==================== csa_cpa_acc
### src/rtl/csa_cpa_acc.sv
`default_nettype none
// ============================================================================
//  Module   : csa_cpa_acc
//  Purpose  : Carry-propagate accumulator behind the 4:2 CSA compressor.
//             Resolves each redundant (sum, carry, carry_out) beat to a binary
//             term, accumulates terms over a first/last delimited run and
//             presents each run total on a valid/ready output. Output
//             backpressure freezes the whole block.
//  Revision : 1.0 - initial release
// ============================================================================
module csa_cpa_acc #(
    parameter int WIDTH     = 24,
    parameter int ACC_WIDTH = 32
) (
    input  logic                 clk,
    input  logic                 rst_n,
    input  logic                 in_valid,
    output logic                 in_ready,
    input  logic [WIDTH-1:0]     in_sum,
    input  logic [WIDTH-1:0]     in_carry,
    input  logic                 in_carry_out,
    input  logic                 in_first,
    input  logic                 in_last,
    output logic                 out_valid,
    input  logic                 out_ready,
    output logic [ACC_WIDTH-1:0] out_acc,
    output logic                 out_overflow
);

    // Stage 1 registers
    logic                 r_s1_valid;
    logic                 r_s1_first;
    logic                 r_s1_last;
    logic [ACC_WIDTH-1:0] r_term;

    // Stage 2 / output registers
    logic [ACC_WIDTH-1:0] r_acc;
    logic                 r_ovf;
    logic [ACC_WIDTH-1:0] r_out_acc;
    logic                 r_out_ovf;
    logic                 r_out_valid;

    // Combinational datapath
    logic                 w_stall;
    logic                 w_accept;
    logic [WIDTH+1:0]     w_term;
    logic [ACC_WIDTH-1:0] w_base;
    logic [ACC_WIDTH:0]   w_sum;
    logic                 w_ovf_next;
    logic                 w_load;

    // A pending result the consumer refuses freezes every register.
    assign w_stall  = r_out_valid && !out_ready;
    assign in_ready = !w_stall;
    assign w_accept = in_valid && !w_stall;

    // Exact resolution of the redundant form: carry bits weigh twice their
    // index, the top carry sits just above the sum vector.
    assign w_term = {2'b00, in_sum}
                  + {1'b0, in_carry, 1'b0}
                  + {1'b0, in_carry_out, {WIDTH{1'b0}}};

    // A first beat restarts from zero, otherwise the running total continues
    // (also across a previous last beat).
    assign w_base     = r_s1_first ? '0 : r_acc;
    assign w_sum      = {1'b0, w_base} + {1'b0, r_term};
    assign w_ovf_next = (r_s1_first ? 1'b0 : r_ovf) | w_sum[ACC_WIDTH];
    assign w_load     = r_s1_valid && r_s1_last;

    // Stage 1: capture the resolved term and run flags of an accepted beat.
    always_ff @(posedge clk or negedge rst_n) begin
        if (!rst_n) begin
            r_s1_valid <= 1'b0;
            r_s1_first <= 1'b0;
            r_s1_last  <= 1'b0;
            r_term     <= '0;
        end else if (!w_stall) begin
            r_s1_valid <= w_accept;
            if (w_accept) begin
                r_s1_first <= in_first;
                r_s1_last  <= in_last;
                r_term     <= ACC_WIDTH'(w_term);
            end
        end
    end

    // Stage 2: accumulate, keep the sticky wrap flag, publish run totals.
    always_ff @(posedge clk or negedge rst_n) begin
        if (!rst_n) begin
            r_acc       <= '0;
            r_ovf       <= 1'b0;
            r_out_acc   <= '0;
            r_out_ovf   <= 1'b0;
            r_out_valid <= 1'b0;
        end else if (!w_stall) begin
            if (r_s1_valid) begin
                r_acc <= w_sum[ACC_WIDTH-1:0];
                r_ovf <= w_ovf_next;
            end
            // Not stalled means any held result is being taken this edge,
            // so valid simply follows whether a new total is written.
            r_out_valid <= w_load;
            if (w_load) begin
                r_out_acc <= w_sum[ACC_WIDTH-1:0];
                r_out_ovf <= w_ovf_next;
            end
        end
    end

    assign out_valid    = r_out_valid;
    assign out_acc      = r_out_acc;
    assign out_overflow = r_out_ovf;

endmodule
`default_nettype wire

### config.mk
export PLATFORM = sky130hd
export DESIGN_NAME = csa_cpa_acc
export DESIGN_NICKNAME = d
export VERILOG_FILES = /design/src/rtl/csa_cpa_acc.sv
export SDC_FILE = /design/constraint.sdc
export NUM_CORES = 1
export LEC_CHECK = 0
export ABC_CLOCK_PERIOD_IN_PS = 9300
export CAP_MARGIN = 20
export CORE_MARGIN = 4
export CORE_UTILIZATION = 50
export CTS_BUF_LIST = sky130_fd_sc_hd__clkbuf_4
export DETAILED_ROUTE_END_ITERATION = 10
export PLACE_DENSITY = 0.74
export SLEW_MARGIN = 20
export SYNTH_ARGS = -nofsm -noshare
export SYNTH_HDL_FRONTEND = slang
export SYNTH_SLANG_ARGS = --single-unit
export TNS_END_PERCENT = 100
### constraint.sdc
create_clock -name clk -period 9.3 [get_ports clk]
set_clock_uncertainty 0.15 [all_clocks]
set_input_delay 2.79 -clock clk [delete_from_list [all_inputs] [get_ports clk]]
set_output_delay 2.79 -clock clk [all_outputs]
set_load 0.02 [all_outputs]
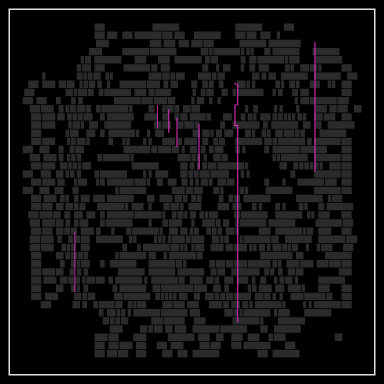
Fig. 1. Signal wires on met4 (csa_cpa_acc).
(3 px per µm) Cells faint in the background.
The wires run mostly vertical. The layer holds 1.3% of the routed length.
vias post-DR: 5337
overall routed net length: 14.5 mm

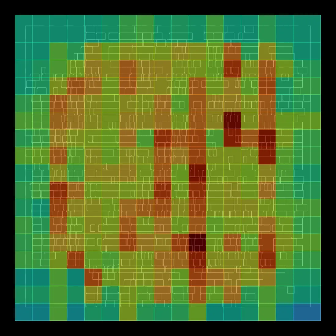
Fig. 2. Track usage over the die (csa_cpa_acc).
met1 track utilization from global routing: 28.6%
Wirelength per Cell: 15.1 µm

==> impl_metrics.csv <==
group,metric,value,unit
status,status,"finished, final reports clean",
power,cellPowerDensity,262,nW/µm²
job,openroad.warnings,26,
layout,final_layout_top_logic_cell,"sky130_fd_sc_hd__nand2_1",
critical_path,worst_path_most_repeated_cell,"sky130_fd_sc_hd__clkdlybuf4s50_1",
critical_path,crit-reg2reg-capture,"r_acc[24]",
layout,signal_buffer_area_fraction,12.2,%
layout,lay_top_cells,"127 x sky130_fd_sc_hd__nand2_1, 96 x sky130_fd_sc_hd__dfrtp_1, 88 x sky130_fd_sc_hd__clkdlybuf4s50_1",
logic_synthesis,synth.cellmix.xorXnorShare,6.55,%
logic_synthesis,syn_area,6420,µm²
layout,final_net_count,890,
layout,sequential_cell_area_share,31.5,%
power,power_frac_seq,33.2,%
logic_synthesis,post_synth_main_area_contributors,"sky130_fd_sc_hd__dfrtp_1 37%, sky130_fd_sc_hd__ha_1 9.7%, sky130_fd_sc_hd__nand2_1 7.4%",
cts,htreeDepth,3,
layout,clock_area_share,2.39,%
placement,postPlaceCellArea,7450,µm²
detailed_routing,drcViolationCount,0,
power,swShare,40.8,%
power,internal_power,1.19,mW
final_timing,timing.final.hold_violations,0,
global_routing,grt_start_max_net_pins,53,
logic_synthesis,synth.mux.area_fraction,5.92,%
critical_path,crit_path_end_kind,"output pin",
logic_synthesis,netlist.area_leader.share,37.4,%
logic_synthesis,synth.logic.top_family,"AND-OR/OR-AND gates",
final_timing,fin_setup_tns,0,ps
critical_path,worstSetupStartpointType,"input port",
detailed_routing,drt-pass1-iter-count,6,
cts,post_cts_resize_count,0,
layout,final_cell_count_no_fill,960,
placement,place.gp.congestion,0.896,
floorplan,num_tap_cells,172,
global_routing,grt_antenna_before_repair,0,
power,p_seq,666,µW
floorplan,chipArea,14700,µm²
final_timing,fmax,141,MHz
hold_path,hp-start,"r_acc[10]",
cts,cts_sinks,96,
logic_synthesis,flop_cell,"sky130_fd_sc_hd__dfrtp_1",
logic_synthesis,syn_avg_cell_area,9.08,µm²
critical_path,reg2regPathDepth,12,
layout,share_of_cell_area_taken_by_multi_input_logic_gates,50.4,%
logic_synthesis,synthAoiAreaFrac,21.1,%
critical_path,worst-path-stages,3,
detailed_routing,wl_met2,6.65,mm
hold_path,hold-path-cell-count,2,
critical_path,worst_path_largest_cell_delay,660,ps
critical_path,r2r_setup_slack,5680,ps
logic_synthesis,post_synth_most_frequent_cells,"127 x sky130_fd_sc_hd__nand2_1, 96 x sky130_fd_sc_hd__dfrtp_1, 61 x sky130_fd_sc_hd__o21ai_0",
layout,num_antenna_cells,0,
global_routing,global_route.overflow_total,0,
logic_synthesis,synth-edff-count,0,
detailed_routing,antenna_violating_nets_post_route,0,
logic_synthesis,synth-warning-count,0,
floorplan,die_height,121,µm
critical_path,cp_slowest_cell,"sky130_fd_sc_hd__clkdlybuf4s50_1",
cts,tritoncts.num_buffers,9,
logic_synthesis,post-synth-top-count-cell,"sky130_fd_sc_hd__nand2_1",
critical_path,critPathMaxFanout,7,
layout,non_clock_buffer_count,95,
layout,final_layout_size_suffix_gt1_share,8.38,%
critical_path,reg2reg_from,"r_s1_first",
layout,postLayoutCoreUtil,60.5,%
critical_path,path_cells,"clkdlybuf4s50_1 > nand2b_1 > clkdlybuf4s50_1",
critical_path,critical_path_start,"out_ready",
global_routing,global_route.usage.met2,33.9,%
final_timing,timing_max_transition_violations_final,0,
hold_path,worstHoldEndpoint,"r_acc[10]",
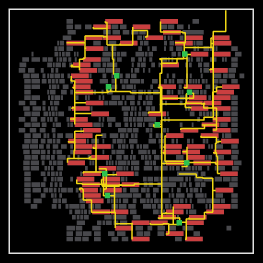
Fig. 3. Routed clock nets over the placement (csa_cpa_acc).
(2 px per µm)
clock drivers: drawn in green, count 9. flip-flops: drawn in red, count 96. clock wires: drawn in yellow, length 1120 µm.
There are 10 routed clock nets.
Skew-Pair Late Insertion Delay: 460 ps
portion of total power attributed to the clock network: 13.8%
power dissipated in the clock network: 276 µW


==================== io_button
`src/rtl/io_button_pkg.sv`:
```
// Shared IO address map and small helpers for the button block.
package io_button_pkg;

  // IO word addresses (byte address bits [15:2])
  localparam logic [13:0] IO_LED_ADR       = 14'h3F80;
  localparam logic [13:0] IO_BTN_STATE_ADR = 14'h3F84;
  localparam logic [13:0] IO_BTN_EDGE_ADR  = 14'h3F85;
  localparam logic [13:0] IO_BTN_CTRL_ADR  = 14'h3F86;

  // Register selected by a bus access
  typedef enum logic [1:0] {
    SEL_STATE,
    SEL_EDGE,
    SEL_CTRL,
    SEL_NONE
  } btn_sel_e;

  // Map a word address onto one of the button registers
  function automatic btn_sel_e btn_decode(input logic [13:0] adr);
    case (adr)
      IO_BTN_STATE_ADR: return SEL_STATE;
      IO_BTN_EDGE_ADR:  return SEL_EDGE;
      IO_BTN_CTRL_ADR:  return SEL_CTRL;
      default:          return SEL_NONE;
    endcase
  endfunction

  // A limit of zero behaves like one: stable follows sync a cycle later
  function automatic logic [15:0] eff_limit(input logic [15:0] lim);
    return (lim == 16'd0) ? 16'd1 : lim;
  endfunction

endpackage

```
`src/rtl/io_btn_debounce.sv`:
```
// One button: 2-flop synchronizer, polarity fix-up and stable-count debouncer.
module io_btn_debounce
  import io_button_pkg::*;
#(
  parameter bit ACTIVE_LOW = 1'b1
) (
  input  logic        clk,
  input  logic        rst,
  input  logic        pin,
  input  logic [15:0] limit,
  output logic        stable
);

  logic        sync_1;
  logic        sync_2;
  logic        sync_n;
  logic [15:0] cnt;

  // Pressed-high view of the synchronized pin
  assign sync_n = ACTIVE_LOW ? ~sync_2 : sync_2;

  // Synchronize the pin and accept a new level only after it has held for limit cycles
  always_ff @(posedge clk) begin
    // NOTE: reset is synchronous here, so it lives inside the clocked branch
    // rather than in the sensitivity list.
    if (rst) begin
      sync_1 <= 1'b0;
      sync_2 <= 1'b0;
      stable <= 1'b0;
      cnt    <= 16'd0;
    end else begin
      // NOTE: non-blocking assignments keep sync_2 taking the old sync_1,
      // which is what makes this a two-stage synchronizer.
      sync_1 <= pin;
      sync_2 <= sync_1;
      if (sync_n == stable) begin
        cnt <= 16'd0;
      end else if (cnt >= limit - 16'd1) begin
        // >= also commits promptly if the limit was lowered below the running count,
        // so the counter can never run past the limit and wrap.
        stable <= sync_n;
        cnt    <= 16'd0;
      end else begin
        cnt <= cnt + 16'd1;
      end
    end
  end

endmodule

```
`src/rtl/io_button.sv`:
```
// Memory-mapped button block: debounced state, press-pending flags with
// write-1-to-clear, per-button interrupt enables and a chained read port.
module io_button
  import io_button_pkg::*;
#(
  parameter int unsigned NBTN       = 4,
  parameter logic [15:0] DB_DEFAULT = 16'd50000,
  parameter bit          ACTIVE_LOW = 1'b1
) (
  input  logic            clk,
  input  logic            rst,
  input  logic            dma_io_we,
  input  logic [13:0]     dma_io_wadr,
  input  logic [31:0]     dma_io_wdata,
  input  logic [13:0]     dma_io_radr,
  input  logic            dma_io_radr_en,
  input  logic [31:0]     dma_io_rdata_in,
  output logic [31:0]     dma_io_rdata,
  input  logic [NBTN-1:0] btn_in,
  output logic            btn_irq
);

  logic [NBTN-1:0] stable;
  logic [NBTN-1:0] stable_q;
  logic [NBTN-1:0] pend;
  logic [NBTN-1:0] ie;
  logic [NBTN-1:0] rise;
  logic [NBTN-1:0] clr;
  logic [15:0]     db_limit;
  logic [15:0]     limit;
  btn_sel_e        wsel;
  btn_sel_e        rsel;
  logic [31:0]     rd_mux;
  logic [31:0]     rd_data;
  logic            rd_hit;
  logic            unused_ok;

  // Upper write-data bits beyond the implemented fields are deliberately ignored
  assign unused_ok = &{1'b0, dma_io_wdata};

  assign limit = eff_limit(db_limit);

  for (genvar i = 0; i < NBTN; i++) begin : g_db
    io_btn_debounce #(
      .ACTIVE_LOW(ACTIVE_LOW)
    ) u_db (
      .clk   (clk),
      .rst   (rst),
      .pin   (btn_in[i]),
      .limit (limit),
      .stable(stable[i])
    );
  end

  // Address decode, press detection, W1C mask and read mux
  always_comb begin
    // NOTE: every output gets a default first so no path leaves a value held,
    // which would otherwise infer a latch.
    wsel   = dma_io_we      ? btn_decode(dma_io_wadr) : SEL_NONE;
    rsel   = dma_io_radr_en ? btn_decode(dma_io_radr) : SEL_NONE;
    rise   = stable & ~stable_q;
    clr    = (wsel == SEL_EDGE) ? dma_io_wdata[NBTN-1:0] : '0;
    rd_mux = '0;
    case (rsel)
      SEL_STATE: rd_mux[NBTN-1:0] = stable;
      SEL_EDGE:  rd_mux[NBTN-1:0] = pend;
      SEL_CTRL: begin
        rd_mux[15:0]     = db_limit;
        rd_mux[16+:NBTN] = ie;
      end
      default:   rd_mux = '0;
    endcase
  end

  // Control/status registers and the registered interrupt
  always_ff @(posedge clk) begin
    if (rst) begin
      stable_q <= '0;
      pend     <= '0;
      ie       <= '0;
      db_limit <= DB_DEFAULT;
      btn_irq  <= 1'b0;
    end else begin
      stable_q <= stable;
      // A new press in the same cycle as its clear wins
      pend     <= (pend & ~clr) | rise;
      if (wsel == SEL_CTRL) begin
        db_limit <= dma_io_wdata[15:0];
        ie       <= dma_io_wdata[16+:NBTN];
      end
      btn_irq  <= |(pend & ie);
    end
  end

  // Capture read data at the request cycle; it is presented the cycle after
  always_ff @(posedge clk) begin
    if (rst) begin
      rd_hit  <= 1'b0;
      rd_data <= '0;
    end else begin
      rd_hit  <= (rsel != SEL_NONE);
      rd_data <= rd_mux;
    end
  end

  // Chain pass-through unless this block owns the current read slot
  assign dma_io_rdata = (rd_hit && !rst) ? rd_data : dma_io_rdata_in;

endmodule

```
`config.mk`:
```
export PLATFORM = sky130hd
export DESIGN_NAME = io_button
export DESIGN_NICKNAME = d
export VERILOG_FILES = /design/src/rtl/io_button_pkg.sv /design/src/rtl/io_btn_debounce.sv /design/src/rtl/io_button.sv
export SDC_FILE = /design/constraint.sdc
export NUM_CORES = 1
export LEC_CHECK = 0
export ABC_AREA = 0
export CORE_MARGIN = 1
export CORE_UTILIZATION = 30
export DETAILED_ROUTE_END_ITERATION = 16
export GPL_ROUTABILITY_DRIVEN = 0
export PLACE_DENSITY = 0.52
export SETUP_SLACK_MARGIN = 0.2
export SLEW_MARGIN = 30
export SYNTH_ARGS = -nofsm -noshare
export SYNTH_HDL_FRONTEND = slang
export SYNTH_HIERARCHICAL = 1
export SYNTH_SLANG_ARGS = --single-unit
```
`constraint.sdc`:
```
create_clock -name clk -period 7.1 [get_ports clk]
set_clock_uncertainty 0.1 [all_clocks]
set_input_delay 1.42 -clock clk [delete_from_list [all_inputs] [get_ports clk]]
set_output_delay 1.42 -clock clk [all_outputs]
set_load 0.02 [all_outputs]
```
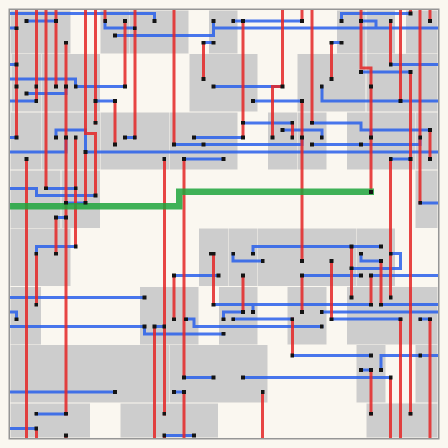
Fig. 4. Zoomed window (io_button).
Region (114, 31) to (134, 51) µm. Cells in grey, sequential cells in the stronger grey; small squares are vias.
metal 2: drawn in red. metal 3: drawn in green. metal 1: drawn in blue.
33 logic cells have their middle in the window. Sequential cells in the window: 0. Most frequent: ha_1 (6), nand2_1 (4), nor2_1 (4).

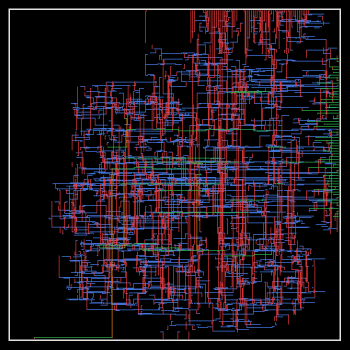
Fig. 5. Metal layers overlaid (io_button).
(2 px per µm)
metal 3: drawn in green, wire length 920 µm. metal 4: drawn in orange, wire length 176 µm. metal 1: drawn in blue, wire length 8780 µm. metal 2: drawn in red, wire length 8720 µm.
vias post-DR: 6328
all-layer global routing usage: 14.2%
Wirelength per Cell: 13.6 µm
overall routed net length: 18.6 mm

==> impl_metrics.csv <==
group,metric,value,unit
status,status,"finished, final reports clean",
final_timing,hold_slack,341,ps
layout,final_cell_count_no_fill,1365,
layout,fin_area,10100,µm²
global_routing,global_route.overflow_total,0,
cts,post_cts_resize_count,0,
layout,seq_cells,126,
placement,dp.cells,1333,
logic_synthesis,post_synth_main_area_contributors,"sky130_fd_sc_hd__dfxtp_1 32%, sky130_fd_sc_hd__ha_1 11%, sky130_fd_sc_hd__xor2_1 6.7%",
layout,largest_register_ff_count,64,
floorplan,initial_core_util,30.5,%
power,ir_worst_vdd,0.149,mV
cts,clk_root_buffer_cell,"sky130_fd_sc_hd__clkbuf_16",
power,power-top-group,"the clock network",
critical_path,crit_required,5580,ps
detailed_routing,drcViolationCount,0,
layout,num_antenna_cells,0,
power,cellPowerDensity,174,nW/µm²
floorplan,design.core.area,26100,µm²
power,internal_power,1.36,mW
final_timing,fin_setup_tns,0,ps
layout,final_net_count,1189,
logic_synthesis,postSynthSeqShare,31.7,%
final_timing,grt_setup_unrepaired,"false",
layout,biggestCellCategory,"logic gates",
layout,layout.area.seq,2520,µm²
power,pwr.group.combinational,136,µW
global_routing,grt_antenna_before_repair,0,
cts,worstSkewPairLatency,420,ps
global_routing,grt_start_max_net_pins,69,
layout,final_layout_size_suffix_gt1_share,11.4,%
final_timing,timing_max_transition_violations_final,0,
critical_path,ws_path_type,"input port to output pin",
layout,lay_top_cells,"126 x sky130_fd_sc_hd__dfxtp_1, 123 x sky130_fd_sc_hd__nor2_1, 119 x sky130_fd_sc_hd__clkdlybuf4s50_1",

==================== spi_slave_sync
Fig. 6: spi_slave_sync, zoomed window
Region (49, 6) to (69, 26) µm. Cells in grey, sequential cells in the stronger grey; small squares are vias.
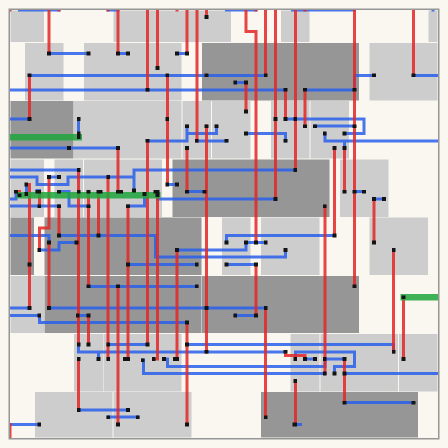
Fig. 7: spi_slave_sync, selected gate families
(4 px per µm)
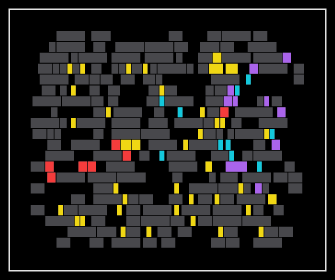
Fig. 8: spi_slave_sync, track usage over the die
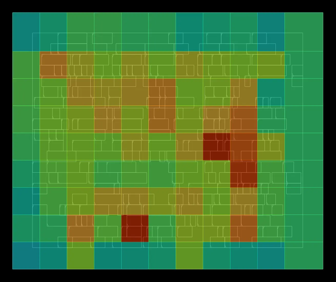
--- src/rtl/spi_slave_sync.sv ---
// SPI slave clocked entirely by clk: pins pass through synchronisers, sclk edges
// are detected and registered, and the frame/shift logic acts one cycle later.
module spi_slave_sync #(
    parameter int WIDTH       = 8,
    parameter int CPOL        = 0,
    parameter int CPHA        = 0,
    parameter int MSB_FIRST   = 1,
    parameter int SS_ACT      = 0,
    parameter int SYNC_STAGES = 2
) (
    input  logic             clk,
    input  logic             rst_n,
    input  logic             ss,
    input  logic             sclk,
    input  logic             mosi,
    output logic             miso,
    output logic             miso_oe,
    input  logic [WIDTH-1:0] tx_data,
    input  logic             tx_valid,
    output logic             tx_ready,
    output logic [WIDTH-1:0] rx_data,
    output logic             rx_valid,
    input  logic             rx_ready,
    output logic             rx_overrun,
    output logic             tx_underrun,
    output logic             busy
);
    localparam int            CW       = $clog2(WIDTH);
    localparam logic [CW-1:0] LAST_BIT = CW'(WIDTH - 1);
    localparam logic          CPOL_L   = CPOL[0];
    localparam logic          CPHA_L   = CPHA[0];
    localparam logic          MSB_L    = MSB_FIRST[0];
    localparam logic          SS_L     = SS_ACT[0];

    typedef enum logic {S_IDLE, S_ACTIVE} state_t;

    logic [SYNC_STAGES-1:0] ss_sync_q, ss_sync_d;
    logic [SYNC_STAGES-1:0] sclk_sync_q, sclk_sync_d;
    logic [SYNC_STAGES-1:0] mosi_sync_q, mosi_sync_d;
    logic                   ss_prev_q, ss_prev_d;
    logic                   sclk_prev_q, sclk_prev_d;
    logic                   mosi_smp_q, mosi_smp_d;
    logic                   sample_ev_q, sample_ev_d;
    logic                   shift_ev_q, shift_ev_d;

    state_t                 state_q, state_d;
    logic [CW-1:0]          bit_cnt_q, bit_cnt_d;
    logic [WIDTH-1:0]       rx_shift_q, rx_shift_d;
    logic [WIDTH-1:0]       tx_shift_q, tx_shift_d;
    logic [WIDTH-1:0]       hold_q, hold_d;
    logic                   hold_full_q, hold_full_d;
    logic                   word_done_q, word_done_d;
    logic [WIDTH-1:0]       rx_data_q, rx_data_d;
    logic                   rx_valid_q, rx_valid_d;
    logic                   rx_overrun_q, rx_overrun_d;
    logic                   tx_underrun_q, tx_underrun_d;
    logic                   miso_q, miso_d;

    logic sclk_s, sclk_rise, sclk_fall, lead_edge, trail_edge;
    logic frame_on, load_pt, tx_upd, word_end, handshake;

    // Synchronisers and registered edge events; mosi is captured alongside the event.
    always_comb begin
        ss_sync_d   = {ss_sync_q[SYNC_STAGES-2:0], ss};
        sclk_sync_d = {sclk_sync_q[SYNC_STAGES-2:0], sclk};
        mosi_sync_d = {mosi_sync_q[SYNC_STAGES-2:0], mosi};
        sclk_s      = sclk_sync_q[SYNC_STAGES-1];
        sclk_rise   = sclk_s & ~sclk_prev_q;
        sclk_fall   = ~sclk_s & sclk_prev_q;
        lead_edge   = CPOL_L ? sclk_fall : sclk_rise;
        trail_edge  = CPOL_L ? sclk_rise : sclk_fall;
        sample_ev_d = CPHA_L ? trail_edge : lead_edge;
        shift_ev_d  = CPHA_L ? lead_edge : trail_edge;
        ss_prev_d   = ss_sync_q[SYNC_STAGES-1];
        sclk_prev_d = sclk_s;
        mosi_smp_d  = mosi_sync_q[SYNC_STAGES-1];
    end

    always_comb begin
        state_d       = state_q;
        bit_cnt_d     = bit_cnt_q;
        rx_shift_d    = rx_shift_q;
        tx_shift_d    = tx_shift_q;
        hold_d        = hold_q;
        hold_full_d   = hold_full_q;
        word_done_d   = word_done_q;
        rx_data_d     = rx_data_q;
        rx_valid_d    = rx_valid_q;
        rx_overrun_d  = 1'b0;
        tx_underrun_d = 1'b0;
        miso_d        = miso_q;
        load_pt       = 1'b0;
        tx_upd        = 1'b0;
        word_end      = 1'b0;
        frame_on      = (ss_prev_q == SS_L);
        handshake     = rx_valid_q && rx_ready;

        if (state_q == S_IDLE) begin
            if (frame_on) begin
                state_d = S_ACTIVE;
                load_pt = !CPHA_L;
            end
        end else if (!frame_on) begin
            state_d     = S_IDLE;
            bit_cnt_d   = '0;
            rx_shift_d  = '0;
            tx_shift_d  = '0;
            word_done_d = 1'b0;
            miso_d      = 1'b0;
        end else begin
            if (sample_ev_q) begin
                rx_shift_d = MSB_L ? {rx_shift_q[WIDTH-2:0], mosi_smp_q}
                                   : {mosi_smp_q, rx_shift_q[WIDTH-1:1]};
                if (bit_cnt_q == LAST_BIT) begin
                    bit_cnt_d   = '0;
                    word_done_d = 1'b1;
                    word_end    = 1'b1;
                end else begin
                    bit_cnt_d = bit_cnt_q + 1'b1;
                end
            end
            if (shift_ev_q) begin
                word_done_d = 1'b0;
                if (bit_cnt_q == '0 && (CPHA_L || word_done_q)) begin
                    load_pt = 1'b1;
                end else begin
                    tx_shift_d = MSB_L ? {tx_shift_q[WIDTH-2:0], 1'b0}
                                       : {1'b0, tx_shift_q[WIDTH-1:1]};
                    tx_upd     = 1'b1;
                end
            end
        end

        // An empty holding register at a load point sends zeros.
        if (load_pt) begin
            tx_upd = 1'b1;
            if (hold_full_q) begin
                tx_shift_d  = hold_q;
                hold_full_d = 1'b0;
            end else begin
                tx_shift_d    = '0;
                tx_underrun_d = 1'b1;
            end
        end
        if (tx_upd) begin
            miso_d = MSB_L ? tx_shift_d[WIDTH-1] : tx_shift_d[0];
        end

        if (tx_valid && !hold_full_q) begin
            hold_d      = tx_data;
            hold_full_d = 1'b1;
        end

        if (word_end) begin
            if (!rx_valid_q || handshake) begin
                rx_data_d  = rx_shift_d;
                rx_valid_d = 1'b1;
            end else begin
                rx_overrun_d = 1'b1;
            end
        end else if (handshake) begin
            rx_valid_d = 1'b0;
        end
    end

    always_ff @(posedge clk) begin
        if (!rst_n) begin
            ss_sync_q     <= {SYNC_STAGES{~SS_L}};
            sclk_sync_q   <= {SYNC_STAGES{CPOL_L}};
            mosi_sync_q   <= '0;
            ss_prev_q     <= ~SS_L;
            sclk_prev_q   <= CPOL_L;
            mosi_smp_q    <= 1'b0;
            sample_ev_q   <= 1'b0;
            shift_ev_q    <= 1'b0;
            state_q       <= S_IDLE;
            bit_cnt_q     <= '0;
            rx_shift_q    <= '0;
            tx_shift_q    <= '0;
            hold_q        <= '0;
            hold_full_q   <= 1'b0;
            word_done_q   <= 1'b0;
            rx_data_q     <= '0;
            rx_valid_q    <= 1'b0;
            rx_overrun_q  <= 1'b0;
            tx_underrun_q <= 1'b0;
            miso_q        <= 1'b0;
        end else begin
            ss_sync_q     <= ss_sync_d;
            sclk_sync_q   <= sclk_sync_d;
            mosi_sync_q   <= mosi_sync_d;
            ss_prev_q     <= ss_prev_d;
            sclk_prev_q   <= sclk_prev_d;
            mosi_smp_q    <= mosi_smp_d;
            sample_ev_q   <= sample_ev_d;
            shift_ev_q    <= shift_ev_d;
            state_q       <= state_d;
            bit_cnt_q     <= bit_cnt_d;
            rx_shift_q    <= rx_shift_d;
            tx_shift_q    <= tx_shift_d;
            hold_q        <= hold_d;
            hold_full_q   <= hold_full_d;
            word_done_q   <= word_done_d;
            rx_data_q     <= rx_data_d;
            rx_valid_q    <= rx_valid_d;
            rx_overrun_q  <= rx_overrun_d;
            tx_underrun_q <= tx_underrun_d;
            miso_q        <= miso_d;
        end
    end

    assign busy        = (state_q == S_ACTIVE);
    assign miso_oe     = busy;
    assign miso        = miso_q;
    assign tx_ready    = !hold_full_q;
    assign rx_data     = rx_data_q;
    assign rx_valid    = rx_valid_q;
    assign rx_overrun  = rx_overrun_q;
    assign tx_underrun = tx_underrun_q;

endmodule

--- config.mk ---
export PLATFORM = sky130hd
export DESIGN_NAME = spi_slave_sync
export DESIGN_NICKNAME = d
export VERILOG_FILES = /design/src/rtl/spi_slave_sync.sv
export SDC_FILE = /design/constraint.sdc
export NUM_CORES = 1
export LEC_CHECK = 0
export CORE_ASPECT_RATIO = 0.8
export CORE_MARGIN = 5
export CORE_UTILIZATION = 52
export CTS_CLUSTER_SIZE = 14
export DETAILED_ROUTE_END_ITERATION = 7
export PLACE_DENSITY_LB_ADDON = 0.1
export SLEW_MARGIN = 30
export SYNTH_ARGS = -nofsm -noshare
export SYNTH_HDL_FRONTEND = slang
export SYNTH_SLANG_ARGS = --single-unit
--- constraint.sdc ---
create_clock -name clk -period 1.8 [get_ports clk]
set_input_delay 0.18 -clock clk [delete_from_list [all_inputs] [get_ports clk]]
set_output_delay 0.18 -clock clk [all_outputs]
set_load 0.05 [all_outputs]
==> impl_metrics.csv <==
group,metric,value,unit
layout,fillerInstances,319,
global_routing,gr-usage-met1,18.5,%
detailed_routing,antenna_violating_nets_post_route,0,
logic_synthesis,post_synth_main_area_contributors,"sky130_fd_sc_hd__dfxtp_1 54%, sky130_fd_sc_hd__nor2_1 5.9%, sky130_fd_sc_hd__mux2i_1 4.1%",
power,switchingPower,444,µW
detailed_routing,drt-vias-per-instance,5.70,
final_timing,fmax,605,MHz
layout,num-clock-buffers,6,
status,status,"finished, final reports clean",
logic_synthesis,postSynthSeqShare,54.0,%
cts,worstSkewPairLatency,300,ps
cts,htreeDepth,2,
power,power,2.01,mW
floorplan,design.core.area,3730,µm²
cts,holdBufCountCts,0,
Notes on Fig. 6 above:
metal 1: drawn in blue. metal 3: drawn in green. metal 2: drawn in red.
Netlist names of flops here include hold_q (2), tx_shift_q (2). Most frequent: dfxtp_1 (6), nor2_1 (5). 29 logic cells have their middle in the window. Sequential cells in the window: 6.

Notes on Fig. 7 above:
NAND gates: drawn in purple, cells 10, most used nand2b_1. inverters: drawn in cyan, cells 10, most used inv_1. NOR gates: drawn in yellow, cells 38, most used nor2_1. AND and OR gates: drawn in red, cells 7, most used and2_1.
share of cell area taken by multi-input logic gates: 33.5%
most common library cell in the layout ignoring fill and taps: sky130_fd_sc_hd__dfxtp_1
post-route insts no fill: 271

Notes on Fig. 8 above:
Layout Utilization: 64.5%
global route hottest layer: met2
all-layer global routing usage: 16.3%
Wirelength per Cell: 14.2 µm
met2 track demand over resource: 27.5%


==================== unidade_de_controle
===== config.mk =====
export PLATFORM = sky130hd
export DESIGN_NAME = unidade_de_controle
export DESIGN_NICKNAME = d
export VERILOG_FILES = /design/src/rtl/unidade_de_controle.sv
export SDC_FILE = /design/constraint.sdc
export NUM_CORES = 1
export LEC_CHECK = 0
export CELL_PAD_IN_SITES_DETAIL_PLACEMENT = 0
export CELL_PAD_IN_SITES_GLOBAL_PLACEMENT = 1
export CORE_UTILIZATION = 29
export DETAILED_ROUTE_END_ITERATION = 10
export PLACE_DENSITY = 0.85
export SYNTH_ARGS = -nofsm -noshare
export SYNTH_HDL_FRONTEND = slang
export SYNTH_SLANG_ARGS = --single-unit

===== constraint.sdc =====
create_clock -name clock -period 1.4 [get_ports clock]
set_input_delay 0.21 -clock clock [delete_from_list [all_inputs] [get_ports clock]]
set_output_delay 0.21 -clock clock [all_outputs]
set_load 0.03 [all_outputs]

===== src/rtl/unidade_de_controle.sv =====
// Multi-cycle control unit: 2-bit step counter, instruction register and per-step strobe decode.
// Optional feature: define UC_XOR_EN to make opcode 110 a 4-step ALU xor (otherwise it is a nop).
module unidade_de_controle (
  input  logic        clock,
  input  logic        Resetn,
  input  logic [15:0] iin,
  output logic [1:0]  Tstep,
  output logic [2:0]  OpSelect,
  output logic        Aenable,
  output logic        Renable,
  output logic        Clear,
  output logic        r0Enable,
  output logic        r1Enable,
  output logic        r2Enable,
  output logic        r3Enable,
  output logic        r4Enable,
  output logic        r5Enable,
  output logic        r6Enable,
  output logic        r7Enable,
  output logic [2:0]  regNumSelect,
  output logic        Rselect,
  output logic        Iselect,
  output logic [9:0]  Imediato
);

  typedef enum logic [1:0] {T0 = 2'd0, T1 = 2'd1, T2 = 2'd2, T3 = 2'd3} step_t;

  localparam logic [2:0] OP_MV  = 3'b000;
  localparam logic [2:0] OP_ADD = 3'b001;
  localparam logic [2:0] OP_SUB = 3'b010;
  localparam logic [2:0] OP_AND = 3'b011;
  localparam logic [2:0] OP_OR  = 3'b100;
  localparam logic [2:0] OP_MVI = 3'b101;
  localparam logic [2:0] OP_XOR = 3'b110;

  step_t       step_q, step_d;
  logic [15:0] ir_q, ir_d;

  logic [2:0] op, rx, ry;
  logic       is_alu;
  logic       we;
  logic [7:0] wen;

  assign op = ir_q[15:13];
  assign rx = ir_q[12:10];
  assign ry = ir_q[9:7];

  always_comb begin
    unique case (op)
      OP_ADD, OP_SUB, OP_AND, OP_OR: is_alu = 1'b1;
`ifdef UC_XOR_EN
      OP_XOR:                        is_alu = 1'b1;
`endif
      default:                       is_alu = 1'b0;
    endcase
  end

  // IR captures iin only at the edge that closes the fetch step.
  assign ir_d = (step_q == T0) ? iin : ir_q;

  always_ff @(posedge clock or posedge Resetn) begin
    if (Resetn) begin
      step_q <= T0;
      ir_q   <= '0;
    end else begin
      step_q <= step_d;
      ir_q   <= ir_d;
    end
  end

  always_comb begin
    step_d       = T0;
    OpSelect     = 3'b000;
    Aenable      = 1'b0;
    Renable      = 1'b0;
    Clear        = 1'b0;
    regNumSelect = 3'b000;
    Rselect      = 1'b0;
    Iselect      = 1'b0;
    we           = 1'b0;
    unique case (step_q)
      T0: ;
      T1: begin
        if (is_alu) begin
          regNumSelect = rx;
          Aenable      = 1'b1;
        end else begin
          Clear = 1'b1;
          if (op == OP_MV) begin
            regNumSelect = ry;
            we           = 1'b1;
          end else if (op == OP_MVI) begin
            Iselect = 1'b1;
            we      = 1'b1;
          end
        end
      end
      T2: begin
        if (is_alu) begin
          regNumSelect = ry;
          OpSelect     = op;
          Renable      = 1'b1;
        end else begin
          Clear = 1'b1;
        end
      end
      T3: begin
        Clear = 1'b1;
        if (is_alu) begin
          Rselect = 1'b1;
          we      = 1'b1;
        end
      end
      default: ;
    endcase
    // Counter: back to fetch after the last step, otherwise advance.
    if (!Clear) begin
      unique case (step_q)
        T0:      step_d = T1;
        T1:      step_d = T2;
        T2:      step_d = T3;
        default: step_d = T0;
      endcase
    end
  end

  assign wen = we ? (8'b0000_0001 << rx) : 8'b0000_0000;

  assign r0Enable = wen[0];
  assign r1Enable = wen[1];
  assign r2Enable = wen[2];
  assign r3Enable = wen[3];
  assign r4Enable = wen[4];
  assign r5Enable = wen[5];
  assign r6Enable = wen[6];
  assign r7Enable = wen[7];

  assign Tstep    = step_q;
  assign Imediato = ir_q[9:0];

endmodule


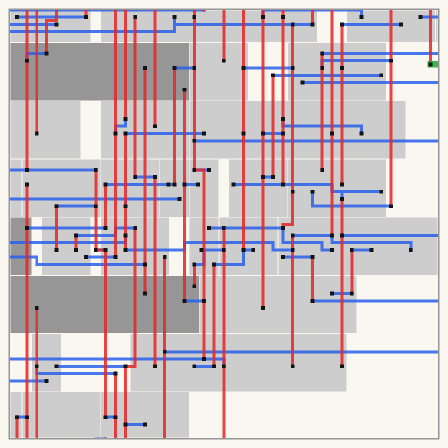
Fig. 9. Zoomed window (unidade_de_controle).
Region (39, 6) to (59, 26) µm. Cells in grey, sequential cells in the stronger grey; small squares are vias.
metal 1: drawn in blue. metal 3: drawn in green. metal 2: drawn in red.
Sequential cells in the window: 2. Most frequent: a2111oi_4 (4), buf_6 (4), buf_4 (4). 25 logic cells have their middle in the window. Netlist names of flops here include ir_q (2).

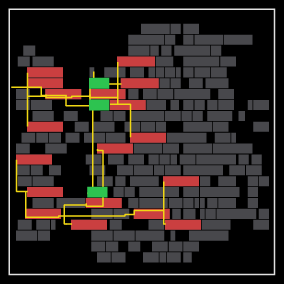
Fig. 10. Routed clock nets over the placement (unidade_de_controle).
(4 px per µm)
flip-flops: drawn in red, count 18. clock wires: drawn in yellow, length 225 µm. clock drivers: drawn in green, count 3.
There are 4 routed clock nets.
portion of total power attributed to the clock network: 5.5%
worst clock skew: 3.96 ps
power dissipated in the clock network: 371 µW

==> impl_metrics.csv <==
group,metric,value,unit
status,status,"finished with violations",
status,violations,"setup timing",
power,combinationalPowerShare,79.2,%
detailed_routing,routedLengthMet1,1.45,mm
final_timing,setup_violating_endpoint_count_in_the_final_report,33,
layout,sequential_cell_area_share,18.5,%
layout,final_layout_top_logic_cell,"sky130_fd_sc_hd__buf_4",
logic_synthesis,count_of_distinct_cell_types_in_the_synthesized_netlist,31,
global_routing,grt_start_max_net_pins,13,
cts,worst_setup_hold_path_clk_slew,70,ps
logic_synthesis,postSynthSeqShare,38.0,%
logic_synthesis,synth-area-yosys,1180,µm²
layout,lay_top_cells,"29 x sky130_fd_sc_hd__buf_4, 28 x sky130_fd_sc_hd__buf_6, 17 x sky130_fd_sc_hd__clkdlybuf4s50_1",
cts,cts_max_path_buffers,2,
cts,tritoncts.num_buffers,3,
final_timing,fmax,495,MHz
power,internal_power,3.79,mW
logic_synthesis,post_synth_most_frequent_cells,"18 x sky130_fd_sc_hd__dfrtp_1, 13 x sky130_fd_sc_hd__mux2_2, 11 x sky130_fd_sc_hd__buf_4",
global_routing,global_route.overflow_total,0,
cts,holdBufCountCts,0,
placement,postPlaceCellArea,2040,µm²
job,max-cap-violations,0,
critical_path,crit-reg2reg-capture,"Tstep[0]",
placement,place.gp.congestion,0.748,
layout,final_net_count,208,
layout,biggestCellCategory,"buffers",
critical_path,critPathTopFamily,"AND-OR/OR-AND gates",
layout,areaGrowthSynthToFinish,107,%
cts,cts_post_setup_buffers_inserted,12,
placement,dp.cells,210,
layout,signal_buffer_area_fraction,38.1,%
logic_synthesis,synth-edff-count,0,
layout,num-clock-buffers,4,
detailed_routing,finalWirelength,3.63,mm
power,power_frac_seq,15.3,%
layout,non_clock_buffer_count,92,
global_routing,grt_antenna_before_repair,0,
logic_synthesis,async_flop_share,100,%
power,pwr.group.combinational,5.34,mW
global_routing,global_route.peak_usage_layer,"met2",
placement,detailed_place_hpwl,2.49,mm
final_timing,fin_setup_tns,-10660,ps
critical_path,path_cells,"buf_6 > xnor2_4 > nand3b_4 > a2111oi_4 > buf_4",
job,openroad.warnings,33,
detailed_routing,antenna_violating_nets_post_route,0,
final_timing,timing.final.hold_violations,0,
critical_path,reg2reg_from,"Tstep[0]",
layout,regMostFlops,"ir_q",
critical_path,critical_path_start,"ir_q[15]",
global_routing,globalRouteTotalUtil,17.2,%
floorplan,chipArea,4350,µm²
critical_path,worst-path-stages,5,
final_timing,layout_setup_ws,-622,ps

==================== hazard_ctrl_unit
### src/rtl/hazard_ctrl_unit.sv
// hazard_ctrl_unit
// Central hazard sequencer for the 5-stage RISC-V pipeline. Produces every
// stage write-enable, flush and bubble from one state machine that handles
// data-memory waits (full freeze), taken branches (multi-cycle IF/ID flush)
// and load-use (one-cycle stall), plus a timeout error for a dead data memory.
// Optional build macro HAZARD_PERF_EN adds saturating stall/flush counters.
module hazard_ctrl_unit #(
  parameter int unsigned TIMEOUT_CYCLES = 16,
  parameter int unsigned FLUSH_CYCLES   = 2
`ifdef HAZARD_PERF_EN
  ,
  parameter int unsigned CNT_W          = 16
`endif
) (
  input  logic       clk,
  input  logic       rst,
  input  logic       id_ex_memRead,
  input  logic [4:0] id_ex_rd,
  input  logic [4:0] if_id_rs1,
  input  logic [4:0] if_id_rs2,
  input  logic       if_id_use_rs2,
  input  logic       ex_branch_taken,
  input  logic       ex_mem_memAccess,
  input  logic       dmem_ready,
  input  logic       err_clear,
  output logic       pc_write,
  output logic       if_id_write,
  output logic       if_id_flush,
  output logic       id_ex_write,
  output logic       id_ex_bubble,
  output logic       ex_mem_write,
  output logic       mem_wb_bubble,
  output logic       mem_timeout,
  output logic [1:0] hazard_state
`ifdef HAZARD_PERF_EN
  ,
  output logic [CNT_W-1:0] stall_cycles,
  output logic [CNT_W-1:0] flush_cycles
`endif
);

  typedef enum logic [1:0] {
    S_RUN      = 2'd0,
    S_MEM_WAIT = 2'd1,
    S_FLUSH    = 2'd2,
    S_ERROR    = 2'd3
  } state_e;

  // One bundle of pipeline controls so each situation is a single constant.
  typedef struct packed {
    logic pc_write;
    logic if_id_write;
    logic if_id_flush;
    logic id_ex_write;
    logic id_ex_bubble;
    logic ex_mem_write;
    logic mem_wb_bubble;
  } ctrl_t;

  localparam ctrl_t CTRL_NORMAL  = 7'b1101010;
  localparam ctrl_t CTRL_FREEZE  = 7'b0000001;
  localparam ctrl_t CTRL_FLUSH   = 7'b1111110;
  localparam ctrl_t CTRL_LOADUSE = 7'b0001110;
  localparam ctrl_t CTRL_OFF     = 7'b0000000;

  localparam logic [7:0] WAIT_LAST   = 8'(TIMEOUT_CYCLES - 1);
  localparam logic [2:0] FLUSH_N     = 3'(FLUSH_CYCLES);
  localparam logic [2:0] FLUSH_LAST  = 3'(FLUSH_CYCLES - 1);
  localparam logic       MULTI_FLUSH = (FLUSH_CYCLES > 1);

  state_e     state_q, state_d;
  logic [7:0] wait_cnt_q, wait_cnt_d;
  logic [2:0] flush_cnt_q, flush_cnt_d;
  logic [2:0] flush_rem_q, flush_rem_d;

  logic  memstall;
  logic  loaduse;
  ctrl_t fresh_ctrl;
  logic  fresh_flush;
  ctrl_t ctrl;
  logic  timeout;
  ctrl_t ctrl_out;

  assign memstall = ex_mem_memAccess & ~dmem_ready;
  assign loaduse  = id_ex_memRead & (id_ex_rd != 5'd0) &
                    ((id_ex_rd == if_id_rs1) | (if_id_use_rs2 & (id_ex_rd == if_id_rs2)));

  // Branch / load-use decision for a cycle in which the pipe is free to advance.
  always_comb begin
    fresh_ctrl  = CTRL_NORMAL;
    fresh_flush = 1'b0;
    if (ex_branch_taken) begin
      fresh_ctrl  = CTRL_FLUSH;
      fresh_flush = MULTI_FLUSH;
    end else if (loaduse) begin
      fresh_ctrl = CTRL_LOADUSE;
    end
  end

  // Next-state, counter updates and control outputs.
  always_comb begin
    // NOTE: every signal gets a default first so no path leaves it unassigned (no latch).
    state_d     = state_q;
    wait_cnt_d  = wait_cnt_q;
    flush_cnt_d = flush_cnt_q;
    flush_rem_d = flush_rem_q;
    ctrl        = CTRL_NORMAL;
    timeout     = 1'b0;

    case (state_q)
      S_RUN: begin
        if (memstall) begin
          ctrl        = CTRL_FREEZE;
          state_d     = S_MEM_WAIT;
          wait_cnt_d  = 8'd1;
          flush_rem_d = 3'd0;
        end else begin
          ctrl = fresh_ctrl;
          if (fresh_flush) begin
            state_d     = S_FLUSH;
            flush_cnt_d = 3'd1;
          end
        end
      end

      S_MEM_WAIT: begin
        if (!dmem_ready) begin
          ctrl       = CTRL_FREEZE;
          wait_cnt_d = wait_cnt_q + 8'd1;
          if (wait_cnt_q == WAIT_LAST) begin
            state_d    = S_ERROR;
            wait_cnt_d = 8'd0;
          end
        end else begin
          // Release cycle: the pipe advances and the wait counter retires.
          wait_cnt_d  = 8'd0;
          flush_rem_d = 3'd0;
          if (flush_rem_q != 3'd0) begin
            // This cycle is the first of the remaining flush cycles.
            ctrl = CTRL_FLUSH;
            if (flush_rem_q > 3'd1) begin
              state_d     = S_FLUSH;
              flush_cnt_d = FLUSH_N - flush_rem_q + 3'd1;
            end else begin
              state_d     = S_RUN;
              flush_cnt_d = 3'd0;
            end
          end else begin
            ctrl        = fresh_ctrl;
            state_d     = fresh_flush ? S_FLUSH : S_RUN;
            flush_cnt_d = fresh_flush ? 3'd1 : 3'd0;
          end
        end
      end

      S_FLUSH: begin
        if (memstall) begin
          // Remember how much flushing is still owed; it resumes after release.
          ctrl        = CTRL_FREEZE;
          flush_rem_d = FLUSH_N - flush_cnt_q;
          flush_cnt_d = 3'd0;
          wait_cnt_d  = 8'd1;
          state_d     = S_MEM_WAIT;
        end else begin
          ctrl        = CTRL_FLUSH;
          flush_cnt_d = flush_cnt_q + 3'd1;
          if (flush_cnt_q == FLUSH_LAST) begin
            state_d     = S_RUN;
            flush_cnt_d = 3'd0;
          end
        end
      end

      S_ERROR: begin
        ctrl    = CTRL_OFF;
        timeout = 1'b1;
        if (err_clear) begin
          state_d     = S_RUN;
          wait_cnt_d  = 8'd0;
          flush_cnt_d = 3'd0;
          flush_rem_d = 3'd0;
        end
      end
    endcase
  end

  // Reset forces every control low immediately, independent of the clock.
  always_comb begin
    ctrl_out = rst ? CTRL_OFF : ctrl;
  end

  assign pc_write      = ctrl_out.pc_write;
  assign if_id_write   = ctrl_out.if_id_write;
  assign if_id_flush   = ctrl_out.if_id_flush;
  assign id_ex_write   = ctrl_out.id_ex_write;
  assign id_ex_bubble  = ctrl_out.id_ex_bubble;
  assign ex_mem_write  = ctrl_out.ex_mem_write;
  assign mem_wb_bubble = ctrl_out.mem_wb_bubble;
  assign mem_timeout   = timeout & ~rst;
  assign hazard_state  = rst ? 2'd0 : state_q;

  // State and counter registers.
  always_ff @(posedge clk or posedge rst) begin
    if (rst) begin
      state_q     <= S_RUN;
      wait_cnt_q  <= 8'd0;
      flush_cnt_q <= 3'd0;
      flush_rem_q <= 3'd0;
    end else begin
      // NOTE: non-blocking assignments so every register samples pre-edge values.
      state_q     <= state_d;
      wait_cnt_q  <= wait_cnt_d;
      flush_cnt_q <= flush_cnt_d;
      flush_rem_q <= flush_rem_d;
    end
  end

`ifdef HAZARD_PERF_EN
  logic             stall_evt;
  logic [CNT_W-1:0] stall_q;
  logic [CNT_W-1:0] flush_q;

  assign stall_evt    = (ctrl_out == CTRL_FREEZE) | (ctrl_out == CTRL_LOADUSE);
  assign stall_cycles = stall_q;
  assign flush_cycles = flush_q;

  // Saturating performance counters for stall and flush cycles.
  always_ff @(posedge clk or posedge rst) begin
    if (rst) begin
      stall_q <= '0;
      flush_q <= '0;
    end else begin
      if (stall_evt && (stall_q != '1)) stall_q <= stall_q + 1'b1;
      if (ctrl_out.if_id_flush && (flush_q != '1)) flush_q <= flush_q + 1'b1;
    end
  end
`endif

endmodule

### config.mk
export PLATFORM = sky130hd
export DESIGN_NAME = hazard_ctrl_unit
export DESIGN_NICKNAME = d
export VERILOG_FILES = /design/src/rtl/hazard_ctrl_unit.sv
export SDC_FILE = /design/constraint.sdc
export NUM_CORES = 1
export LEC_CHECK = 0
export CAP_MARGIN = 20
export CORE_MARGIN = 1
export CORE_UTILIZATION = 35
export DETAILED_ROUTE_END_ITERATION = 8
export PLACE_DENSITY = 0.71
export SLEW_MARGIN = 20
export SYNTH_ARGS = -nofsm -noshare
export SYNTH_HDL_FRONTEND = slang
export SYNTH_SLANG_ARGS = --single-unit
export TNS_END_PERCENT = 30
### constraint.sdc
create_clock -name clk -period 1.8 [get_ports clk]
set_input_delay 0.36 -clock clk [delete_from_list [all_inputs] [get_ports clk]]
set_output_delay 0.36 -clock clk [all_outputs]
set_load 0.005 [all_outputs]
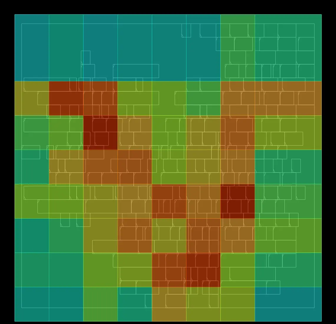
Fig. 11. Track usage over the die (hazard_ctrl_unit).
Wirelength per Cell: 14.0 µm
Layout Utilization: 57.8%
fraction of met3 tracks used by global routing: 4.76%
all-layer global routing usage: 20.2%
global route hottest layer: met2

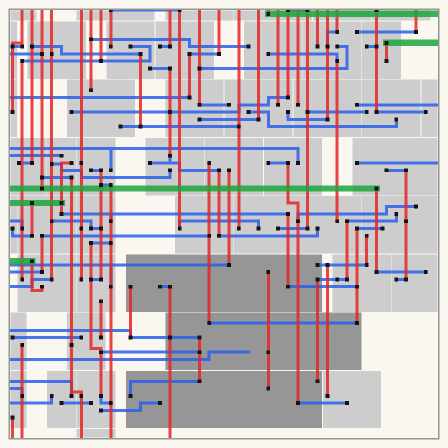
Fig. 12. Zoomed window (hazard_ctrl_unit).
Region (36, 5) to (56, 25) µm. Cells in grey, sequential cells in the stronger grey; small squares are vias.
metal 3: drawn in green. metal 1: drawn in blue. metal 2: drawn in red.
36 logic cells have their middle in the window. Sequential cells in the window: 3. Most frequent: buf_4 (14), nand2_1 (4). Netlist names of flops here include flush_rem_q (3).

==> impl_metrics.csv <==
group,metric,value,unit
status,status,"finished with violations",
status,violations,"setup timing",
global_routing,grt_start_max_net_pins,17,
floorplan,num_tap_cells,46,
floorplan,io-pin-count,33,
critical_path,worst-path-stages,7,
critical_path,crit_buf_inv,3,
critical_path,worstSetupStartpointType,"input port",
power,clock_power_share,9.6,%
cts,clk_root_buffer_cell,"sky130_fd_sc_hd__clkbuf_4",
logic_synthesis,synth.cellmix.xorXnorShare,7.72,%
layout,sequential_cell_area_share,20.7,%
global_routing,grt_antenna_before_repair,0,
final_timing,worst_case_headroom_to_the_max_slew_limit,78.3,%
logic_synthesis,synth-edff-count,0,
logic_synthesis,largest_area_cell,"sky130_fd_sc_hd__dfrtp_1",
final_timing,layout_setup_ws,-467,ps
logic_synthesis,yosysCellCount,147,
critical_path,ws_path_type,"input port to output pin",
critical_path,crit_path_end_kind,"output pin",
final_timing,setup_violating_endpoint_count_in_the_final_report,7,
logic_synthesis,count_of_distinct_cell_types_in_the_synthesized_netlist,46,
logic_synthesis,ys_sh_adder,4.01,%
critical_path,reg2reg_from,"wait_cnt_q[7]",
floorplan,chipWidth,61.7,µm
cts,post_cts_resize_count,34,
layout,share_of_cell_area_taken_by_multi_input_logic_gates,42.4,%
critical_path,critPathCapture,"if_id_write",

==================== mem_load_store_unit_flat
Fig. 13: mem_load_store_unit_flat, zoomed window
Region (158, 18) to (178, 38) µm. Cells in grey, sequential cells in the stronger grey; small squares are vias.
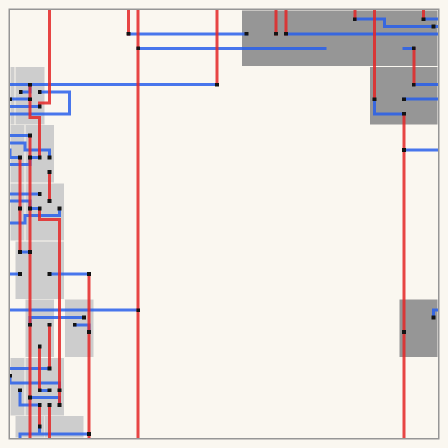
Fig. 14: mem_load_store_unit_flat, signal wires on met4
(2 px per µm) Cells faint in the background.
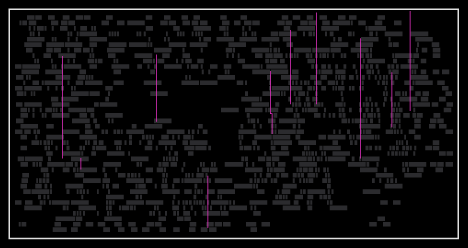
<file path="config.mk">
export PLATFORM = sky130hd
export DESIGN_NAME = mem_load_store_unit_flat
export DESIGN_NICKNAME = d
export VERILOG_FILES = /design/src/rtl/mem_load_store_unit_if.sv /design/src/rtl/mem_load_store_unit.sv /design/src/flat_wrapper.sv
export SDC_FILE = /design/constraint.sdc
export NUM_CORES = 1
export LEC_CHECK = 0
export ABC_AREA = 1
export ABC_CLOCK_PERIOD_IN_PS = 1300
export CORE_ASPECT_RATIO = 0.5
export CORE_MARGIN = 2
export CORE_UTILIZATION = 25
export CTS_CLUSTER_SIZE = 40
export DETAILED_ROUTE_END_ITERATION = 7
export GPL_TIMING_DRIVEN = 0
export HOLD_SLACK_MARGIN = 0.06
export PLACE_DENSITY_LB_ADDON = 0.08
export SYNTH_ARGS = -nofsm -noshare
export SYNTH_HDL_FRONTEND = slang
export SYNTH_SLANG_ARGS = --single-unit
export TNS_END_PERCENT = 5
</file>
<file path="constraint.sdc">
create_clock -name clk -period 1.3 [get_ports clk]
set_input_delay 0.39 -clock clk [delete_from_list [all_inputs] [get_ports clk]]
set_output_delay 0.39 -clock clk [all_outputs]
set_load 0.05 [all_outputs]
</file>
<file path="src/rtl/mem_load_store_unit_if.sv">
// rtl/mem_load_store_unit_if.sv - request, memory bus and writeback signals of the load/store unit
interface mem_load_store_unit_if;
    logic        req_valid;
    logic        req_ready;
    logic        req_we;
    logic [1:0]  req_size;
    logic        req_signed;
    logic [31:0] req_addr;
    logic [31:0] req_wdata;
    logic [4:0]  req_rd;

    logic        mem_req;
    logic        mem_we;
    logic [31:0] mem_addr;
    logic [3:0]  mem_be;
    logic [31:0] mem_wdata;
    logic        mem_ack;
    logic [31:0] mem_rdata;

    logic        wb_valid;
    logic [4:0]  wb_rd;
    logic [31:0] wb_data;
    logic        err;

    // master: the load/store unit itself; slave: EX stage, memory and writeback around it
    modport master (
        input  req_valid, req_we, req_size, req_signed, req_addr, req_wdata, req_rd,
        input  mem_ack, mem_rdata,
        output req_ready, mem_req, mem_we, mem_addr, mem_be, mem_wdata,
        output wb_valid, wb_rd, wb_data, err
    );

    modport slave (
        output req_valid, req_we, req_size, req_signed, req_addr, req_wdata, req_rd,
        output mem_ack, mem_rdata,
        input  req_ready, mem_req, mem_we, mem_addr, mem_be, mem_wdata,
        input  wb_valid, wb_rd, wb_data, err
    );
endinterface

</file>
<file path="src/rtl/mem_load_store_unit.sv">
// rtl/mem_load_store_unit.sv - multi-cycle load/store engine between EX and a handshaked data memory
module mem_load_store_unit #(
    parameter int TIMEOUT = 255
) (
    input logic                   clk,
    input logic                   rst_n,
    mem_load_store_unit_if.master bus
);
    localparam int CW = (TIMEOUT > 1) ? $clog2(TIMEOUT) : 1;
    localparam logic [CW-1:0] CNT_LAST = CW'(TIMEOUT - 1);

    typedef enum logic [1:0] {
        S_IDLE,
        S_ACCESS,
        S_DONE,
        S_ERR
    } state_t;

    state_t        state_q, state_d;
    logic          req_ready_q, req_ready_d;
    logic          mem_req_q, mem_req_d;
    logic          mem_we_q, mem_we_d;
    logic [31:0]   mem_addr_q, mem_addr_d;
    logic [3:0]    mem_be_q, mem_be_d;
    logic [31:0]   mem_wdata_q, mem_wdata_d;
    logic          wb_valid_q, wb_valid_d;
    logic [4:0]    wb_rd_q, wb_rd_d;
    logic [31:0]   wb_data_q, wb_data_d;
    logic          err_q, err_d;
    logic [CW-1:0] cnt_q, cnt_d;
    logic [1:0]    size_q, size_d;
    logic          sgn_q, sgn_d;
    logic [1:0]    off_q, off_d;

    logic          misaligned;
    logic [3:0]    acc_be;
    logic [31:0]   acc_wdata;
    logic [31:0]   shifted;
    logic [31:0]   load_data;

    always_comb begin
        misaligned = (bus.req_size == 2'b11)
                   || ((bus.req_size == 2'b01) && bus.req_addr[0])
                   || ((bus.req_size == 2'b10) && (bus.req_addr[1:0] != 2'b00));
        unique case (bus.req_size)
            2'b00: begin
                acc_be    = 4'b0001 << bus.req_addr[1:0];
                acc_wdata = {4{bus.req_wdata[7:0]}};
            end
            2'b01: begin
                acc_be    = 4'b0011 << bus.req_addr[1:0];
                acc_wdata = {2{bus.req_wdata[15:0]}};
            end
            default: begin
                acc_be    = 4'b1111;
                acc_wdata = bus.req_wdata;
            end
        endcase
    end

    // Load alignment: bring the addressed lane down to bit 0, then extend.
    always_comb begin
        shifted = bus.mem_rdata >> {off_q, 3'b000};
        unique case (size_q)
            2'b00:   load_data = {{24{sgn_q & shifted[7]}}, shifted[7:0]};
            2'b01:   load_data = {{16{sgn_q & shifted[15]}}, shifted[15:0]};
            default: load_data = shifted;
        endcase
    end

    always_comb begin
        state_d     = state_q;
        req_ready_d = req_ready_q;
        mem_req_d   = mem_req_q;
        mem_we_d    = mem_we_q;
        mem_addr_d  = mem_addr_q;
        mem_be_d    = mem_be_q;
        mem_wdata_d = mem_wdata_q;
        wb_valid_d  = 1'b0;
        wb_rd_d     = wb_rd_q;
        wb_data_d   = wb_data_q;
        err_d       = 1'b0;
        cnt_d       = cnt_q;
        size_d      = size_q;
        sgn_d       = sgn_q;
        off_d       = off_q;

        unique case (state_q)
            S_IDLE: begin
                if (bus.req_valid) begin
                    size_d      = bus.req_size;
                    sgn_d       = bus.req_signed;
                    off_d       = bus.req_addr[1:0];
                    wb_rd_d     = bus.req_rd;
                    cnt_d       = '0;
                    req_ready_d = 1'b0;
                    if (misaligned) begin
                        state_d = S_ERR;
                        err_d   = 1'b1;
                    end else begin
                        state_d     = S_ACCESS;
                        mem_req_d   = 1'b1;
                        mem_we_d    = bus.req_we;
                        mem_addr_d  = {bus.req_addr[31:2], 2'b00};
                        mem_be_d    = acc_be;
                        mem_wdata_d = acc_wdata;
                    end
                end
            end
            S_ACCESS: begin
                // An ack in the cycle the timeout would fire takes priority.
                if (bus.mem_ack) begin
                    mem_req_d = 1'b0;
                    if (mem_we_q) begin
                        state_d     = S_IDLE;
                        req_ready_d = 1'b1;
                    end else begin
                        state_d    = S_DONE;
                        wb_valid_d = 1'b1;
                        wb_data_d  = load_data;
                    end
                end else if ((TIMEOUT > 0) && (cnt_q == CNT_LAST)) begin
                    mem_req_d   = 1'b0;
                    err_d       = 1'b1;
                    state_d     = S_IDLE;
                    req_ready_d = 1'b1;
                end else if (TIMEOUT > 0) begin
                    cnt_d = cnt_q + CW'(1);
                end
            end
            S_DONE: begin
                state_d     = S_IDLE;
                req_ready_d = 1'b1;
            end
            default: begin
                state_d     = S_IDLE;
                req_ready_d = 1'b1;
            end
        endcase
    end

    always_ff @(posedge clk or negedge rst_n) begin
        if (!rst_n) begin
            state_q     <= S_IDLE;
            req_ready_q <= 1'b1;
            mem_req_q   <= 1'b0;
            mem_we_q    <= 1'b0;
            mem_addr_q  <= '0;
            mem_be_q    <= '0;
            mem_wdata_q <= '0;
            wb_valid_q  <= 1'b0;
            wb_rd_q     <= '0;
            wb_data_q   <= '0;
            err_q       <= 1'b0;
            cnt_q       <= '0;
            size_q      <= '0;
            sgn_q       <= 1'b0;
            off_q       <= '0;
        end else begin
            state_q     <= state_d;
            req_ready_q <= req_ready_d;
            mem_req_q   <= mem_req_d;
            mem_we_q    <= mem_we_d;
            mem_addr_q  <= mem_addr_d;
            mem_be_q    <= mem_be_d;
            mem_wdata_q <= mem_wdata_d;
            wb_valid_q  <= wb_valid_d;
            wb_rd_q     <= wb_rd_d;
            wb_data_q   <= wb_data_d;
            err_q       <= err_d;
            cnt_q       <= cnt_d;
            size_q      <= size_d;
            sgn_q       <= sgn_d;
            off_q       <= off_d;
        end
    end

    assign bus.req_ready = req_ready_q;
    assign bus.mem_req   = mem_req_q;
    assign bus.mem_we    = mem_we_q;
    assign bus.mem_addr  = mem_addr_q;
    assign bus.mem_be    = mem_be_q;
    assign bus.mem_wdata = mem_wdata_q;
    assign bus.wb_valid  = wb_valid_q;
    assign bus.wb_rd     = wb_rd_q;
    assign bus.wb_data   = wb_data_q;
    assign bus.err       = err_q;
endmodule

</file>
<file path="src/flat_wrapper.sv">
// flat-port wrapper written by rule: the top's interface ports become plain ports
module mem_load_store_unit_flat 
#(
    parameter int TIMEOUT = 255
)
  (clk, rst_n, bus_req_valid, bus_req_we, bus_req_size, bus_req_signed, bus_req_addr, bus_req_wdata, bus_req_rd, bus_mem_ack, bus_mem_rdata, bus_req_ready, bus_mem_req, bus_mem_we, bus_mem_addr, bus_mem_be, bus_mem_wdata, bus_wb_valid, bus_wb_rd, bus_wb_data, bus_err);
  mem_load_store_unit_if bus_i ();
  input logic clk;
  input logic rst_n;
  input wire logic [$bits(bus_i.req_valid)-1:0] bus_req_valid;
  input wire logic [$bits(bus_i.req_we)-1:0] bus_req_we;
  input wire logic [$bits(bus_i.req_size)-1:0] bus_req_size;
  input wire logic [$bits(bus_i.req_signed)-1:0] bus_req_signed;
  input wire logic [$bits(bus_i.req_addr)-1:0] bus_req_addr;
  input wire logic [$bits(bus_i.req_wdata)-1:0] bus_req_wdata;
  input wire logic [$bits(bus_i.req_rd)-1:0] bus_req_rd;
  input wire logic [$bits(bus_i.mem_ack)-1:0] bus_mem_ack;
  input wire logic [$bits(bus_i.mem_rdata)-1:0] bus_mem_rdata;
  output wire logic [$bits(bus_i.req_ready)-1:0] bus_req_ready;
  output wire logic [$bits(bus_i.mem_req)-1:0] bus_mem_req;
  output wire logic [$bits(bus_i.mem_we)-1:0] bus_mem_we;
  output wire logic [$bits(bus_i.mem_addr)-1:0] bus_mem_addr;
  output wire logic [$bits(bus_i.mem_be)-1:0] bus_mem_be;
  output wire logic [$bits(bus_i.mem_wdata)-1:0] bus_mem_wdata;
  output wire logic [$bits(bus_i.wb_valid)-1:0] bus_wb_valid;
  output wire logic [$bits(bus_i.wb_rd)-1:0] bus_wb_rd;
  output wire logic [$bits(bus_i.wb_data)-1:0] bus_wb_data;
  output wire logic [$bits(bus_i.err)-1:0] bus_err;
  assign bus_i.req_valid = bus_req_valid;
  assign bus_i.req_we = bus_req_we;
  assign bus_i.req_size = bus_req_size;
  assign bus_i.req_signed = bus_req_signed;
  assign bus_i.req_addr = bus_req_addr;
  assign bus_i.req_wdata = bus_req_wdata;
  assign bus_i.req_rd = bus_req_rd;
  assign bus_i.mem_ack = bus_mem_ack;
  assign bus_i.mem_rdata = bus_mem_rdata;
  assign bus_req_ready = bus_i.req_ready;
  assign bus_mem_req = bus_i.mem_req;
  assign bus_mem_we = bus_i.mem_we;
  assign bus_mem_addr = bus_i.mem_addr;
  assign bus_mem_be = bus_i.mem_be;
  assign bus_mem_wdata = bus_i.mem_wdata;
  assign bus_wb_valid = bus_i.wb_valid;
  assign bus_wb_rd = bus_i.wb_rd;
  assign bus_wb_data = bus_i.wb_data;
  assign bus_err = bus_i.err;
  mem_load_store_unit #(.TIMEOUT(TIMEOUT)) u_core (.clk(clk), .rst_n(rst_n), .bus(bus_i));
endmodule
</file>
==> impl_metrics.csv <==
group,metric,value,unit
final_timing,layout_setup_ws,-207,ps
layout,fillerInstances,2480,
logic_synthesis,synth-edff-count,0,
hold_path,worstHoldPathType,"input port to flop",
job,max-cap-violations,0,
cts,worst_setup_hold_path_clk_slew,60,ps
final_timing,timing_max_transition_violations_final,0,
power,ir_worst_vdd,1.11,mV
job,openroad.warnings,30,
global_routing,global_route.overflow_total,0,
floorplan,chipArea,25500,µm²
global_routing,grt_pass1_wl,32.8,mm
cts,htreeDepth,4,
critical_path,critPathMaxFanout,2,
power,switchingPower,13.7,mW
status,violations,"setup timing",
logic_synthesis,post_synth_and_or_nand_nor_area_fraction,32.9,%
status,status,"finished with violations",
critical_path,r2r_setup_slack,-180,ps
global_routing,grt_pass1_vias,5949,
placement,port_buffer_count,215,
final_timing,grt_setup_unrepaired,"true",
final_timing,period_used_share,116,%
floorplan,initial_core_util,25.3,%
layout,clock_area_share,5.92,%
power,power,28.4,mW
critical_path,crit_arrival,1120,ps
detailed_routing,drt-initial-drc-count,335,
layout,num_antenna_cells,1,
power,power-top-group,"combinational cells",
critical_path,critPathTopFamily,"flip-flops",
critical_path,reg2reg_from,"u_core.state_q[0]",
floorplan,design.core.area,23900,µm²
final_timing,hold_slack,253,ps
floorplan,chipWidth,224,µm
layout,final_cell_count_no_fill,1389,
final_timing,setup_violating_endpoint_count_in_the_final_report,217,
power,swShare,48.1,%
About Fig. 13:
metal 1: drawn in blue. metal 2: drawn in red.
Most frequent: nand2_1 (3), nand3_1 (2). Sequential cells in the window: 1. 9 logic cells have their middle in the window. Netlist names of flops here include u_core.bus.wb_data (1).

About Fig. 14:
6 nets have wire on it. The longest straight run is 59.8 µm.
overall routed net length: 21.0 mm
vias post-DR: 6003


==================== mn_index_receiver
[src/rtl/mn_rx_pkg.sv]
// Shared FSM state type and default sizing for the M/N index receiver.
package mn_rx_pkg;
   localparam int DefWidth     = 8;
   localparam int DefFifoDepth = 4;

   typedef enum logic [1:0] {
      IDLE  = 2'd0,
      RUN   = 2'd1,
      DRAIN = 2'd2
   } state_e;
endpackage

[src/rtl/mn_rx_fifo.sv]
// Address FIFO: power-of-two depth, occupancy counter, a push into a full FIFO
// is accepted only when a pop happens in the same cycle.
module mn_rx_fifo #(
   parameter int DataWidth = 16,
   parameter int Depth     = 4
) (
   input  logic                 clk_i,
   input  logic                 rst_ni,
   input  logic                 push_i,
   input  logic                 pop_i,
   input  logic [DataWidth-1:0] data_i,
   output logic [DataWidth-1:0] data_o,
   output logic                 full_o,
   output logic                 empty_o
);
   localparam int PtrW = $clog2(Depth);

   logic [DataWidth-1:0] mem_q [Depth];
   logic [PtrW-1:0]      wr_ptr_q, wr_ptr_d, rd_ptr_q, rd_ptr_d;
   logic [PtrW:0]        cnt_q, cnt_d;
   logic                 do_push, do_pop;

   assign full_o  = cnt_q == (PtrW+1)'(Depth);
   assign empty_o = cnt_q == '0;
   assign do_pop  = pop_i && !empty_o;
   assign do_push = push_i && (!full_o || do_pop);
   assign data_o  = mem_q[rd_ptr_q];

   always_comb begin
      wr_ptr_d = wr_ptr_q;
      rd_ptr_d = rd_ptr_q;
      cnt_d    = cnt_q;
      if (do_push) wr_ptr_d = wr_ptr_q + PtrW'(1);
      if (do_pop)  rd_ptr_d = rd_ptr_q + PtrW'(1);
      case ({do_push, do_pop})
         2'b10:   cnt_d = cnt_q + (PtrW+1)'(1);
         2'b01:   cnt_d = cnt_q - (PtrW+1)'(1);
         default: cnt_d = cnt_q;
      endcase
   end

   always_ff @(posedge clk_i or negedge rst_ni) begin
      if (!rst_ni) begin
         wr_ptr_q <= '0;
         rd_ptr_q <= '0;
         cnt_q    <= '0;
      end else begin
         wr_ptr_q <= wr_ptr_d;
         rd_ptr_q <= rd_ptr_d;
         cnt_q    <= cnt_d;
      end
   end

   // Storage needs no reset: contents are only observable while non-empty.
   always_ff @(posedge clk_i) begin
      if (do_push) mem_q[wr_ptr_q] <= data_i;
   end
endmodule

[src/rtl/mn_index_receiver.sv]
// Receives (M,N) index beats, converts them to linear addresses and buffers them.
// Define MN_RX_ERR_CHECK_EN to enable the expected-index order checker (seq_err_o).
module mn_index_receiver
   import mn_rx_pkg::*;
#(
   parameter int Width     = DefWidth,
   parameter int FifoDepth = DefFifoDepth
) (
   input  logic               clk_i,
   input  logic               rst_ni,
   input  logic               start_i,
   input  logic [Width-1:0]   M_size_i,
   input  logic [Width-1:0]   N_size_i,
   input  logic               in_valid_i,
   input  logic [Width-1:0]   in_M_i,
   input  logic [Width-1:0]   in_N_i,
   input  logic               in_last_i,
   output logic               in_ready_o,
   output logic [2*Width-1:0] addr_o,
   output logic               addr_valid_o,
   input  logic               addr_ready_i,
   output logic               busy_o,
   output logic               done_o,
   output logic               ovf_o,
   output logic               seq_err_o
);
   localparam int AW = 2*Width;

   state_e           state_q, state_d;
   logic [Width-1:0] n_size_q, n_size_d;
   logic             done_q, done_d, ovf_q, ovf_d;
   logic             beat, pop, full, empty, start_ok;
   logic [AW-1:0]    beat_addr, head;

   assign start_ok  = state_q == IDLE && start_i && M_size_i != '0 && N_size_i != '0;
   assign beat      = state_q == RUN && in_valid_i;
   assign pop       = addr_valid_o && addr_ready_i;
   assign beat_addr = AW'(in_M_i) * AW'(n_size_q) + AW'(in_N_i);

   mn_rx_fifo #(.DataWidth(AW), .Depth(FifoDepth)) u_fifo (
      .clk_i   (clk_i),
      .rst_ni  (rst_ni),
      .push_i  (beat),
      .pop_i   (pop),
      .data_i  (beat_addr),
      .data_o  (head),
      .full_o  (full),
      .empty_o (empty)
   );

   always_comb begin
      state_d  = state_q;
      n_size_d = n_size_q;
      done_d   = 1'b0;
      ovf_d    = ovf_q;
      case (state_q)
         IDLE: if (start_ok) begin
            state_d  = RUN;
            n_size_d = N_size_i;
            ovf_d    = 1'b0;
         end else if (start_i) begin
            done_d = 1'b1;
         end
         RUN: if (in_valid_i) begin
            if (full && !pop) ovf_d = 1'b1;
            if (in_last_i) state_d = DRAIN;
         end
         DRAIN: if (empty) state_d = IDLE;
         default: state_d = IDLE;
      endcase
   end

   always_ff @(posedge clk_i or negedge rst_ni) begin
      if (!rst_ni) begin
         state_q  <= IDLE;
         n_size_q <= '0;
         done_q   <= 1'b0;
         ovf_q    <= 1'b0;
      end else begin
         state_q  <= state_d;
         n_size_q <= n_size_d;
         done_q   <= done_d;
         ovf_q    <= ovf_d;
      end
   end

`ifdef MN_RX_ERR_CHECK_EN
   logic [Width-1:0] m_size_q, m_size_d, exp_m_q, exp_m_d, exp_n_q, exp_n_d;
   logic             seq_err_q, seq_err_d, at_final, bad_beat;

   assign at_final = exp_m_q == m_size_q - Width'(1) && exp_n_q == n_size_q - Width'(1);
   // in_last_i must coincide exactly with the final expected index.
   assign bad_beat = in_M_i != exp_m_q || in_N_i != exp_n_q || in_last_i != at_final;

   always_comb begin
      m_size_d  = m_size_q;
      exp_m_d   = exp_m_q;
      exp_n_d   = exp_n_q;
      seq_err_d = seq_err_q;
      if (start_ok) begin
         m_size_d  = M_size_i;
         exp_m_d   = '0;
         exp_n_d   = '0;
         seq_err_d = 1'b0;
      end else if (beat) begin
         if (bad_beat) seq_err_d = 1'b1;
         if (!at_final) begin
            if (exp_n_q == n_size_q - Width'(1)) begin
               exp_n_d = '0;
               exp_m_d = exp_m_q + Width'(1);
            end else begin
               exp_n_d = exp_n_q + Width'(1);
            end
         end
      end
   end

   always_ff @(posedge clk_i or negedge rst_ni) begin
      if (!rst_ni) begin
         m_size_q  <= '0;
         exp_m_q   <= '0;
         exp_n_q   <= '0;
         seq_err_q <= 1'b0;
      end else begin
         m_size_q  <= m_size_d;
         exp_m_q   <= exp_m_d;
         exp_n_q   <= exp_n_d;
         seq_err_q <= seq_err_d;
      end
   end

   assign seq_err_o = seq_err_q;
`else
   assign seq_err_o = 1'b0;
`endif

   assign addr_valid_o = !empty;
   assign addr_o       = empty ? '0 : head;
   assign in_ready_o   = !full;
   assign busy_o       = state_q != IDLE;
   // Drain completion is flagged in the cycle the FIFO is seen empty.
   assign done_o       = done_q || (state_q == DRAIN && empty);
   assign ovf_o        = ovf_q;
endmodule

[config.mk]
export PLATFORM = sky130hd
export DESIGN_NAME = mn_index_receiver
export DESIGN_NICKNAME = d
export VERILOG_FILES = /design/src/rtl/mn_rx_pkg.sv /design/src/rtl/mn_rx_fifo.sv /design/src/rtl/mn_index_receiver.sv
export SDC_FILE = /design/constraint.sdc
export NUM_CORES = 1
export LEC_CHECK = 0
export ABC_AREA = 1
export CAP_MARGIN = 30
export CORE_ASPECT_RATIO = 1.75
export CORE_MARGIN = 2
export CORE_UTILIZATION = 55
export DETAILED_ROUTE_END_ITERATION = 8
export PLACE_DENSITY = 0.78
export RECOVER_POWER = 50
export REMOVE_ABC_BUFFERS = 1
export SYNTH_ARGS = -nofsm -noshare
export SYNTH_HDL_FRONTEND = slang
export SYNTH_SLANG_ARGS = --single-unit
[constraint.sdc]
create_clock -name clk_i -period 8.6 [get_ports clk_i]
set_input_delay 1.72 -clock clk_i [delete_from_list [all_inputs] [get_ports clk_i]]
set_output_delay 1.72 -clock clk_i [all_outputs]
set_load 0.005 [all_outputs]
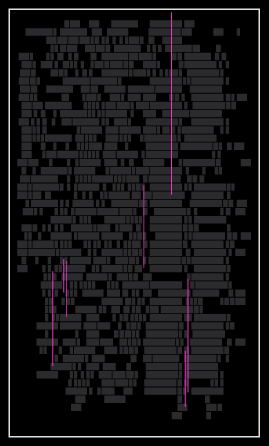
Fig. 15. Signal wires on met4 (mn_index_receiver).
(3 px per µm) Cells faint in the background.
7 nets have wire on it. The layer holds 1.8% of the routed length.
vias post-DR: 4306
overall routed net length: 11.5 mm

==> impl_metrics.csv <==
group,metric,value,unit
final_timing,timing_max_transition_violations_final,34,
detailed_routing,wl_met2,6.61,mm
placement,detailed_place_hpwl,8.73,mm
critical_path,r2r_setup_slack,4370,ps
placement,dp.cells,813,
job,max-cap-violations,2,
critical_path,cp_slowest_cell,"sky130_fd_sc_hd__dlygate4sd3_1",
hold_path,hold-path-cell-count,2,
status,violations,"capacitance limit, slew limit",
cts,tritoncts,"done",
critical_path,crit_buf_inv,4,
hold_path,hp-start,"ovf_o",
final_timing,period_used_share,67.3,%
layout,postLayoutCoreUtil,64.2,%
logic_synthesis,syn_area,5980,µm²
logic_synthesis,synth-area-yosys,5980,µm²
final_timing,timing.final.hold_violations,0,
status,status,"finished with violations",
cts,clk_root_buffer_cell,"sky130_fd_sc_hd__clkbuf_16",
critical_path,crit_required,8660,ps
floorplan,io-pin-count,60,

==================== lsu_agu_flat
**src/rtl/lsu_agu_if.sv**
```systemverilog
// Shared packet type and the issue/LSU/writeback bundle of the address generation unit.
// The master side is the issue stage plus LSU environment; the slave side is lsu_agu.
// Outputs of the AGU are inputs of the master modport and vice versa.
package lsu_agu_pkg;
  typedef struct packed {
    logic        valid;
    logic [3:0]  opc;
    logic [31:0] addr;
    logic [31:0] wdata;
  } lsu_pkt_t;
endpackage

interface lsu_agu_if;
  import lsu_agu_pkg::*;

  logic        req_valid;
  logic        req_ready;
  logic [3:0]  req_opc;
  logic [31:0] req_base;
  logic [31:0] req_imm;
  logic [31:0] req_wdata;
  logic [4:0]  req_rd;
  logic        flush;

  lsu_pkt_t    lsu_p;
  logic        lsu_addr_wait;
  logic        lsu_resp_valid;
  logic [31:0] lsu_rdata;

  logic        wb_valid;
  logic [4:0]  wb_rd;
  logic [31:0] wb_data;
  logic        exc_valid;
  logic [31:0] exc_addr;
  logic        exc_store;
  logic        resp_err;

  modport master (
    output req_valid, req_opc, req_base, req_imm, req_wdata, req_rd, flush,
    output lsu_addr_wait, lsu_resp_valid, lsu_rdata,
    input  req_ready, lsu_p, wb_valid, wb_rd, wb_data,
    input  exc_valid, exc_addr, exc_store, resp_err
  );

  modport slave (
    input  req_valid, req_opc, req_base, req_imm, req_wdata, req_rd, flush,
    input  lsu_addr_wait, lsu_resp_valid, lsu_rdata,
    output req_ready, lsu_p, wb_valid, wb_rd, wb_data,
    output exc_valid, exc_addr, exc_store, resp_err
  );
endinterface

```
**src/rtl/lsu_agu.sv**
```systemverilog
// Load/store address generation: computes base+imm, checks alignment/legality,
// queues legal ops and issues them in order to the LSU, tracking outstanding ops
// so in-order responses can be turned into register writebacks.
// Latency: one cycle from acceptance to lsu_p.valid. Backpressure: req_ready drops
// when the queue is full, on flush or while an exception is pending; issue stalls
// on lsu_addr_wait or a full tracker.
module lsu_agu
  import lsu_agu_pkg::*;
#(
  parameter int QDEPTH = 2,
  parameter int TDEPTH = 4
) (
  input logic        clk,
  input logic        rst,
  lsu_agu_if.slave   bus
);

  localparam int QAW = $clog2(QDEPTH);
  localparam int QCW = QAW + 1;
  localparam int TAW = $clog2(TDEPTH);
  localparam int TCW = TAW + 1;

  // request queue (data fields are not reset; occupancy is qualified by q_cnt)
  logic [3:0]     q_opc   [QDEPTH];
  logic [31:0]    q_addr  [QDEPTH];
  logic [31:0]    q_wdata [QDEPTH];
  logic [4:0]     q_dst   [QDEPTH];
  logic [QAW-1:0] q_wptr;
  logic [QAW-1:0] q_rptr;
  logic [QCW-1:0] q_cnt;

  // outstanding-op tracker
  logic           t_load  [TDEPTH];
  logic [4:0]     t_dst   [TDEPTH];
  logic [TAW-1:0] t_wptr;
  logic [TAW-1:0] t_rptr;
  logic [TCW-1:0] t_cnt;

  logic        exc_pend;
  logic [31:0] exc_addr_q;
  logic        exc_store_q;
  logic        err_q;

  logic [31:0] ea;
  logic [2:0]  f3;
  logic        is_store;
  logic        fault;
  logic        ready;
  logic        accept;
  logic        push;
  logic        issue;
  logic        t_full;
  logic        t_pop;
  lsu_pkt_t    pkt;

  assign ea       = bus.req_base + bus.req_imm;
  assign f3       = bus.req_opc[2:0];
  assign is_store = bus.req_opc[3];

  // Decode misaligned halfword/word accesses and unused funct3 encodings
  always_comb begin
    fault = 1'b0;
    if (is_store) begin
      case (f3)
        3'd0:    fault = 1'b0;
        3'd1:    fault = ea[0];
        3'd2:    fault = |ea[1:0];
        default: fault = 1'b1;
      endcase
    end else begin
      case (f3)
        3'd0, 3'd4: fault = 1'b0;
        3'd1, 3'd5: fault = ea[0];
        3'd2:       fault = |ea[1:0];
        default:    fault = 1'b1;
      endcase
    end
  end

  assign ready  = (q_cnt != QCW'(QDEPTH)) && !bus.flush && !exc_pend && !rst;
  assign accept = bus.req_valid && ready;
  assign push   = accept && !fault;

  // tracker fullness is judged before this cycle's response pop
  assign t_full = (t_cnt == TCW'(TDEPTH));
  assign issue  = (q_cnt != '0) && !bus.lsu_addr_wait && !t_full && !bus.flush && !rst;
  assign t_pop  = bus.lsu_resp_valid && (t_cnt != '0) && !rst;

  // Present the queue head to the LSU address phase
  always_comb begin
    pkt       = '0;
    pkt.valid = issue;
    pkt.opc   = q_opc[q_rptr];
    pkt.addr  = q_addr[q_rptr];
    pkt.wdata = q_wdata[q_rptr];
  end

  assign bus.req_ready = ready;
  assign bus.lsu_p     = pkt;
  assign bus.wb_valid  = t_pop && t_load[t_rptr] && (t_dst[t_rptr] != 5'd0);
  assign bus.wb_rd     = t_dst[t_rptr];
  assign bus.wb_data   = bus.lsu_rdata;
  assign bus.exc_valid = exc_pend;
  assign bus.exc_addr  = exc_addr_q;
  assign bus.exc_store = exc_store_q;
  assign bus.resp_err  = err_q;

  // Queue pointers and occupancy; flush drops everything not yet issued
  always_ff @(posedge clk) begin
    if (rst || bus.flush) begin
      q_wptr <= '0;
      q_rptr <= '0;
      q_cnt  <= '0;
    end else begin
      if (push)  q_wptr <= q_wptr + QAW'(1);
      if (issue) q_rptr <= q_rptr + QAW'(1);
      q_cnt <= q_cnt + QCW'(push) - QCW'(issue);
    end
  end

  // Queue storage written at the tail on acceptance
  always_ff @(posedge clk) begin
    if (push) begin
      q_opc[q_wptr]   <= bus.req_opc;
      q_addr[q_wptr]  <= ea;
      q_wdata[q_wptr] <= bus.req_wdata;
      q_dst[q_wptr]   <= bus.req_rd;
    end
  end

  // Tracker pointers and occupancy; flush leaves issued ops in flight
  always_ff @(posedge clk) begin
    if (rst) begin
      t_wptr <= '0;
      t_rptr <= '0;
      t_cnt  <= '0;
    end else begin
      if (issue) t_wptr <= t_wptr + TAW'(1);
      if (t_pop) t_rptr <= t_rptr + TAW'(1);
      t_cnt <= t_cnt + TCW'(issue) - TCW'(t_pop);
    end
  end

  // Tracker storage records whether each issued op needs a writeback
  always_ff @(posedge clk) begin
    if (issue) begin
      t_load[t_wptr] <= !q_opc[q_rptr][3];
      t_dst[t_wptr]  <= q_dst[q_rptr];
    end
  end

  // Pending exception: set by a faulting acceptance, held until flush
  always_ff @(posedge clk) begin
    if (rst || bus.flush) begin
      exc_pend <= 1'b0;
    end else if (accept && fault) begin
      exc_pend <= 1'b1;
    end
  end

  // Exception payload captured alongside the pending flag
  always_ff @(posedge clk) begin
    if (accept && fault) begin
      exc_addr_q  <= ea;
      exc_store_q <= is_store;
    end
  end

  // Sticky flag for a response with nothing outstanding
  always_ff @(posedge clk) begin
    if (rst) begin
      err_q <= 1'b0;
    end else if (bus.lsu_resp_valid && (t_cnt == '0)) begin
      err_q <= 1'b1;
    end
  end

endmodule

```
**src/flat_wrapper.sv**
```systemverilog
// flat-port wrapper written by rule: the top's interface ports become plain ports
module lsu_agu_flat import lsu_agu_pkg::*;
#(
  parameter int QDEPTH = 2,
  parameter int TDEPTH = 4
)
  (clk, rst, bus_req_valid, bus_req_opc, bus_req_base, bus_req_imm, bus_req_wdata, bus_req_rd, bus_flush, bus_lsu_addr_wait, bus_lsu_resp_valid, bus_lsu_rdata, bus_req_ready, bus_lsu_p, bus_wb_valid, bus_wb_rd, bus_wb_data, bus_exc_valid, bus_exc_addr, bus_exc_store, bus_resp_err);
  lsu_agu_if bus_i ();
  input logic clk;
  input logic rst;
  input wire logic [$bits(bus_i.req_valid)-1:0] bus_req_valid;
  input wire logic [$bits(bus_i.req_opc)-1:0] bus_req_opc;
  input wire logic [$bits(bus_i.req_base)-1:0] bus_req_base;
  input wire logic [$bits(bus_i.req_imm)-1:0] bus_req_imm;
  input wire logic [$bits(bus_i.req_wdata)-1:0] bus_req_wdata;
  input wire logic [$bits(bus_i.req_rd)-1:0] bus_req_rd;
  input wire logic [$bits(bus_i.flush)-1:0] bus_flush;
  input wire logic [$bits(bus_i.lsu_addr_wait)-1:0] bus_lsu_addr_wait;
  input wire logic [$bits(bus_i.lsu_resp_valid)-1:0] bus_lsu_resp_valid;
  input wire logic [$bits(bus_i.lsu_rdata)-1:0] bus_lsu_rdata;
  output wire logic [$bits(bus_i.req_ready)-1:0] bus_req_ready;
  output wire logic [$bits(bus_i.lsu_p)-1:0] bus_lsu_p;
  output wire logic [$bits(bus_i.wb_valid)-1:0] bus_wb_valid;
  output wire logic [$bits(bus_i.wb_rd)-1:0] bus_wb_rd;
  output wire logic [$bits(bus_i.wb_data)-1:0] bus_wb_data;
  output wire logic [$bits(bus_i.exc_valid)-1:0] bus_exc_valid;
  output wire logic [$bits(bus_i.exc_addr)-1:0] bus_exc_addr;
  output wire logic [$bits(bus_i.exc_store)-1:0] bus_exc_store;
  output wire logic [$bits(bus_i.resp_err)-1:0] bus_resp_err;
  assign bus_i.req_valid = bus_req_valid;
  assign bus_i.req_opc = bus_req_opc;
  assign bus_i.req_base = bus_req_base;
  assign bus_i.req_imm = bus_req_imm;
  assign bus_i.req_wdata = bus_req_wdata;
  assign bus_i.req_rd = bus_req_rd;
  assign bus_i.flush = bus_flush;
  assign bus_i.lsu_addr_wait = bus_lsu_addr_wait;
  assign bus_i.lsu_resp_valid = bus_lsu_resp_valid;
  assign bus_i.lsu_rdata = bus_lsu_rdata;
  assign bus_req_ready = bus_i.req_ready;
  assign bus_lsu_p = bus_i.lsu_p;
  assign bus_wb_valid = bus_i.wb_valid;
  assign bus_wb_rd = bus_i.wb_rd;
  assign bus_wb_data = bus_i.wb_data;
  assign bus_exc_valid = bus_i.exc_valid;
  assign bus_exc_addr = bus_i.exc_addr;
  assign bus_exc_store = bus_i.exc_store;
  assign bus_resp_err = bus_i.resp_err;
  lsu_agu #(.QDEPTH(QDEPTH), .TDEPTH(TDEPTH)) u_core (.clk(clk), .rst(rst), .bus(bus_i));
endmodule
```
**config.mk**
```make
export PLATFORM = sky130hd
export DESIGN_NAME = lsu_agu_flat
export DESIGN_NICKNAME = d
export VERILOG_FILES = /design/src/rtl/lsu_agu_if.sv /design/src/rtl/lsu_agu.sv /design/src/flat_wrapper.sv
export SDC_FILE = /design/constraint.sdc
export NUM_CORES = 1
export LEC_CHECK = 0
export ABC_AREA = 1
export CAP_MARGIN = 20
export CORE_ASPECT_RATIO = 0.8
export CORE_MARGIN = 1
export CORE_UTILIZATION = 31
export DETAILED_ROUTE_END_ITERATION = 16
export SYNTH_ARGS = -nofsm -noshare
export SYNTH_HDL_FRONTEND = slang
export SYNTH_SLANG_ARGS = --single-unit
```
**constraint.sdc**
```tcl
create_clock -name clk -period 7.07 [get_ports clk]
set_input_delay 0.707 -clock clk [delete_from_list [all_inputs] [get_ports clk]]
set_output_delay 0.707 -clock clk [all_outputs]
set_load 0.03 [all_outputs]
```
==> impl_metrics.csv <==
group,metric,value,unit
logic_synthesis,synthAoiAreaFrac,2.64,%
cts,tritoncts.num_buffers,25,
detailed_routing,drt-pass1-iter-count,4,
critical_path,ws_path_type,"input port to flop",
layout,areaGrowthSynthToFinish,31.1,%
global_routing,grt_pass1_wl,38.4,mm
critical_path,worst_path_largest_cell_delay,700,ps
floorplan,num_tap_cells,434,
floorplan,design.core.area,33600,µm²
critical_path,crit_path_end_kind,"flop",
cts,cts_max_path_buffers,3,
status,status,"finished, final reports clean",
global_routing,grt_start_max_net_pins,46,
final_timing,setup_violating_endpoint_count_in_the_final_report,0,
cts,htreeDepth,1,
power,power_frac_seq,46.0,%
floorplan,initial_core_util,31.6,%
logic_synthesis,synth_flop_count,219,
critical_path,crit_buf_inv,4,
critical_path,critical_path_start,"bus_req_imm[0]",
logic_synthesis,netlist.area_leader.share,57.4,%
layout,seq_cells,219,
logic_synthesis,synth.cellmix.xorXnorShare,1.65,%
global_routing,global_route.usage.met2,22.3,%
logic_synthesis,synth-edff-count,203,
layout,final_layout_top_logic_cell,"sky130_fd_sc_hd__nand2_1",
layout,num_antenna_cells,0,
power,swShare,25.3,%
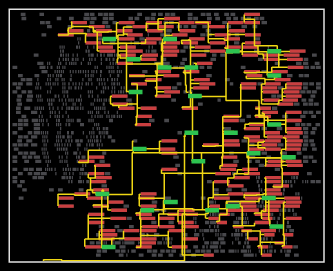
Fig. 16. Routed clock nets over the placement (lsu_agu_flat).
(1.5 px per µm)
clock wires: drawn in yellow, length 2790 µm. flip-flops: drawn in red, count 219. clock drivers: drawn in green, count 25.
There are 26 routed clock nets.
worst clock skew: 21.3 ps
Skew-Pair Late Insertion Delay: 510 ps
power dissipated in the clock network: 1.25 mW
portion of total power attributed to the clock network: 38.3%

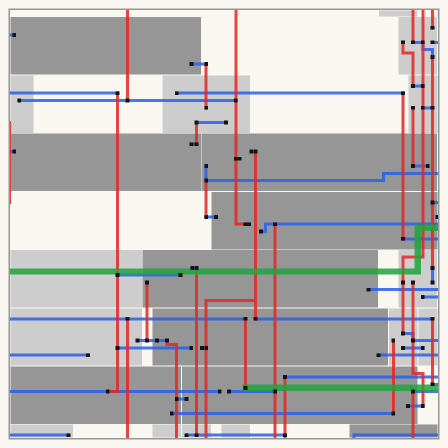
Fig. 17. Zoomed window (lsu_agu_flat).
Region (147, 32) to (167, 52) µm. Cells in grey, sequential cells in the stronger grey; small squares are vias.
metal 2: drawn in red. metal 1: drawn in blue. metal 3: drawn in green.
Most frequent: edfxtp_1 (8), clkbuf_16 (2). Sequential cells in the window: 8. Netlist names of flops here include u_core.t_dst (6), u_core.q_dst (2). 15 logic cells have their middle in the window.


==================== bm_mem_loader
[config.mk]
export PLATFORM = sky130hd
export DESIGN_NAME = bm_mem_loader
export DESIGN_NICKNAME = d
export VERILOG_FILES = /design/src/rtl/bm_mem_loader.sv
export SDC_FILE = /design/constraint.sdc
export NUM_CORES = 2
export LEC_CHECK = 0
export CAP_MARGIN = 40
export CORE_MARGIN = 1.5
export CORE_UTILIZATION = 35
export CTS_CLUSTER_SIZE = 25
export DETAILED_ROUTE_END_ITERATION = 8
export PLACE_DENSITY_LB_ADDON = 0.25
export REMOVE_ABC_BUFFERS = 1
export SLEW_MARGIN = 20
export SYNTH_ARGS = -nofsm -noshare
export SYNTH_HDL_FRONTEND = slang
export SYNTH_SLANG_ARGS = --single-unit
[constraint.sdc]
create_clock -name clk -period 55.6 [get_ports clk]
set_input_delay 11.12 -clock clk [delete_from_list [all_inputs] [get_ports clk]]
set_output_delay 11.12 -clock clk [all_outputs]
set_load 0.02 [all_outputs]
[src/rtl/bm_mem_loader.sv]
// Bitmatrix column store: packs host beats into BM_COL_W-bit columns, then serves
// 1-cycle-latency column reads to the bitmatrix memory controller.
module bm_mem_loader #(
    parameter int W         = 8,
    parameter int K_MAX     = 8,
    parameter int M_MAX     = 4,
    parameter int HOST_W    = 32,
    parameter int BM_COL_W  = W * W * K_MAX,
    parameter int BEATS     = BM_COL_W / HOST_W,
    parameter int BM_ADDR_W = $clog2(M_MAX)
) (
    input  logic                 clk,
    input  logic                 rst,
    input  logic [M_MAX-1:0]     MReg,
    input  logic                 host_bm_load_start,
    input  logic [HOST_W-1:0]    host_bm_wr_data,
    input  logic                 host_bm_wr_val,
    output logic                 bm_mem_host_wr_rdy,
    output logic                 bm_mem_host_load_done,
    output logic                 bm_mem_host_err,
    output logic                 bm_mem_loaded,
    input  logic                 bm_cntl_bm_mem_rd_rq,
    input  logic [BM_ADDR_W-1:0] bm_cntl_bm_mem_rd_addr,
    output logic [BM_COL_W-1:0]  bm_mem_bm_cntl_rd_data,
    output logic                 bm_mem_bm_cntl_rd_data_val
);

    localparam int BEAT_W = $clog2(BEATS);
    localparam logic [BEAT_W-1:0] LAST_BEAT = BEAT_W'(BEATS - 1);
    localparam logic [M_MAX-1:0]  M_LIM     = M_MAX'(M_MAX);

    typedef enum logic [1:0] {IDLE, LOAD, READY} state_t;

    state_t              state, state_nxt;
    logic [BEAT_W-1:0]   beat_cnt, beat_nxt;
    logic [M_MAX-1:0]    col_cnt, col_nxt;
    logic [M_MAX-1:0]    m_lat, m_lat_nxt;
    logic                done_nxt, start_err, mem_we, beat_acc, start_legal, rd_ok;
    logic [BM_COL_W-1:0] stage, col_merged;
    logic [BM_COL_W-1:0] mem [M_MAX];

    assign start_legal   = (MReg != '0) && (MReg <= M_LIM);
    assign beat_acc      = host_bm_wr_val && bm_mem_host_wr_rdy;
    assign bm_mem_loaded = (state == READY);
    assign rd_ok         = (state == READY) && (M_MAX'(bm_cntl_bm_mem_rd_addr) < m_lat);

    always_comb begin
        col_merged = stage;
        col_merged[beat_cnt*HOST_W +: HOST_W] = host_bm_wr_data;
    end

    always_ff @(posedge clk or posedge rst) begin
        if (rst) begin
            state    <= IDLE;
            beat_cnt <= '0;
            col_cnt  <= '0;
            m_lat    <= '0;
        end else begin
            state    <= state_nxt;
            beat_cnt <= beat_nxt;
            col_cnt  <= col_nxt;
            m_lat    <= m_lat_nxt;
        end
    end

    always_comb begin
        state_nxt          = state;
        beat_nxt           = beat_cnt;
        col_nxt            = col_cnt;
        m_lat_nxt          = m_lat;
        done_nxt           = 1'b0;
        start_err          = 1'b0;
        mem_we             = 1'b0;
        bm_mem_host_wr_rdy = 1'b0;
        if (state == LOAD) begin
            bm_mem_host_wr_rdy = ~host_bm_load_start;
        end
        if (host_bm_load_start) begin
            // any start (from any state) either restarts at column 0 or is rejected
            if (start_legal) begin
                state_nxt = LOAD;
                m_lat_nxt = MReg;
                beat_nxt  = '0;
                col_nxt   = '0;
            end else begin
                start_err = 1'b1;
                if (state == LOAD) begin
                    state_nxt = IDLE;
                end
            end
        end else if (beat_acc) begin
            beat_nxt = beat_cnt + 1'b1;
            if (beat_cnt == LAST_BEAT) begin
                mem_we   = 1'b1;
                beat_nxt = '0;
                col_nxt  = col_cnt + 1'b1;
                if (col_cnt == m_lat - 1'b1) begin
                    state_nxt = READY;
                    done_nxt  = 1'b1;
                end
            end
        end
    end

    // column store is deliberately not reset; bm_mem_loaded qualifies its contents
    always_ff @(posedge clk) begin
        if (beat_acc) begin
            stage <= col_merged;
        end
        if (mem_we) begin
            mem[col_cnt[BM_ADDR_W-1:0]] <= col_merged;
        end
    end

    always_ff @(posedge clk or posedge rst) begin
        if (rst) begin
            bm_mem_bm_cntl_rd_data     <= '0;
            bm_mem_bm_cntl_rd_data_val <= 1'b0;
            bm_mem_host_load_done      <= 1'b0;
            bm_mem_host_err            <= 1'b0;
        end else begin
            bm_mem_bm_cntl_rd_data_val <= 1'b0;
            bm_mem_host_load_done      <= done_nxt;
            bm_mem_host_err            <= start_err | (bm_cntl_bm_mem_rd_rq & ~rd_ok);
            if (bm_cntl_bm_mem_rd_rq) begin
                if (rd_ok) begin
                    bm_mem_bm_cntl_rd_data     <= mem[bm_cntl_bm_mem_rd_addr];
                    bm_mem_bm_cntl_rd_data_val <= 1'b1;
                end else begin
                    bm_mem_bm_cntl_rd_data <= '0;
                end
            end
        end
    end

endmodule

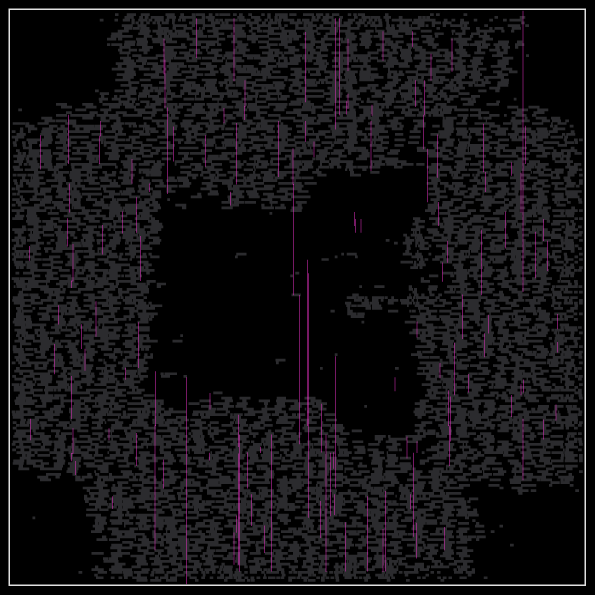
Fig. 18. Signal wires on met4 (bm_mem_loader).
(1 px per µm) Cells faint in the background.
The longest straight run is 281 µm. 55 nets have wire on it. The layer carries 5850 µm of wire. The wires run mostly vertical. The layer holds 2.0% of the routed length.
overall routed net length: 290 mm
vias post-DR: 54100

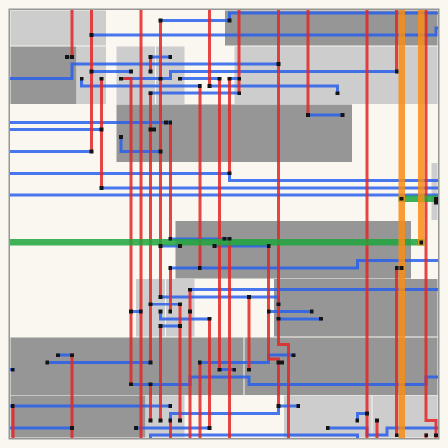
Fig. 19. Zoomed window (bm_mem_loader).
Region (421, 134) to (441, 154) µm. Cells in grey, sequential cells in the stronger grey; small squares are vias.
metal 1: drawn in blue. metal 4: drawn in orange. metal 3: drawn in green. metal 2: drawn in red.
16 logic cells have their middle in the window. Sequential cells in the window: 7. Netlist names of flops here include mem (5), stage (2). Most frequent: edfxtp_1 (7), nand2_1 (4), o21ai_0 (2).

==> impl_metrics.csv <==
group,metric,value,unit
final_timing,worst_case_headroom_to_the_max_slew_limit,27.6,%
final_timing,period_used_share,43.1,%
floorplan,die_height,575,µm
layout,final_layout_size_suffix_gt1_share,27.2,%
logic_synthesis,synth_flop_count,3089,
global_routing,global_route.usage.met2,28.5,%
power,powerClk,2.20,mW
detailed_routing,met3RoutedLength,16.3,mm
placement,postPlaceCellArea,126000,µm²
detailed_routing,drcViolationCount,0,
logic_synthesis,postSynthSeqShare,78.8,%
power,clock_power_share,43.3,%
final_timing,hold_slack,503,ps
logic_synthesis,largest_area_cell,"sky130_fd_sc_hd__edfxtp_1",
critical_path,critPathTopFamily,"buffers and inverters",
critical_path,crit_arrival,12820,ps
final_timing,period_minus_slack,23940,ps
layout,inv_count,12,
status,status,"finished, final reports clean",

==================== serial_io_access_sequencer
Fig. 20: serial_io_access_sequencer, zoomed window
Region (32, 7) to (52, 27) µm. Cells in grey, sequential cells in the stronger grey; small squares are vias.
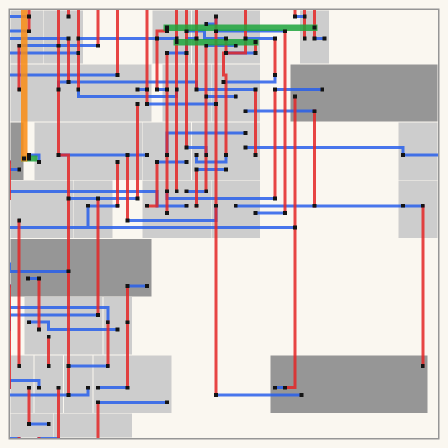
Fig. 21: serial_io_access_sequencer, register map, names as in the netlist
(6 px per µm)
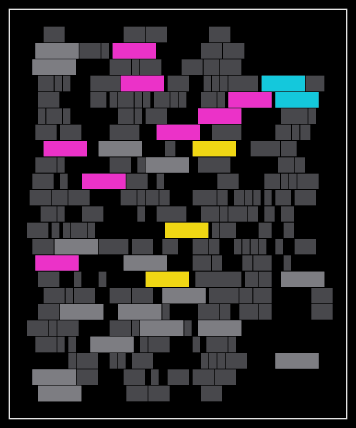
Fig. 22: serial_io_access_sequencer, metal layers overlaid
(6 px per µm)
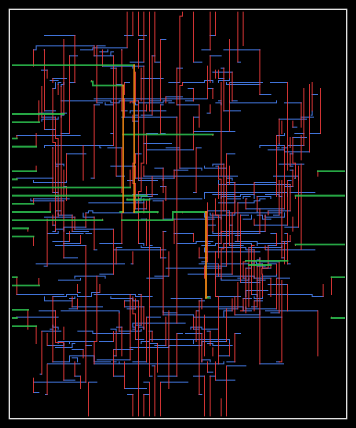
**src/rtl/serial_io_access_sequencer_pkg.sv**
```systemverilog
// Shared types for the serial IO access sequencer.
// State encoding, 16550 register map and counter sizing.
package serial_io_access_sequencer_pkg;

  typedef enum logic [2:0] {
    ST_IDLE    = 3'd0,
    ST_SETUP   = 3'd1,
    ST_STROBE  = 3'd2,
    ST_HOLD    = 3'd3,
    ST_ACK     = 3'd4,
    ST_RECOVER = 3'd5
  } seq_state_t;

  localparam logic [2:0] REG_RBR = 3'd0;
  localparam logic [2:0] REG_THR = 3'd0;
  localparam logic [2:0] REG_IER = 3'd1;
  localparam logic [2:0] REG_IIR = 3'd2;
  localparam logic [2:0] REG_FCR = 3'd2;
  localparam logic [2:0] REG_LCR = 3'd3;
  localparam logic [2:0] REG_MCR = 3'd4;
  localparam logic [2:0] REG_LSR = 3'd5;
  localparam logic [2:0] REG_MSR = 3'd6;
  localparam logic [2:0] REG_SCR = 3'd7;

  function automatic int cnt_width(
    input int a,
    input int b,
    input int c,
    input int d
  );
    int m;
    m = a;
    if (b > m) m = b;
    if (c > m) m = c;
    if (d > m) m = d;
    return (m < 2) ? 1 : $clog2(m);
  endfunction

endpackage

```
**src/rtl/serial_io_access_sequencer_phase_counter.sv**
```systemverilog
// Loadable down-counter with a zero flag.
// One instance times every phase of the access.
module serial_io_phase_counter #(
  parameter int W = 2
) (
  input  logic         clk,
  input  logic         rst_n,
  input  logic         load,
  input  logic         dec,
  input  logic [W-1:0] load_val,
  output logic         zero
);

  logic [W-1:0] count;

  // load wins over decrement; never wraps below zero
  always_ff @(posedge clk) begin
    if (!rst_n) begin
      count <= '0;
    end else if (load) begin
      count <= load_val;
    end else if (dec && count != '0) begin
      count <= count - W'(1);
    end
  end

  assign zero = (count == '0);

endmodule

```
**src/rtl/serial_io_access_sequencer.sv**
```systemverilog
// Timed 16550 register access for one UART port.
// Stalls the CPU bridge until setup/strobe/hold are met.
module serial_io_access_sequencer
  import serial_io_access_sequencer_pkg::*;
#(
  parameter int SETUP_CYCLES   = 1,
  parameter int STROBE_CYCLES  = 4,
  parameter int HOLD_CYCLES    = 1,
  parameter int RECOVER_CYCLES = 2
) (
  input  logic       Clock,
  input  logic       Reset_L,
  input  logic       Port_Enable_H,
  input  logic       WE_L,
  input  logic [2:0] Address,
  input  logic [7:0] CPU_DataIn,
  output logic [7:0] CPU_DataOut,
  output logic       WaitRequest_H,
  output logic       UART_CS_L,
  output logic       UART_RD_L,
  output logic       UART_WR_L,
  output logic [2:0] UART_A,
  output logic [7:0] UART_DataOut,
  output logic       UART_DataOE_H,
  input  logic [7:0] UART_DataIn
);

  localparam int CW = cnt_width(SETUP_CYCLES, STROBE_CYCLES,
                                HOLD_CYCLES, RECOVER_CYCLES);

  localparam logic [CW-1:0] LD_SETUP  = CW'(SETUP_CYCLES - 1);
  localparam logic [CW-1:0] LD_STROBE = CW'(STROBE_CYCLES - 1);
  localparam logic [CW-1:0] LD_HOLD   = CW'(HOLD_CYCLES - 1);
  localparam logic [CW-1:0] LD_RECOV  =
    CW'((RECOVER_CYCLES > 0) ? RECOVER_CYCLES - 1 : 0);

  seq_state_t    state;
  logic          is_write;
  logic          cnt_load;
  logic          cnt_dec;
  logic [CW-1:0] cnt_val;
  logic          cnt_zero;

  serial_io_phase_counter #(
    .W(CW)
  ) u_phase_cnt (
    .clk     (Clock),
    .rst_n   (Reset_L),
    .load    (cnt_load),
    .dec     (cnt_dec),
    .load_val(cnt_val),
    .zero    (cnt_zero)
  );

  // counter reloads on entry to each timed phase, else counts down
  always_comb begin
    cnt_load = 1'b0;
    cnt_dec  = 1'b0;
    cnt_val  = '0;
    unique case (state)
      ST_IDLE: begin
        if (Port_Enable_H) begin
          cnt_load = 1'b1;
          cnt_val  = LD_SETUP;
        end
      end
      ST_SETUP: begin
        if (cnt_zero) begin
          cnt_load = 1'b1;
          cnt_val  = LD_STROBE;
        end else begin
          cnt_dec = 1'b1;
        end
      end
      ST_STROBE: begin
        if (cnt_zero) begin
          cnt_load = 1'b1;
          cnt_val  = LD_HOLD;
        end else begin
          cnt_dec = 1'b1;
        end
      end
      ST_HOLD: begin
        cnt_dec = !cnt_zero;
      end
      ST_ACK: begin
        cnt_load = (RECOVER_CYCLES > 0);
        cnt_val  = LD_RECOV;
      end
      ST_RECOVER: begin
        cnt_dec = !cnt_zero;
      end
      default: begin
        cnt_load = 1'b0;
      end
    endcase
  end

  // sequencer; outputs are registered with the state they belong to
  always_ff @(posedge Clock) begin
    if (!Reset_L) begin
      state         <= ST_IDLE;
      is_write      <= 1'b0;
      UART_CS_L     <= 1'b1;
      UART_RD_L     <= 1'b1;
      UART_WR_L     <= 1'b1;
      UART_A        <= '0;
      UART_DataOut  <= '0;
      UART_DataOE_H <= 1'b0;
      CPU_DataOut   <= '0;
    end else begin
      unique case (state)
        ST_IDLE: begin
          if (Port_Enable_H) begin
            is_write      <= ~WE_L;
            UART_A        <= Address;
            UART_DataOut  <= CPU_DataIn;
            UART_DataOE_H <= ~WE_L;
            UART_CS_L     <= 1'b0;
            state         <= ST_SETUP;
          end
        end
        ST_SETUP: begin
          if (cnt_zero) begin
            UART_RD_L <= is_write;
            UART_WR_L <= ~is_write;
            state     <= ST_STROBE;
          end
        end
        ST_STROBE: begin
          if (cnt_zero) begin
            UART_RD_L <= 1'b1;
            UART_WR_L <= 1'b1;
            if (!is_write) begin
              CPU_DataOut <= UART_DataIn;
            end
            state <= ST_HOLD;
          end
        end
        ST_HOLD: begin
          if (cnt_zero) begin
            UART_CS_L     <= 1'b1;
            UART_DataOE_H <= 1'b0;
            state         <= ST_ACK;
          end
        end
        ST_ACK: begin
          if (RECOVER_CYCLES > 0) begin
            state <= ST_RECOVER;
          end else begin
            state <= ST_IDLE;
          end
        end
        ST_RECOVER: begin
          if (cnt_zero) begin
            state <= ST_IDLE;
          end
        end
        default: begin
          state <= ST_IDLE;
        end
      endcase
    end
  end

  assign WaitRequest_H = Port_Enable_H && (state != ST_ACK);

endmodule

```
**config.mk**
```make
export PLATFORM = sky130hd
export DESIGN_NAME = serial_io_access_sequencer
export DESIGN_NICKNAME = d
export VERILOG_FILES = /design/src/rtl/serial_io_access_sequencer_pkg.sv /design/src/rtl/serial_io_access_sequencer_phase_counter.sv /design/src/rtl/serial_io_access_sequencer.sv
export SDC_FILE = /design/constraint.sdc
export NUM_CORES = 1
export LEC_CHECK = 0
export CAP_MARGIN = 20
export CORE_AREA = 2 2 54 66
export CTS_CLUSTER_DIAMETER = 80
export CTS_CLUSTER_SIZE = 28
export DETAILED_ROUTE_END_ITERATION = 12
export DIE_AREA = 0 0 56 68
export GPL_TIMING_DRIVEN = 0
export HOLD_SLACK_MARGIN = 0.08
export PLACE_DENSITY_LB_ADDON = 0.15
export SYNTH_ARGS = -nofsm -noshare
export SYNTH_HDL_FRONTEND = slang
export SYNTH_HIERARCHICAL = 1
export SYNTH_SLANG_ARGS = --single-unit
export TNS_END_PERCENT = 50
```
**constraint.sdc**
```tcl
create_clock -name Clock -period 2.4 [get_ports Clock]
set_clock_uncertainty 0.15 [all_clocks]
set_input_delay 0.24 -clock Clock [delete_from_list [all_inputs] [get_ports Clock]]
set_output_delay 0.24 -clock Clock [all_outputs]
set_load 0.005 [all_outputs]
```
==> impl_metrics.csv <==
group,metric,value,unit
status,status,"finished, final reports clean",
layout,share_of_cell_area_taken_by_multi_input_logic_gates,34.6,%
floorplan,initial_core_util,40.1,%
global_routing,global_route.overflow_total,0,
critical_path,worstSetupStartpointType,"flop",
final_timing,layout_setup_ws,134,ps
final_timing,hold_slack,306,ps
critical_path,worst_path_largest_cell_delay,520,ps
logic_synthesis,post_synth_inst_count,150,
cts,tritoncts.num_buffers,5,
global_routing,grt_pass1_wl,5.11,mm
logic_synthesis,post-synth-top-count-cell,"sky130_fd_sc_hd__nand2_1",
layout,signal_buffer_area_fraction,26.1,%
logic_synthesis,fp_nets,174,
layout,layout_top_registers,"CPU_DataOut: 8 flops, UART_DataOut: 8 flops",
critical_path,critPathMaxFanout,10,
power,ir_worst_vdd,0.563,mV
critical_path,reg2reg_from,"u_phase_cnt/count[0]",
power,clock_power_share,24.2,%
job,max-cap-violations,0,
final_timing,period_minus_slack,2270,ps
layout,inv_count,5,
critical_path,ws_path_type,"flop to output pin",
logic_synthesis,largest_area_cell,"sky130_fd_sc_hd__dfxtp_1",
layout,multi_input_comb_cells,107,
floorplan,placement_rows,23,
hold_path,worstHoldEndpoint,"CPU_DataOut[5]",
power,power-top-group,"combinational cells",
cts,htreeDepth,2,
power,pwr.group.combinational,699,µW
detailed_routing,top_signal_layer_used,"met4",
power,switchingPower,595,µW
logic_synthesis,syn_area,1290,µm²
floorplan,design.core.area,3220,µm²
detailed_routing,drcViolationCount,0,
detailed_routing,routedLengthMet1,1.21,mm
placement,port_buffer_count,46,
critical_path,crit_path_end_kind,"output pin",
layout,final-comb-area,659,µm²
cts,worstSkewPairLatency,280,ps
critical_path,crit_required,2010,ps
cts,cts_max_path_buffers,2,
critical_path,crit-reg2reg-capture,"CPU_DataOut[1]",
global_routing,gr-usage-met1,18.3,%
logic_synthesis,synthAoiAreaFrac,16.2,%
critical_path,crit_arrival,1880,ps
power,swShare,33.2,%
layout,num_antenna_cells,0,
floorplan,chipArea,3810,µm²
logic_synthesis,async_flop_share,0,%
placement,dp.cells,233,
job,openroad.warnings,26,
final_timing,timing.final.hold_violations,0,
logic_synthesis,netlist.area_leader.share,44.9,%
critical_path,r2r_setup_slack,370,ps
final_timing,setup_violating_endpoint_count_in_the_final_report,0,
floorplan,chipWidth,56,µm
critical_path,critPathTopFamily,"buffers and inverters",
layout,final_net_count,227,
cts,post_cts_resize_count,0,
cts,cts_post_setup_buffers_inserted,0,
detailed_routing,met3RoutedLength,206,µm
power,combinationalPowerShare,39.0,%
floorplan,die_height,68,µm
logic_synthesis,post_synth_main_area_contributors,"sky130_fd_sc_hd__dfxtp_1 45%, sky130_fd_sc_hd__nand2_1 13%, sky130_fd_sc_hd__a21boi_0 7.5%",
Notes on Fig. 20 above:
metal 1: drawn in blue. metal 3: drawn in green. metal 4: drawn in orange. metal 2: drawn in red.
Most frequent: dfxtp_1 (3), nand2_1 (3), clkdlybuf4s50_1 (3). Sequential cells in the window: 3. 25 logic cells have their middle in the window.

Notes on Fig. 21 above:
state: drawn in yellow, sequential cells 3. u_phase_cnt/count: drawn in cyan, sequential cells 2. UART_DataOut: drawn in magenta, sequential cells 8.
power in sequential cells: 660 µW
sequential cell area share: 30.5%
Sequential Area: 581 µm²
Layout Utilization: 59.0%

Notes on Fig. 22 above:
metal 3: drawn in green, wire length 207 µm. metal 1: drawn in blue, wire length 1210 µm. metal 4: drawn in orange, wire length 59.8 µm. metal 2: drawn in red, wire length 1490 µm.
overall routed net length: 2.96 mm
vias post-DR: 1207
Wirelength per Cell: 12.3 µm
all-layer global routing usage: 17.5%


==================== fpu_sqrt_iter
Fig. 23: fpu_sqrt_iter, routed clock nets over the placement
(1.5 px per µm)
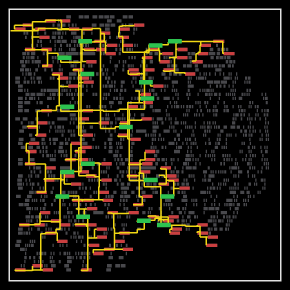
Fig. 24: fpu_sqrt_iter, zoomed window
Region (125, 35) to (145, 55) µm. Cells in grey, sequential cells in the stronger grey; small squares are vias.
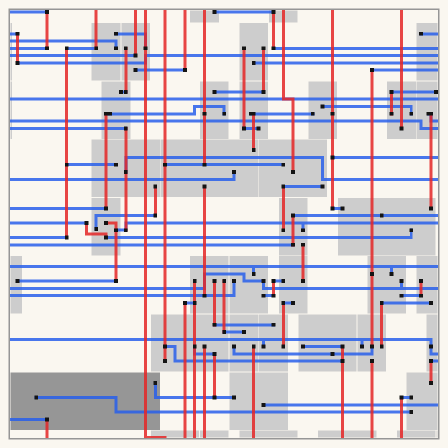
Fig. 25: fpu_sqrt_iter, signal wires on met4
(2 px per µm) Cells faint in the background.
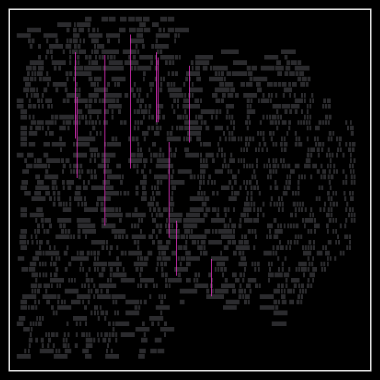
===== config.mk =====
export PLATFORM = sky130hd
export DESIGN_NAME = fpu_sqrt_iter
export DESIGN_NICKNAME = d
export VERILOG_FILES = /design/src/rtl/fpu_pkg.sv /design/src/rtl/fpu_classify.sv /design/src/rtl/fpu_sqrt_iter.sv
export SDC_FILE = /design/constraint.sdc
export NUM_CORES = 1
export LEC_CHECK = 0
export ABC_AREA = 1
export ABC_CLOCK_PERIOD_IN_PS = 3000
export CAP_MARGIN = 20
export CORE_MARGIN = 3
export CORE_UTILIZATION = 29
export CTS_CLUSTER_DIAMETER = 120
export DETAILED_ROUTE_END_ITERATION = 10
export HOLD_SLACK_MARGIN = 0.05
export PLACE_DENSITY_LB_ADDON = 0.12
export SLEW_MARGIN = 10
export SYNTH_ARGS = -nofsm -noshare
export SYNTH_HDL_FRONTEND = slang
export SYNTH_SLANG_ARGS = --single-unit

===== constraint.sdc =====
create_clock -name clk -period 3 [get_ports clk]
set_input_delay 0.45 -clock clk [delete_from_list [all_inputs] [get_ports clk]]
set_output_delay 0.45 -clock clk [all_outputs]
set_load 0.02 [all_outputs]

===== src/rtl/fpu_pkg.sv =====
// Shared FPU definitions: control-state encodings, operand classes and
// format-dependent constants for the execute-stage floating-point units.
package fpu_pkg;

    localparam logic [1:0] ST_IDLE  = 2'd0;
    localparam logic [1:0] ST_CALC  = 2'd1;
    localparam logic [1:0] ST_ROUND = 2'd2;
    localparam logic [1:0] ST_DONE  = 2'd3;

    typedef enum logic [2:0] {
        CLS_ZERO   = 3'd0,
        CLS_DENORM = 3'd1,
        CLS_NORMAL = 3'd2,
        CLS_INF    = 3'd3,
        CLS_QNAN   = 3'd4,
        CLS_SNAN   = 3'd5
    } fp_class_t;

    function automatic int unsigned fp_bias(input int unsigned exp_w);
        return (1 << (exp_w - 1)) - 1;
    endfunction

    // Canonical quiet NaN, right-aligned in 64 bits; callers truncate to width.
    function automatic logic [63:0] fp_qnan(input int unsigned exp_w, input int unsigned man_w);
        logic [63:0] v;
        v = '0;
        for (int unsigned i = 0; i < exp_w; i++) begin
            v = v | (64'd1 << (man_w + i));
        end
        v = v | (64'd1 << (man_w - 1));
        return v;
    endfunction

endpackage


===== src/rtl/fpu_classify.sv =====
// Combinational IEEE-754 operand classifier, shared by the FPU execute units.
module fpu_classify
    import fpu_pkg::*;
#(
    parameter int unsigned EXP_W = 8,
    parameter int unsigned MAN_W = 23
) (
    input  logic [EXP_W+MAN_W:0] operand,
    output logic [2:0]           op_class,
    output logic                 sign
);

    logic [EXP_W-1:0] exp_f;
    logic [MAN_W-1:0] frac_f;
    fp_class_t        cls;

    always_comb begin
        exp_f  = operand[EXP_W+MAN_W-1:MAN_W];
        frac_f = operand[MAN_W-1:0];
        sign   = operand[EXP_W+MAN_W];
        cls    = CLS_NORMAL;
        if (exp_f == '0) begin
            cls = (frac_f == '0) ? CLS_ZERO : CLS_DENORM;
        end else if (exp_f == '1) begin
            if (frac_f == '0)
                cls = CLS_INF;
            else if (frac_f[MAN_W-1])
                cls = CLS_QNAN;
            else
                cls = CLS_SNAN;
        end
        op_class = cls;
    end

endmodule


===== src/rtl/fpu_sqrt_iter.sv =====
// Multi-cycle IEEE-754 square root: radix-2 restoring recurrence, one root bit
// per cycle, round-to-nearest-even, valid/ready on both sides.
module fpu_sqrt_iter
    import fpu_pkg::*;
#(
    parameter  int unsigned EXP_W = 8,
    parameter  int unsigned MAN_W = 23,
    localparam int unsigned W     = EXP_W + MAN_W + 1
) (
    input  logic         clk,
    input  logic         rst,
    input  logic         in_valid,
    output logic         in_ready,
    input  logic [W-1:0] in_a,
    output logic         out_valid,
    input  logic         out_ready,
    output logic [W-1:0] out_result,
    output logic         out_invalid,
    output logic         out_inexact
);

    localparam int unsigned RW    = MAN_W + 4;
    localparam int unsigned QW    = MAN_W + 2;
    localparam int unsigned XW    = 2 * QW;
    localparam int unsigned CNT_W = $clog2(MAN_W + 2);
    localparam logic [CNT_W-1:0]      LAST_ITER = CNT_W'(MAN_W + 1);
    localparam logic signed [EXP_W:0] BIAS_S    = (EXP_W + 1)'(fp_bias(EXP_W));
    localparam logic [W-1:0]          QNAN      = W'(fp_qnan(EXP_W, MAN_W));

    logic [1:0]       state;
    logic [CNT_W-1:0] iter_cnt;
    logic [XW-1:0]    x_reg;
    logic [QW-1:0]    q_reg;
    logic [RW-1:0]    rem_reg;
    logic [EXP_W-1:0] exp_reg;

    logic [2:0]       cls_bits;
    fp_class_t        cls;
    logic             in_sign;

    fpu_classify #(
        .EXP_W (EXP_W),
        .MAN_W (MAN_W)
    ) u_classify (
        .operand  (in_a),
        .op_class (cls_bits),
        .sign     (in_sign)
    );

    logic signed [EXP_W:0] e_unb;
    logic [QW-1:0]         rad;
    logic [EXP_W-1:0]      exp_next;
    logic [RW+1:0]         rem_sh;
    logic [RW+1:0]         trial;
    logic [RW+1:0]         diff;
    logic                  root_bit;
    logic [RW-1:0]         rem_next;
    logic                  round_up;
    logic                  carry;
    logic [MAN_W-1:0]      frac_rnd;
    logic [EXP_W-1:0]      exp_rnd;

    assign in_ready = (state == ST_IDLE);

    always_comb begin
        cls   = fp_class_t'(cls_bits);
        e_unb = $signed({1'b0, in_a[W-2:MAN_W]}) - BIAS_S;
        // Odd exponent: radicand doubles and e drops by one; floor(e/2) from the
        // arithmetic shift already equals (e-1)/2, so no explicit decrement.
        rad      = e_unb[0] ? {1'b1, in_a[MAN_W-1:0], 1'b0} : {1'b0, 1'b1, in_a[MAN_W-1:0]};
        exp_next = EXP_W'((e_unb >>> 1) + BIAS_S);

        rem_sh   = {rem_reg, x_reg[XW-1:XW-2]};
        trial    = {2'b00, q_reg, 2'b01};
        diff     = rem_sh - trial;
        root_bit = (rem_sh >= trial);
        rem_next = root_bit ? RW'(diff) : RW'(rem_sh);

        round_up           = q_reg[0] & ((rem_reg != '0) | q_reg[1]);
        {carry, frac_rnd}  = {1'b0, q_reg[MAN_W:1]} + (MAN_W + 1)'(round_up);
        exp_rnd            = exp_reg + EXP_W'(carry);
    end

    always_ff @(posedge clk) begin
        if (rst) begin
            state       <= ST_IDLE;
            iter_cnt    <= '0;
            x_reg       <= '0;
            q_reg       <= '0;
            rem_reg     <= '0;
            exp_reg     <= '0;
            out_valid   <= 1'b0;
            out_result  <= '0;
            out_invalid <= 1'b0;
            out_inexact <= 1'b0;
        end else begin
            case (state)
                ST_IDLE: begin
                    if (in_valid) begin
                        iter_cnt    <= '0;
                        out_inexact <= 1'b0;
                        out_invalid <= 1'b0;
                        state       <= ST_DONE;
                        out_valid   <= 1'b1;
                        case (cls)
                            CLS_ZERO, CLS_DENORM: out_result <= {in_sign, {(W-1){1'b0}}};
                            CLS_INF: begin
                                out_result  <= in_sign ? QNAN : in_a;
                                out_invalid <= in_sign;
                            end
                            CLS_QNAN: out_result <= QNAN;
                            CLS_SNAN: begin
                                out_result  <= QNAN;
                                out_invalid <= 1'b1;
                            end
                            default: begin
                                if (in_sign) begin
                                    out_result  <= QNAN;
                                    out_invalid <= 1'b1;
                                end else begin
                                    state     <= ST_CALC;
                                    out_valid <= 1'b0;
                                    x_reg     <= {rad, {QW{1'b0}}};
                                    q_reg     <= '0;
                                    rem_reg   <= '0;
                                    exp_reg   <= exp_next;
                                end
                            end
                        endcase
                    end
                end
                ST_CALC: begin
                    x_reg    <= {x_reg[XW-3:0], 2'b00};
                    q_reg    <= {q_reg[QW-2:0], root_bit};
                    rem_reg  <= rem_next;
                    iter_cnt <= iter_cnt + 1'b1;
                    if (iter_cnt == LAST_ITER)
                        state <= ST_ROUND;
                end
                ST_ROUND: begin
                    out_result  <= {1'b0, exp_rnd, frac_rnd};
                    out_inexact <= q_reg[0] | (rem_reg != '0);
                    out_invalid <= 1'b0;
                    out_valid   <= 1'b1;
                    state       <= ST_DONE;
                end
                default: begin
                    if (out_ready) begin
                        out_valid <= 1'b0;
                        state     <= ST_IDLE;
                    end
                end
            endcase
        end
    end

endmodule


==> impl_metrics.csv <==
group,metric,value,unit
detailed_routing,drt-vias-per-instance,4.69,
cts,post_cts_resize_count,30,
logic_synthesis,post-synth-top-count-cell,"sky130_fd_sc_hd__nand2_1",
power,switchingPower,5.74,mW
global_routing,globalRouteTotalUtil,17.3,%
layout,multi_input_comb_cells,1099,
logic_synthesis,fp_nets,1525,
hold_path,hold-path-cell-count,2,
critical_path,worstSetupStartpointType,"flop",
critical_path,worst_path_largest_cell_delay,320,ps
layout,inv_count,168,
logic_synthesis,netlist.area_leader.share,28.9,%
critical_path,r2r_setup_slack,-300,ps
floorplan,placement_rows,63,
logic_synthesis,count_of_distinct_cell_types_in_the_synthesized_netlist,41,
hold_path,hp-start,"x_reg[46]",
layout,final_layout_size_suffix_gt1_share,12.1,%
layout,signal_buffer_area_fraction,12.7,%
status,status,"finished with violations",
job,openroad.warnings,35,
detailed_routing,met3RoutedLength,910,µm
cts,cts_sinks,127,
layout,sequential_cell_area_share,22.9,%
final_timing,timing_max_transition_violations_final,0,
layout,final_cell_count_no_fill,1973,
logic_synthesis,syn_area,8780,µm²
floorplan,num_tap_cells,390,
placement,dp.cells,1934,
layout,lay_top_cells,"457 x sky130_fd_sc_hd__nand2_1, 168 x sky130_fd_sc_hd__nor2_1, 162 x sky130_fd_sc_hd__inv_1",
detailed_routing,routedLengthMet1,14.2,mm
layout,biggestCellCategory,"logic gates",
global_routing,grt_start_max_net_pins,76,
cts,cts_post_setup_buffers_inserted,4,
final_timing,layout_setup_ws,-304,ps
logic_synthesis,post_synth_and_or_nand_nor_area_fraction,37.1,%
placement,detailed_place_hpwl,21.3,mm
global_routing,grt_pass1_vias,8982,
layout,seq_cells,127,
global_routing,global_route.peak_usage_layer,"met2",
critical_path,crit_arrival,3650,ps
detailed_routing,drcViolationCount,0,
logic_synthesis,synth_flop_count,127,
final_timing,period_used_share,110,%
final_timing,setup_violating_endpoint_count_in_the_final_report,4,
status,violations,"setup timing",
critical_path,critPathCapture,"out_result[30]",
floorplan,initial_core_util,29.6,%
logic_synthesis,synth-edff-count,0,
critical_path,crit_buf_inv,3,
detailed_routing,wl_met2,12.7,mm
cts,tritoncts,"done",
detailed_routing,wl_per_cell,14.3,µm
layout,clock_area_share,5.29,%
layout,areaGrowthSynthToFinish,27.0,%
cts,worst_setup_hold_path_clk_slew,60,ps
power,ir_worst_vdd,0.753,mV
Notes on Fig. 23 above:
flip-flops: drawn in red, count 127. clock drivers: drawn in green, count 17. clock wires: drawn in yellow, length 1900 µm.
There are 18 routed clock nets.
worst clock skew: 9.12 ps
Skew-Pair Late Insertion Delay: 430 ps
power dissipated in the clock network: 2.06 mW
portion of total power attributed to the clock network: 17.8%

Notes on Fig. 24 above:
metal 2: drawn in red. metal 1: drawn in blue.
Netlist names of flops here include rem_reg (1). Sequential cells in the window: 1. Most frequent: nand2_1 (13), inv_1 (3). 28 logic cells have their middle in the window.

Notes on Fig. 25 above:
The wires run mostly vertical. The layer carries 433 µm of wire. The longest straight run is 85.0 µm. The layer holds 1.5% of the routed length.
overall routed net length: 28.2 mm
vias post-DR: 9253



==> layout pictures side by side <==
Routed clock nets over the placement.
shot_01.png
(4 px per µm)
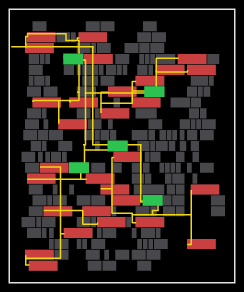
shot_02.png
(4 px per µm)
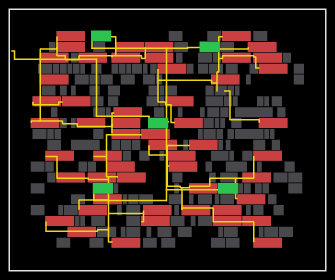
shot_03.png
(1.5 px per µm)
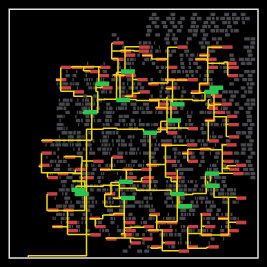
shot_04.png
(2 px per µm)
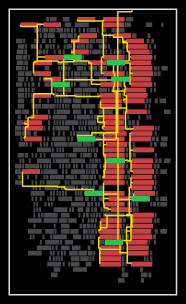
shot_05.png
(4 px per µm)
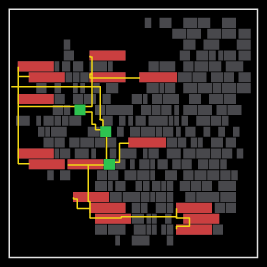
shot_06.png
(1.5 px per µm)
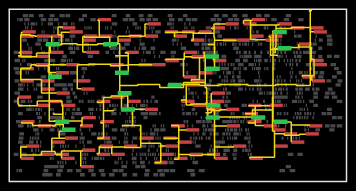
shot_05.png -> hazard_ctrl_unit
shot_04.png -> mn_index_receiver
shot_01.png -> serial_io_access_sequencer
shot_06.png -> mem_load_store_unit_flat
shot_03.png -> io_button
shot_02.png -> spi_slave_sync
- fewest sequential cells: shot_05.png

Key to shot_04.png:
clock drivers: drawn in green, count 9. flip-flops: drawn in red, count 83. clock wires: drawn in yellow, length 913 µm.
There are 10 routed clock nets.


==> layout pictures side by side <==
Metal layers overlaid.
Plate I
(2 px per µm)
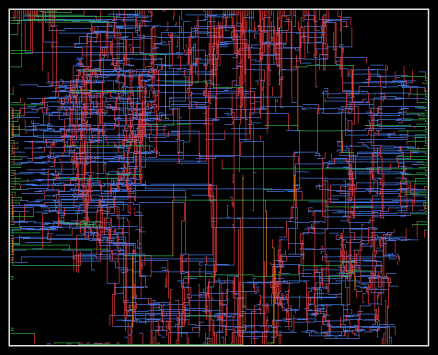
Plate II
(4 px per µm)
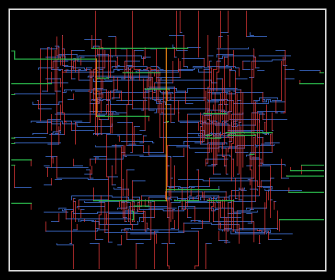
Plate III
(2 px per µm)
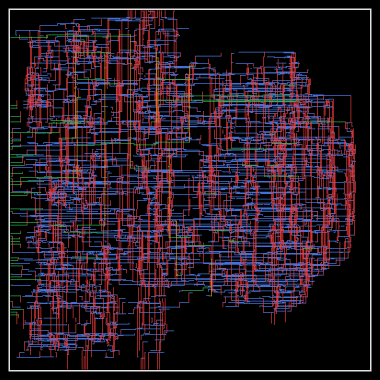
Plate IV
(6 px per µm)
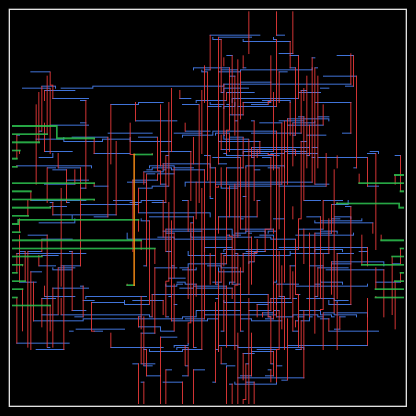
Plate V
(1 px per µm)
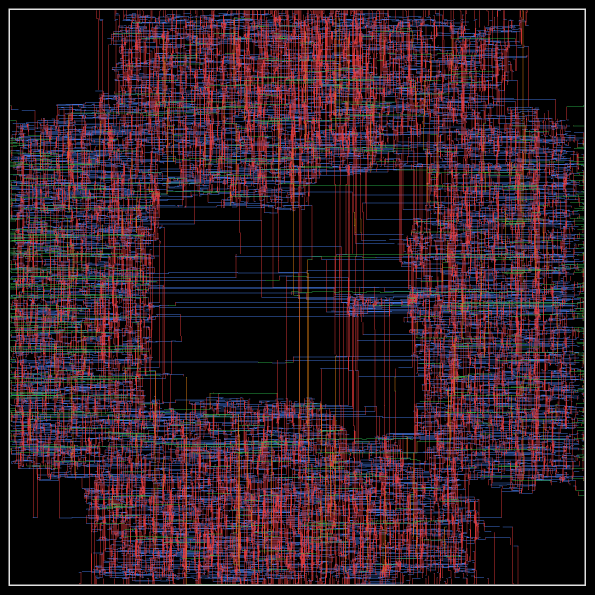
Plate VI
(6 px per µm)
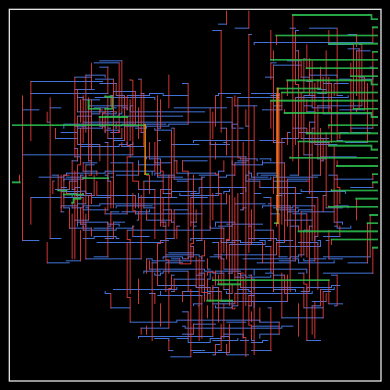
- most wire: Plate V
- largest die: Plate V
- spi_slave_sync = Plate II
- fpu_sqrt_iter = Plate III
- hazard_ctrl_unit = Plate VI
- unidade_de_controle = Plate IV
- bm_mem_loader = Plate V
- lsu_agu_flat = Plate I

Key to Plate I:
metal 3: drawn in green, wire length 1640 µm. metal 1: drawn in blue, wire length 12000 µm. metal 4: drawn in orange, wire length 411 µm. metal 2: drawn in red, wire length 11200 µm.

Power figures rest on the tool's default switching activity, not on a simulated workload.
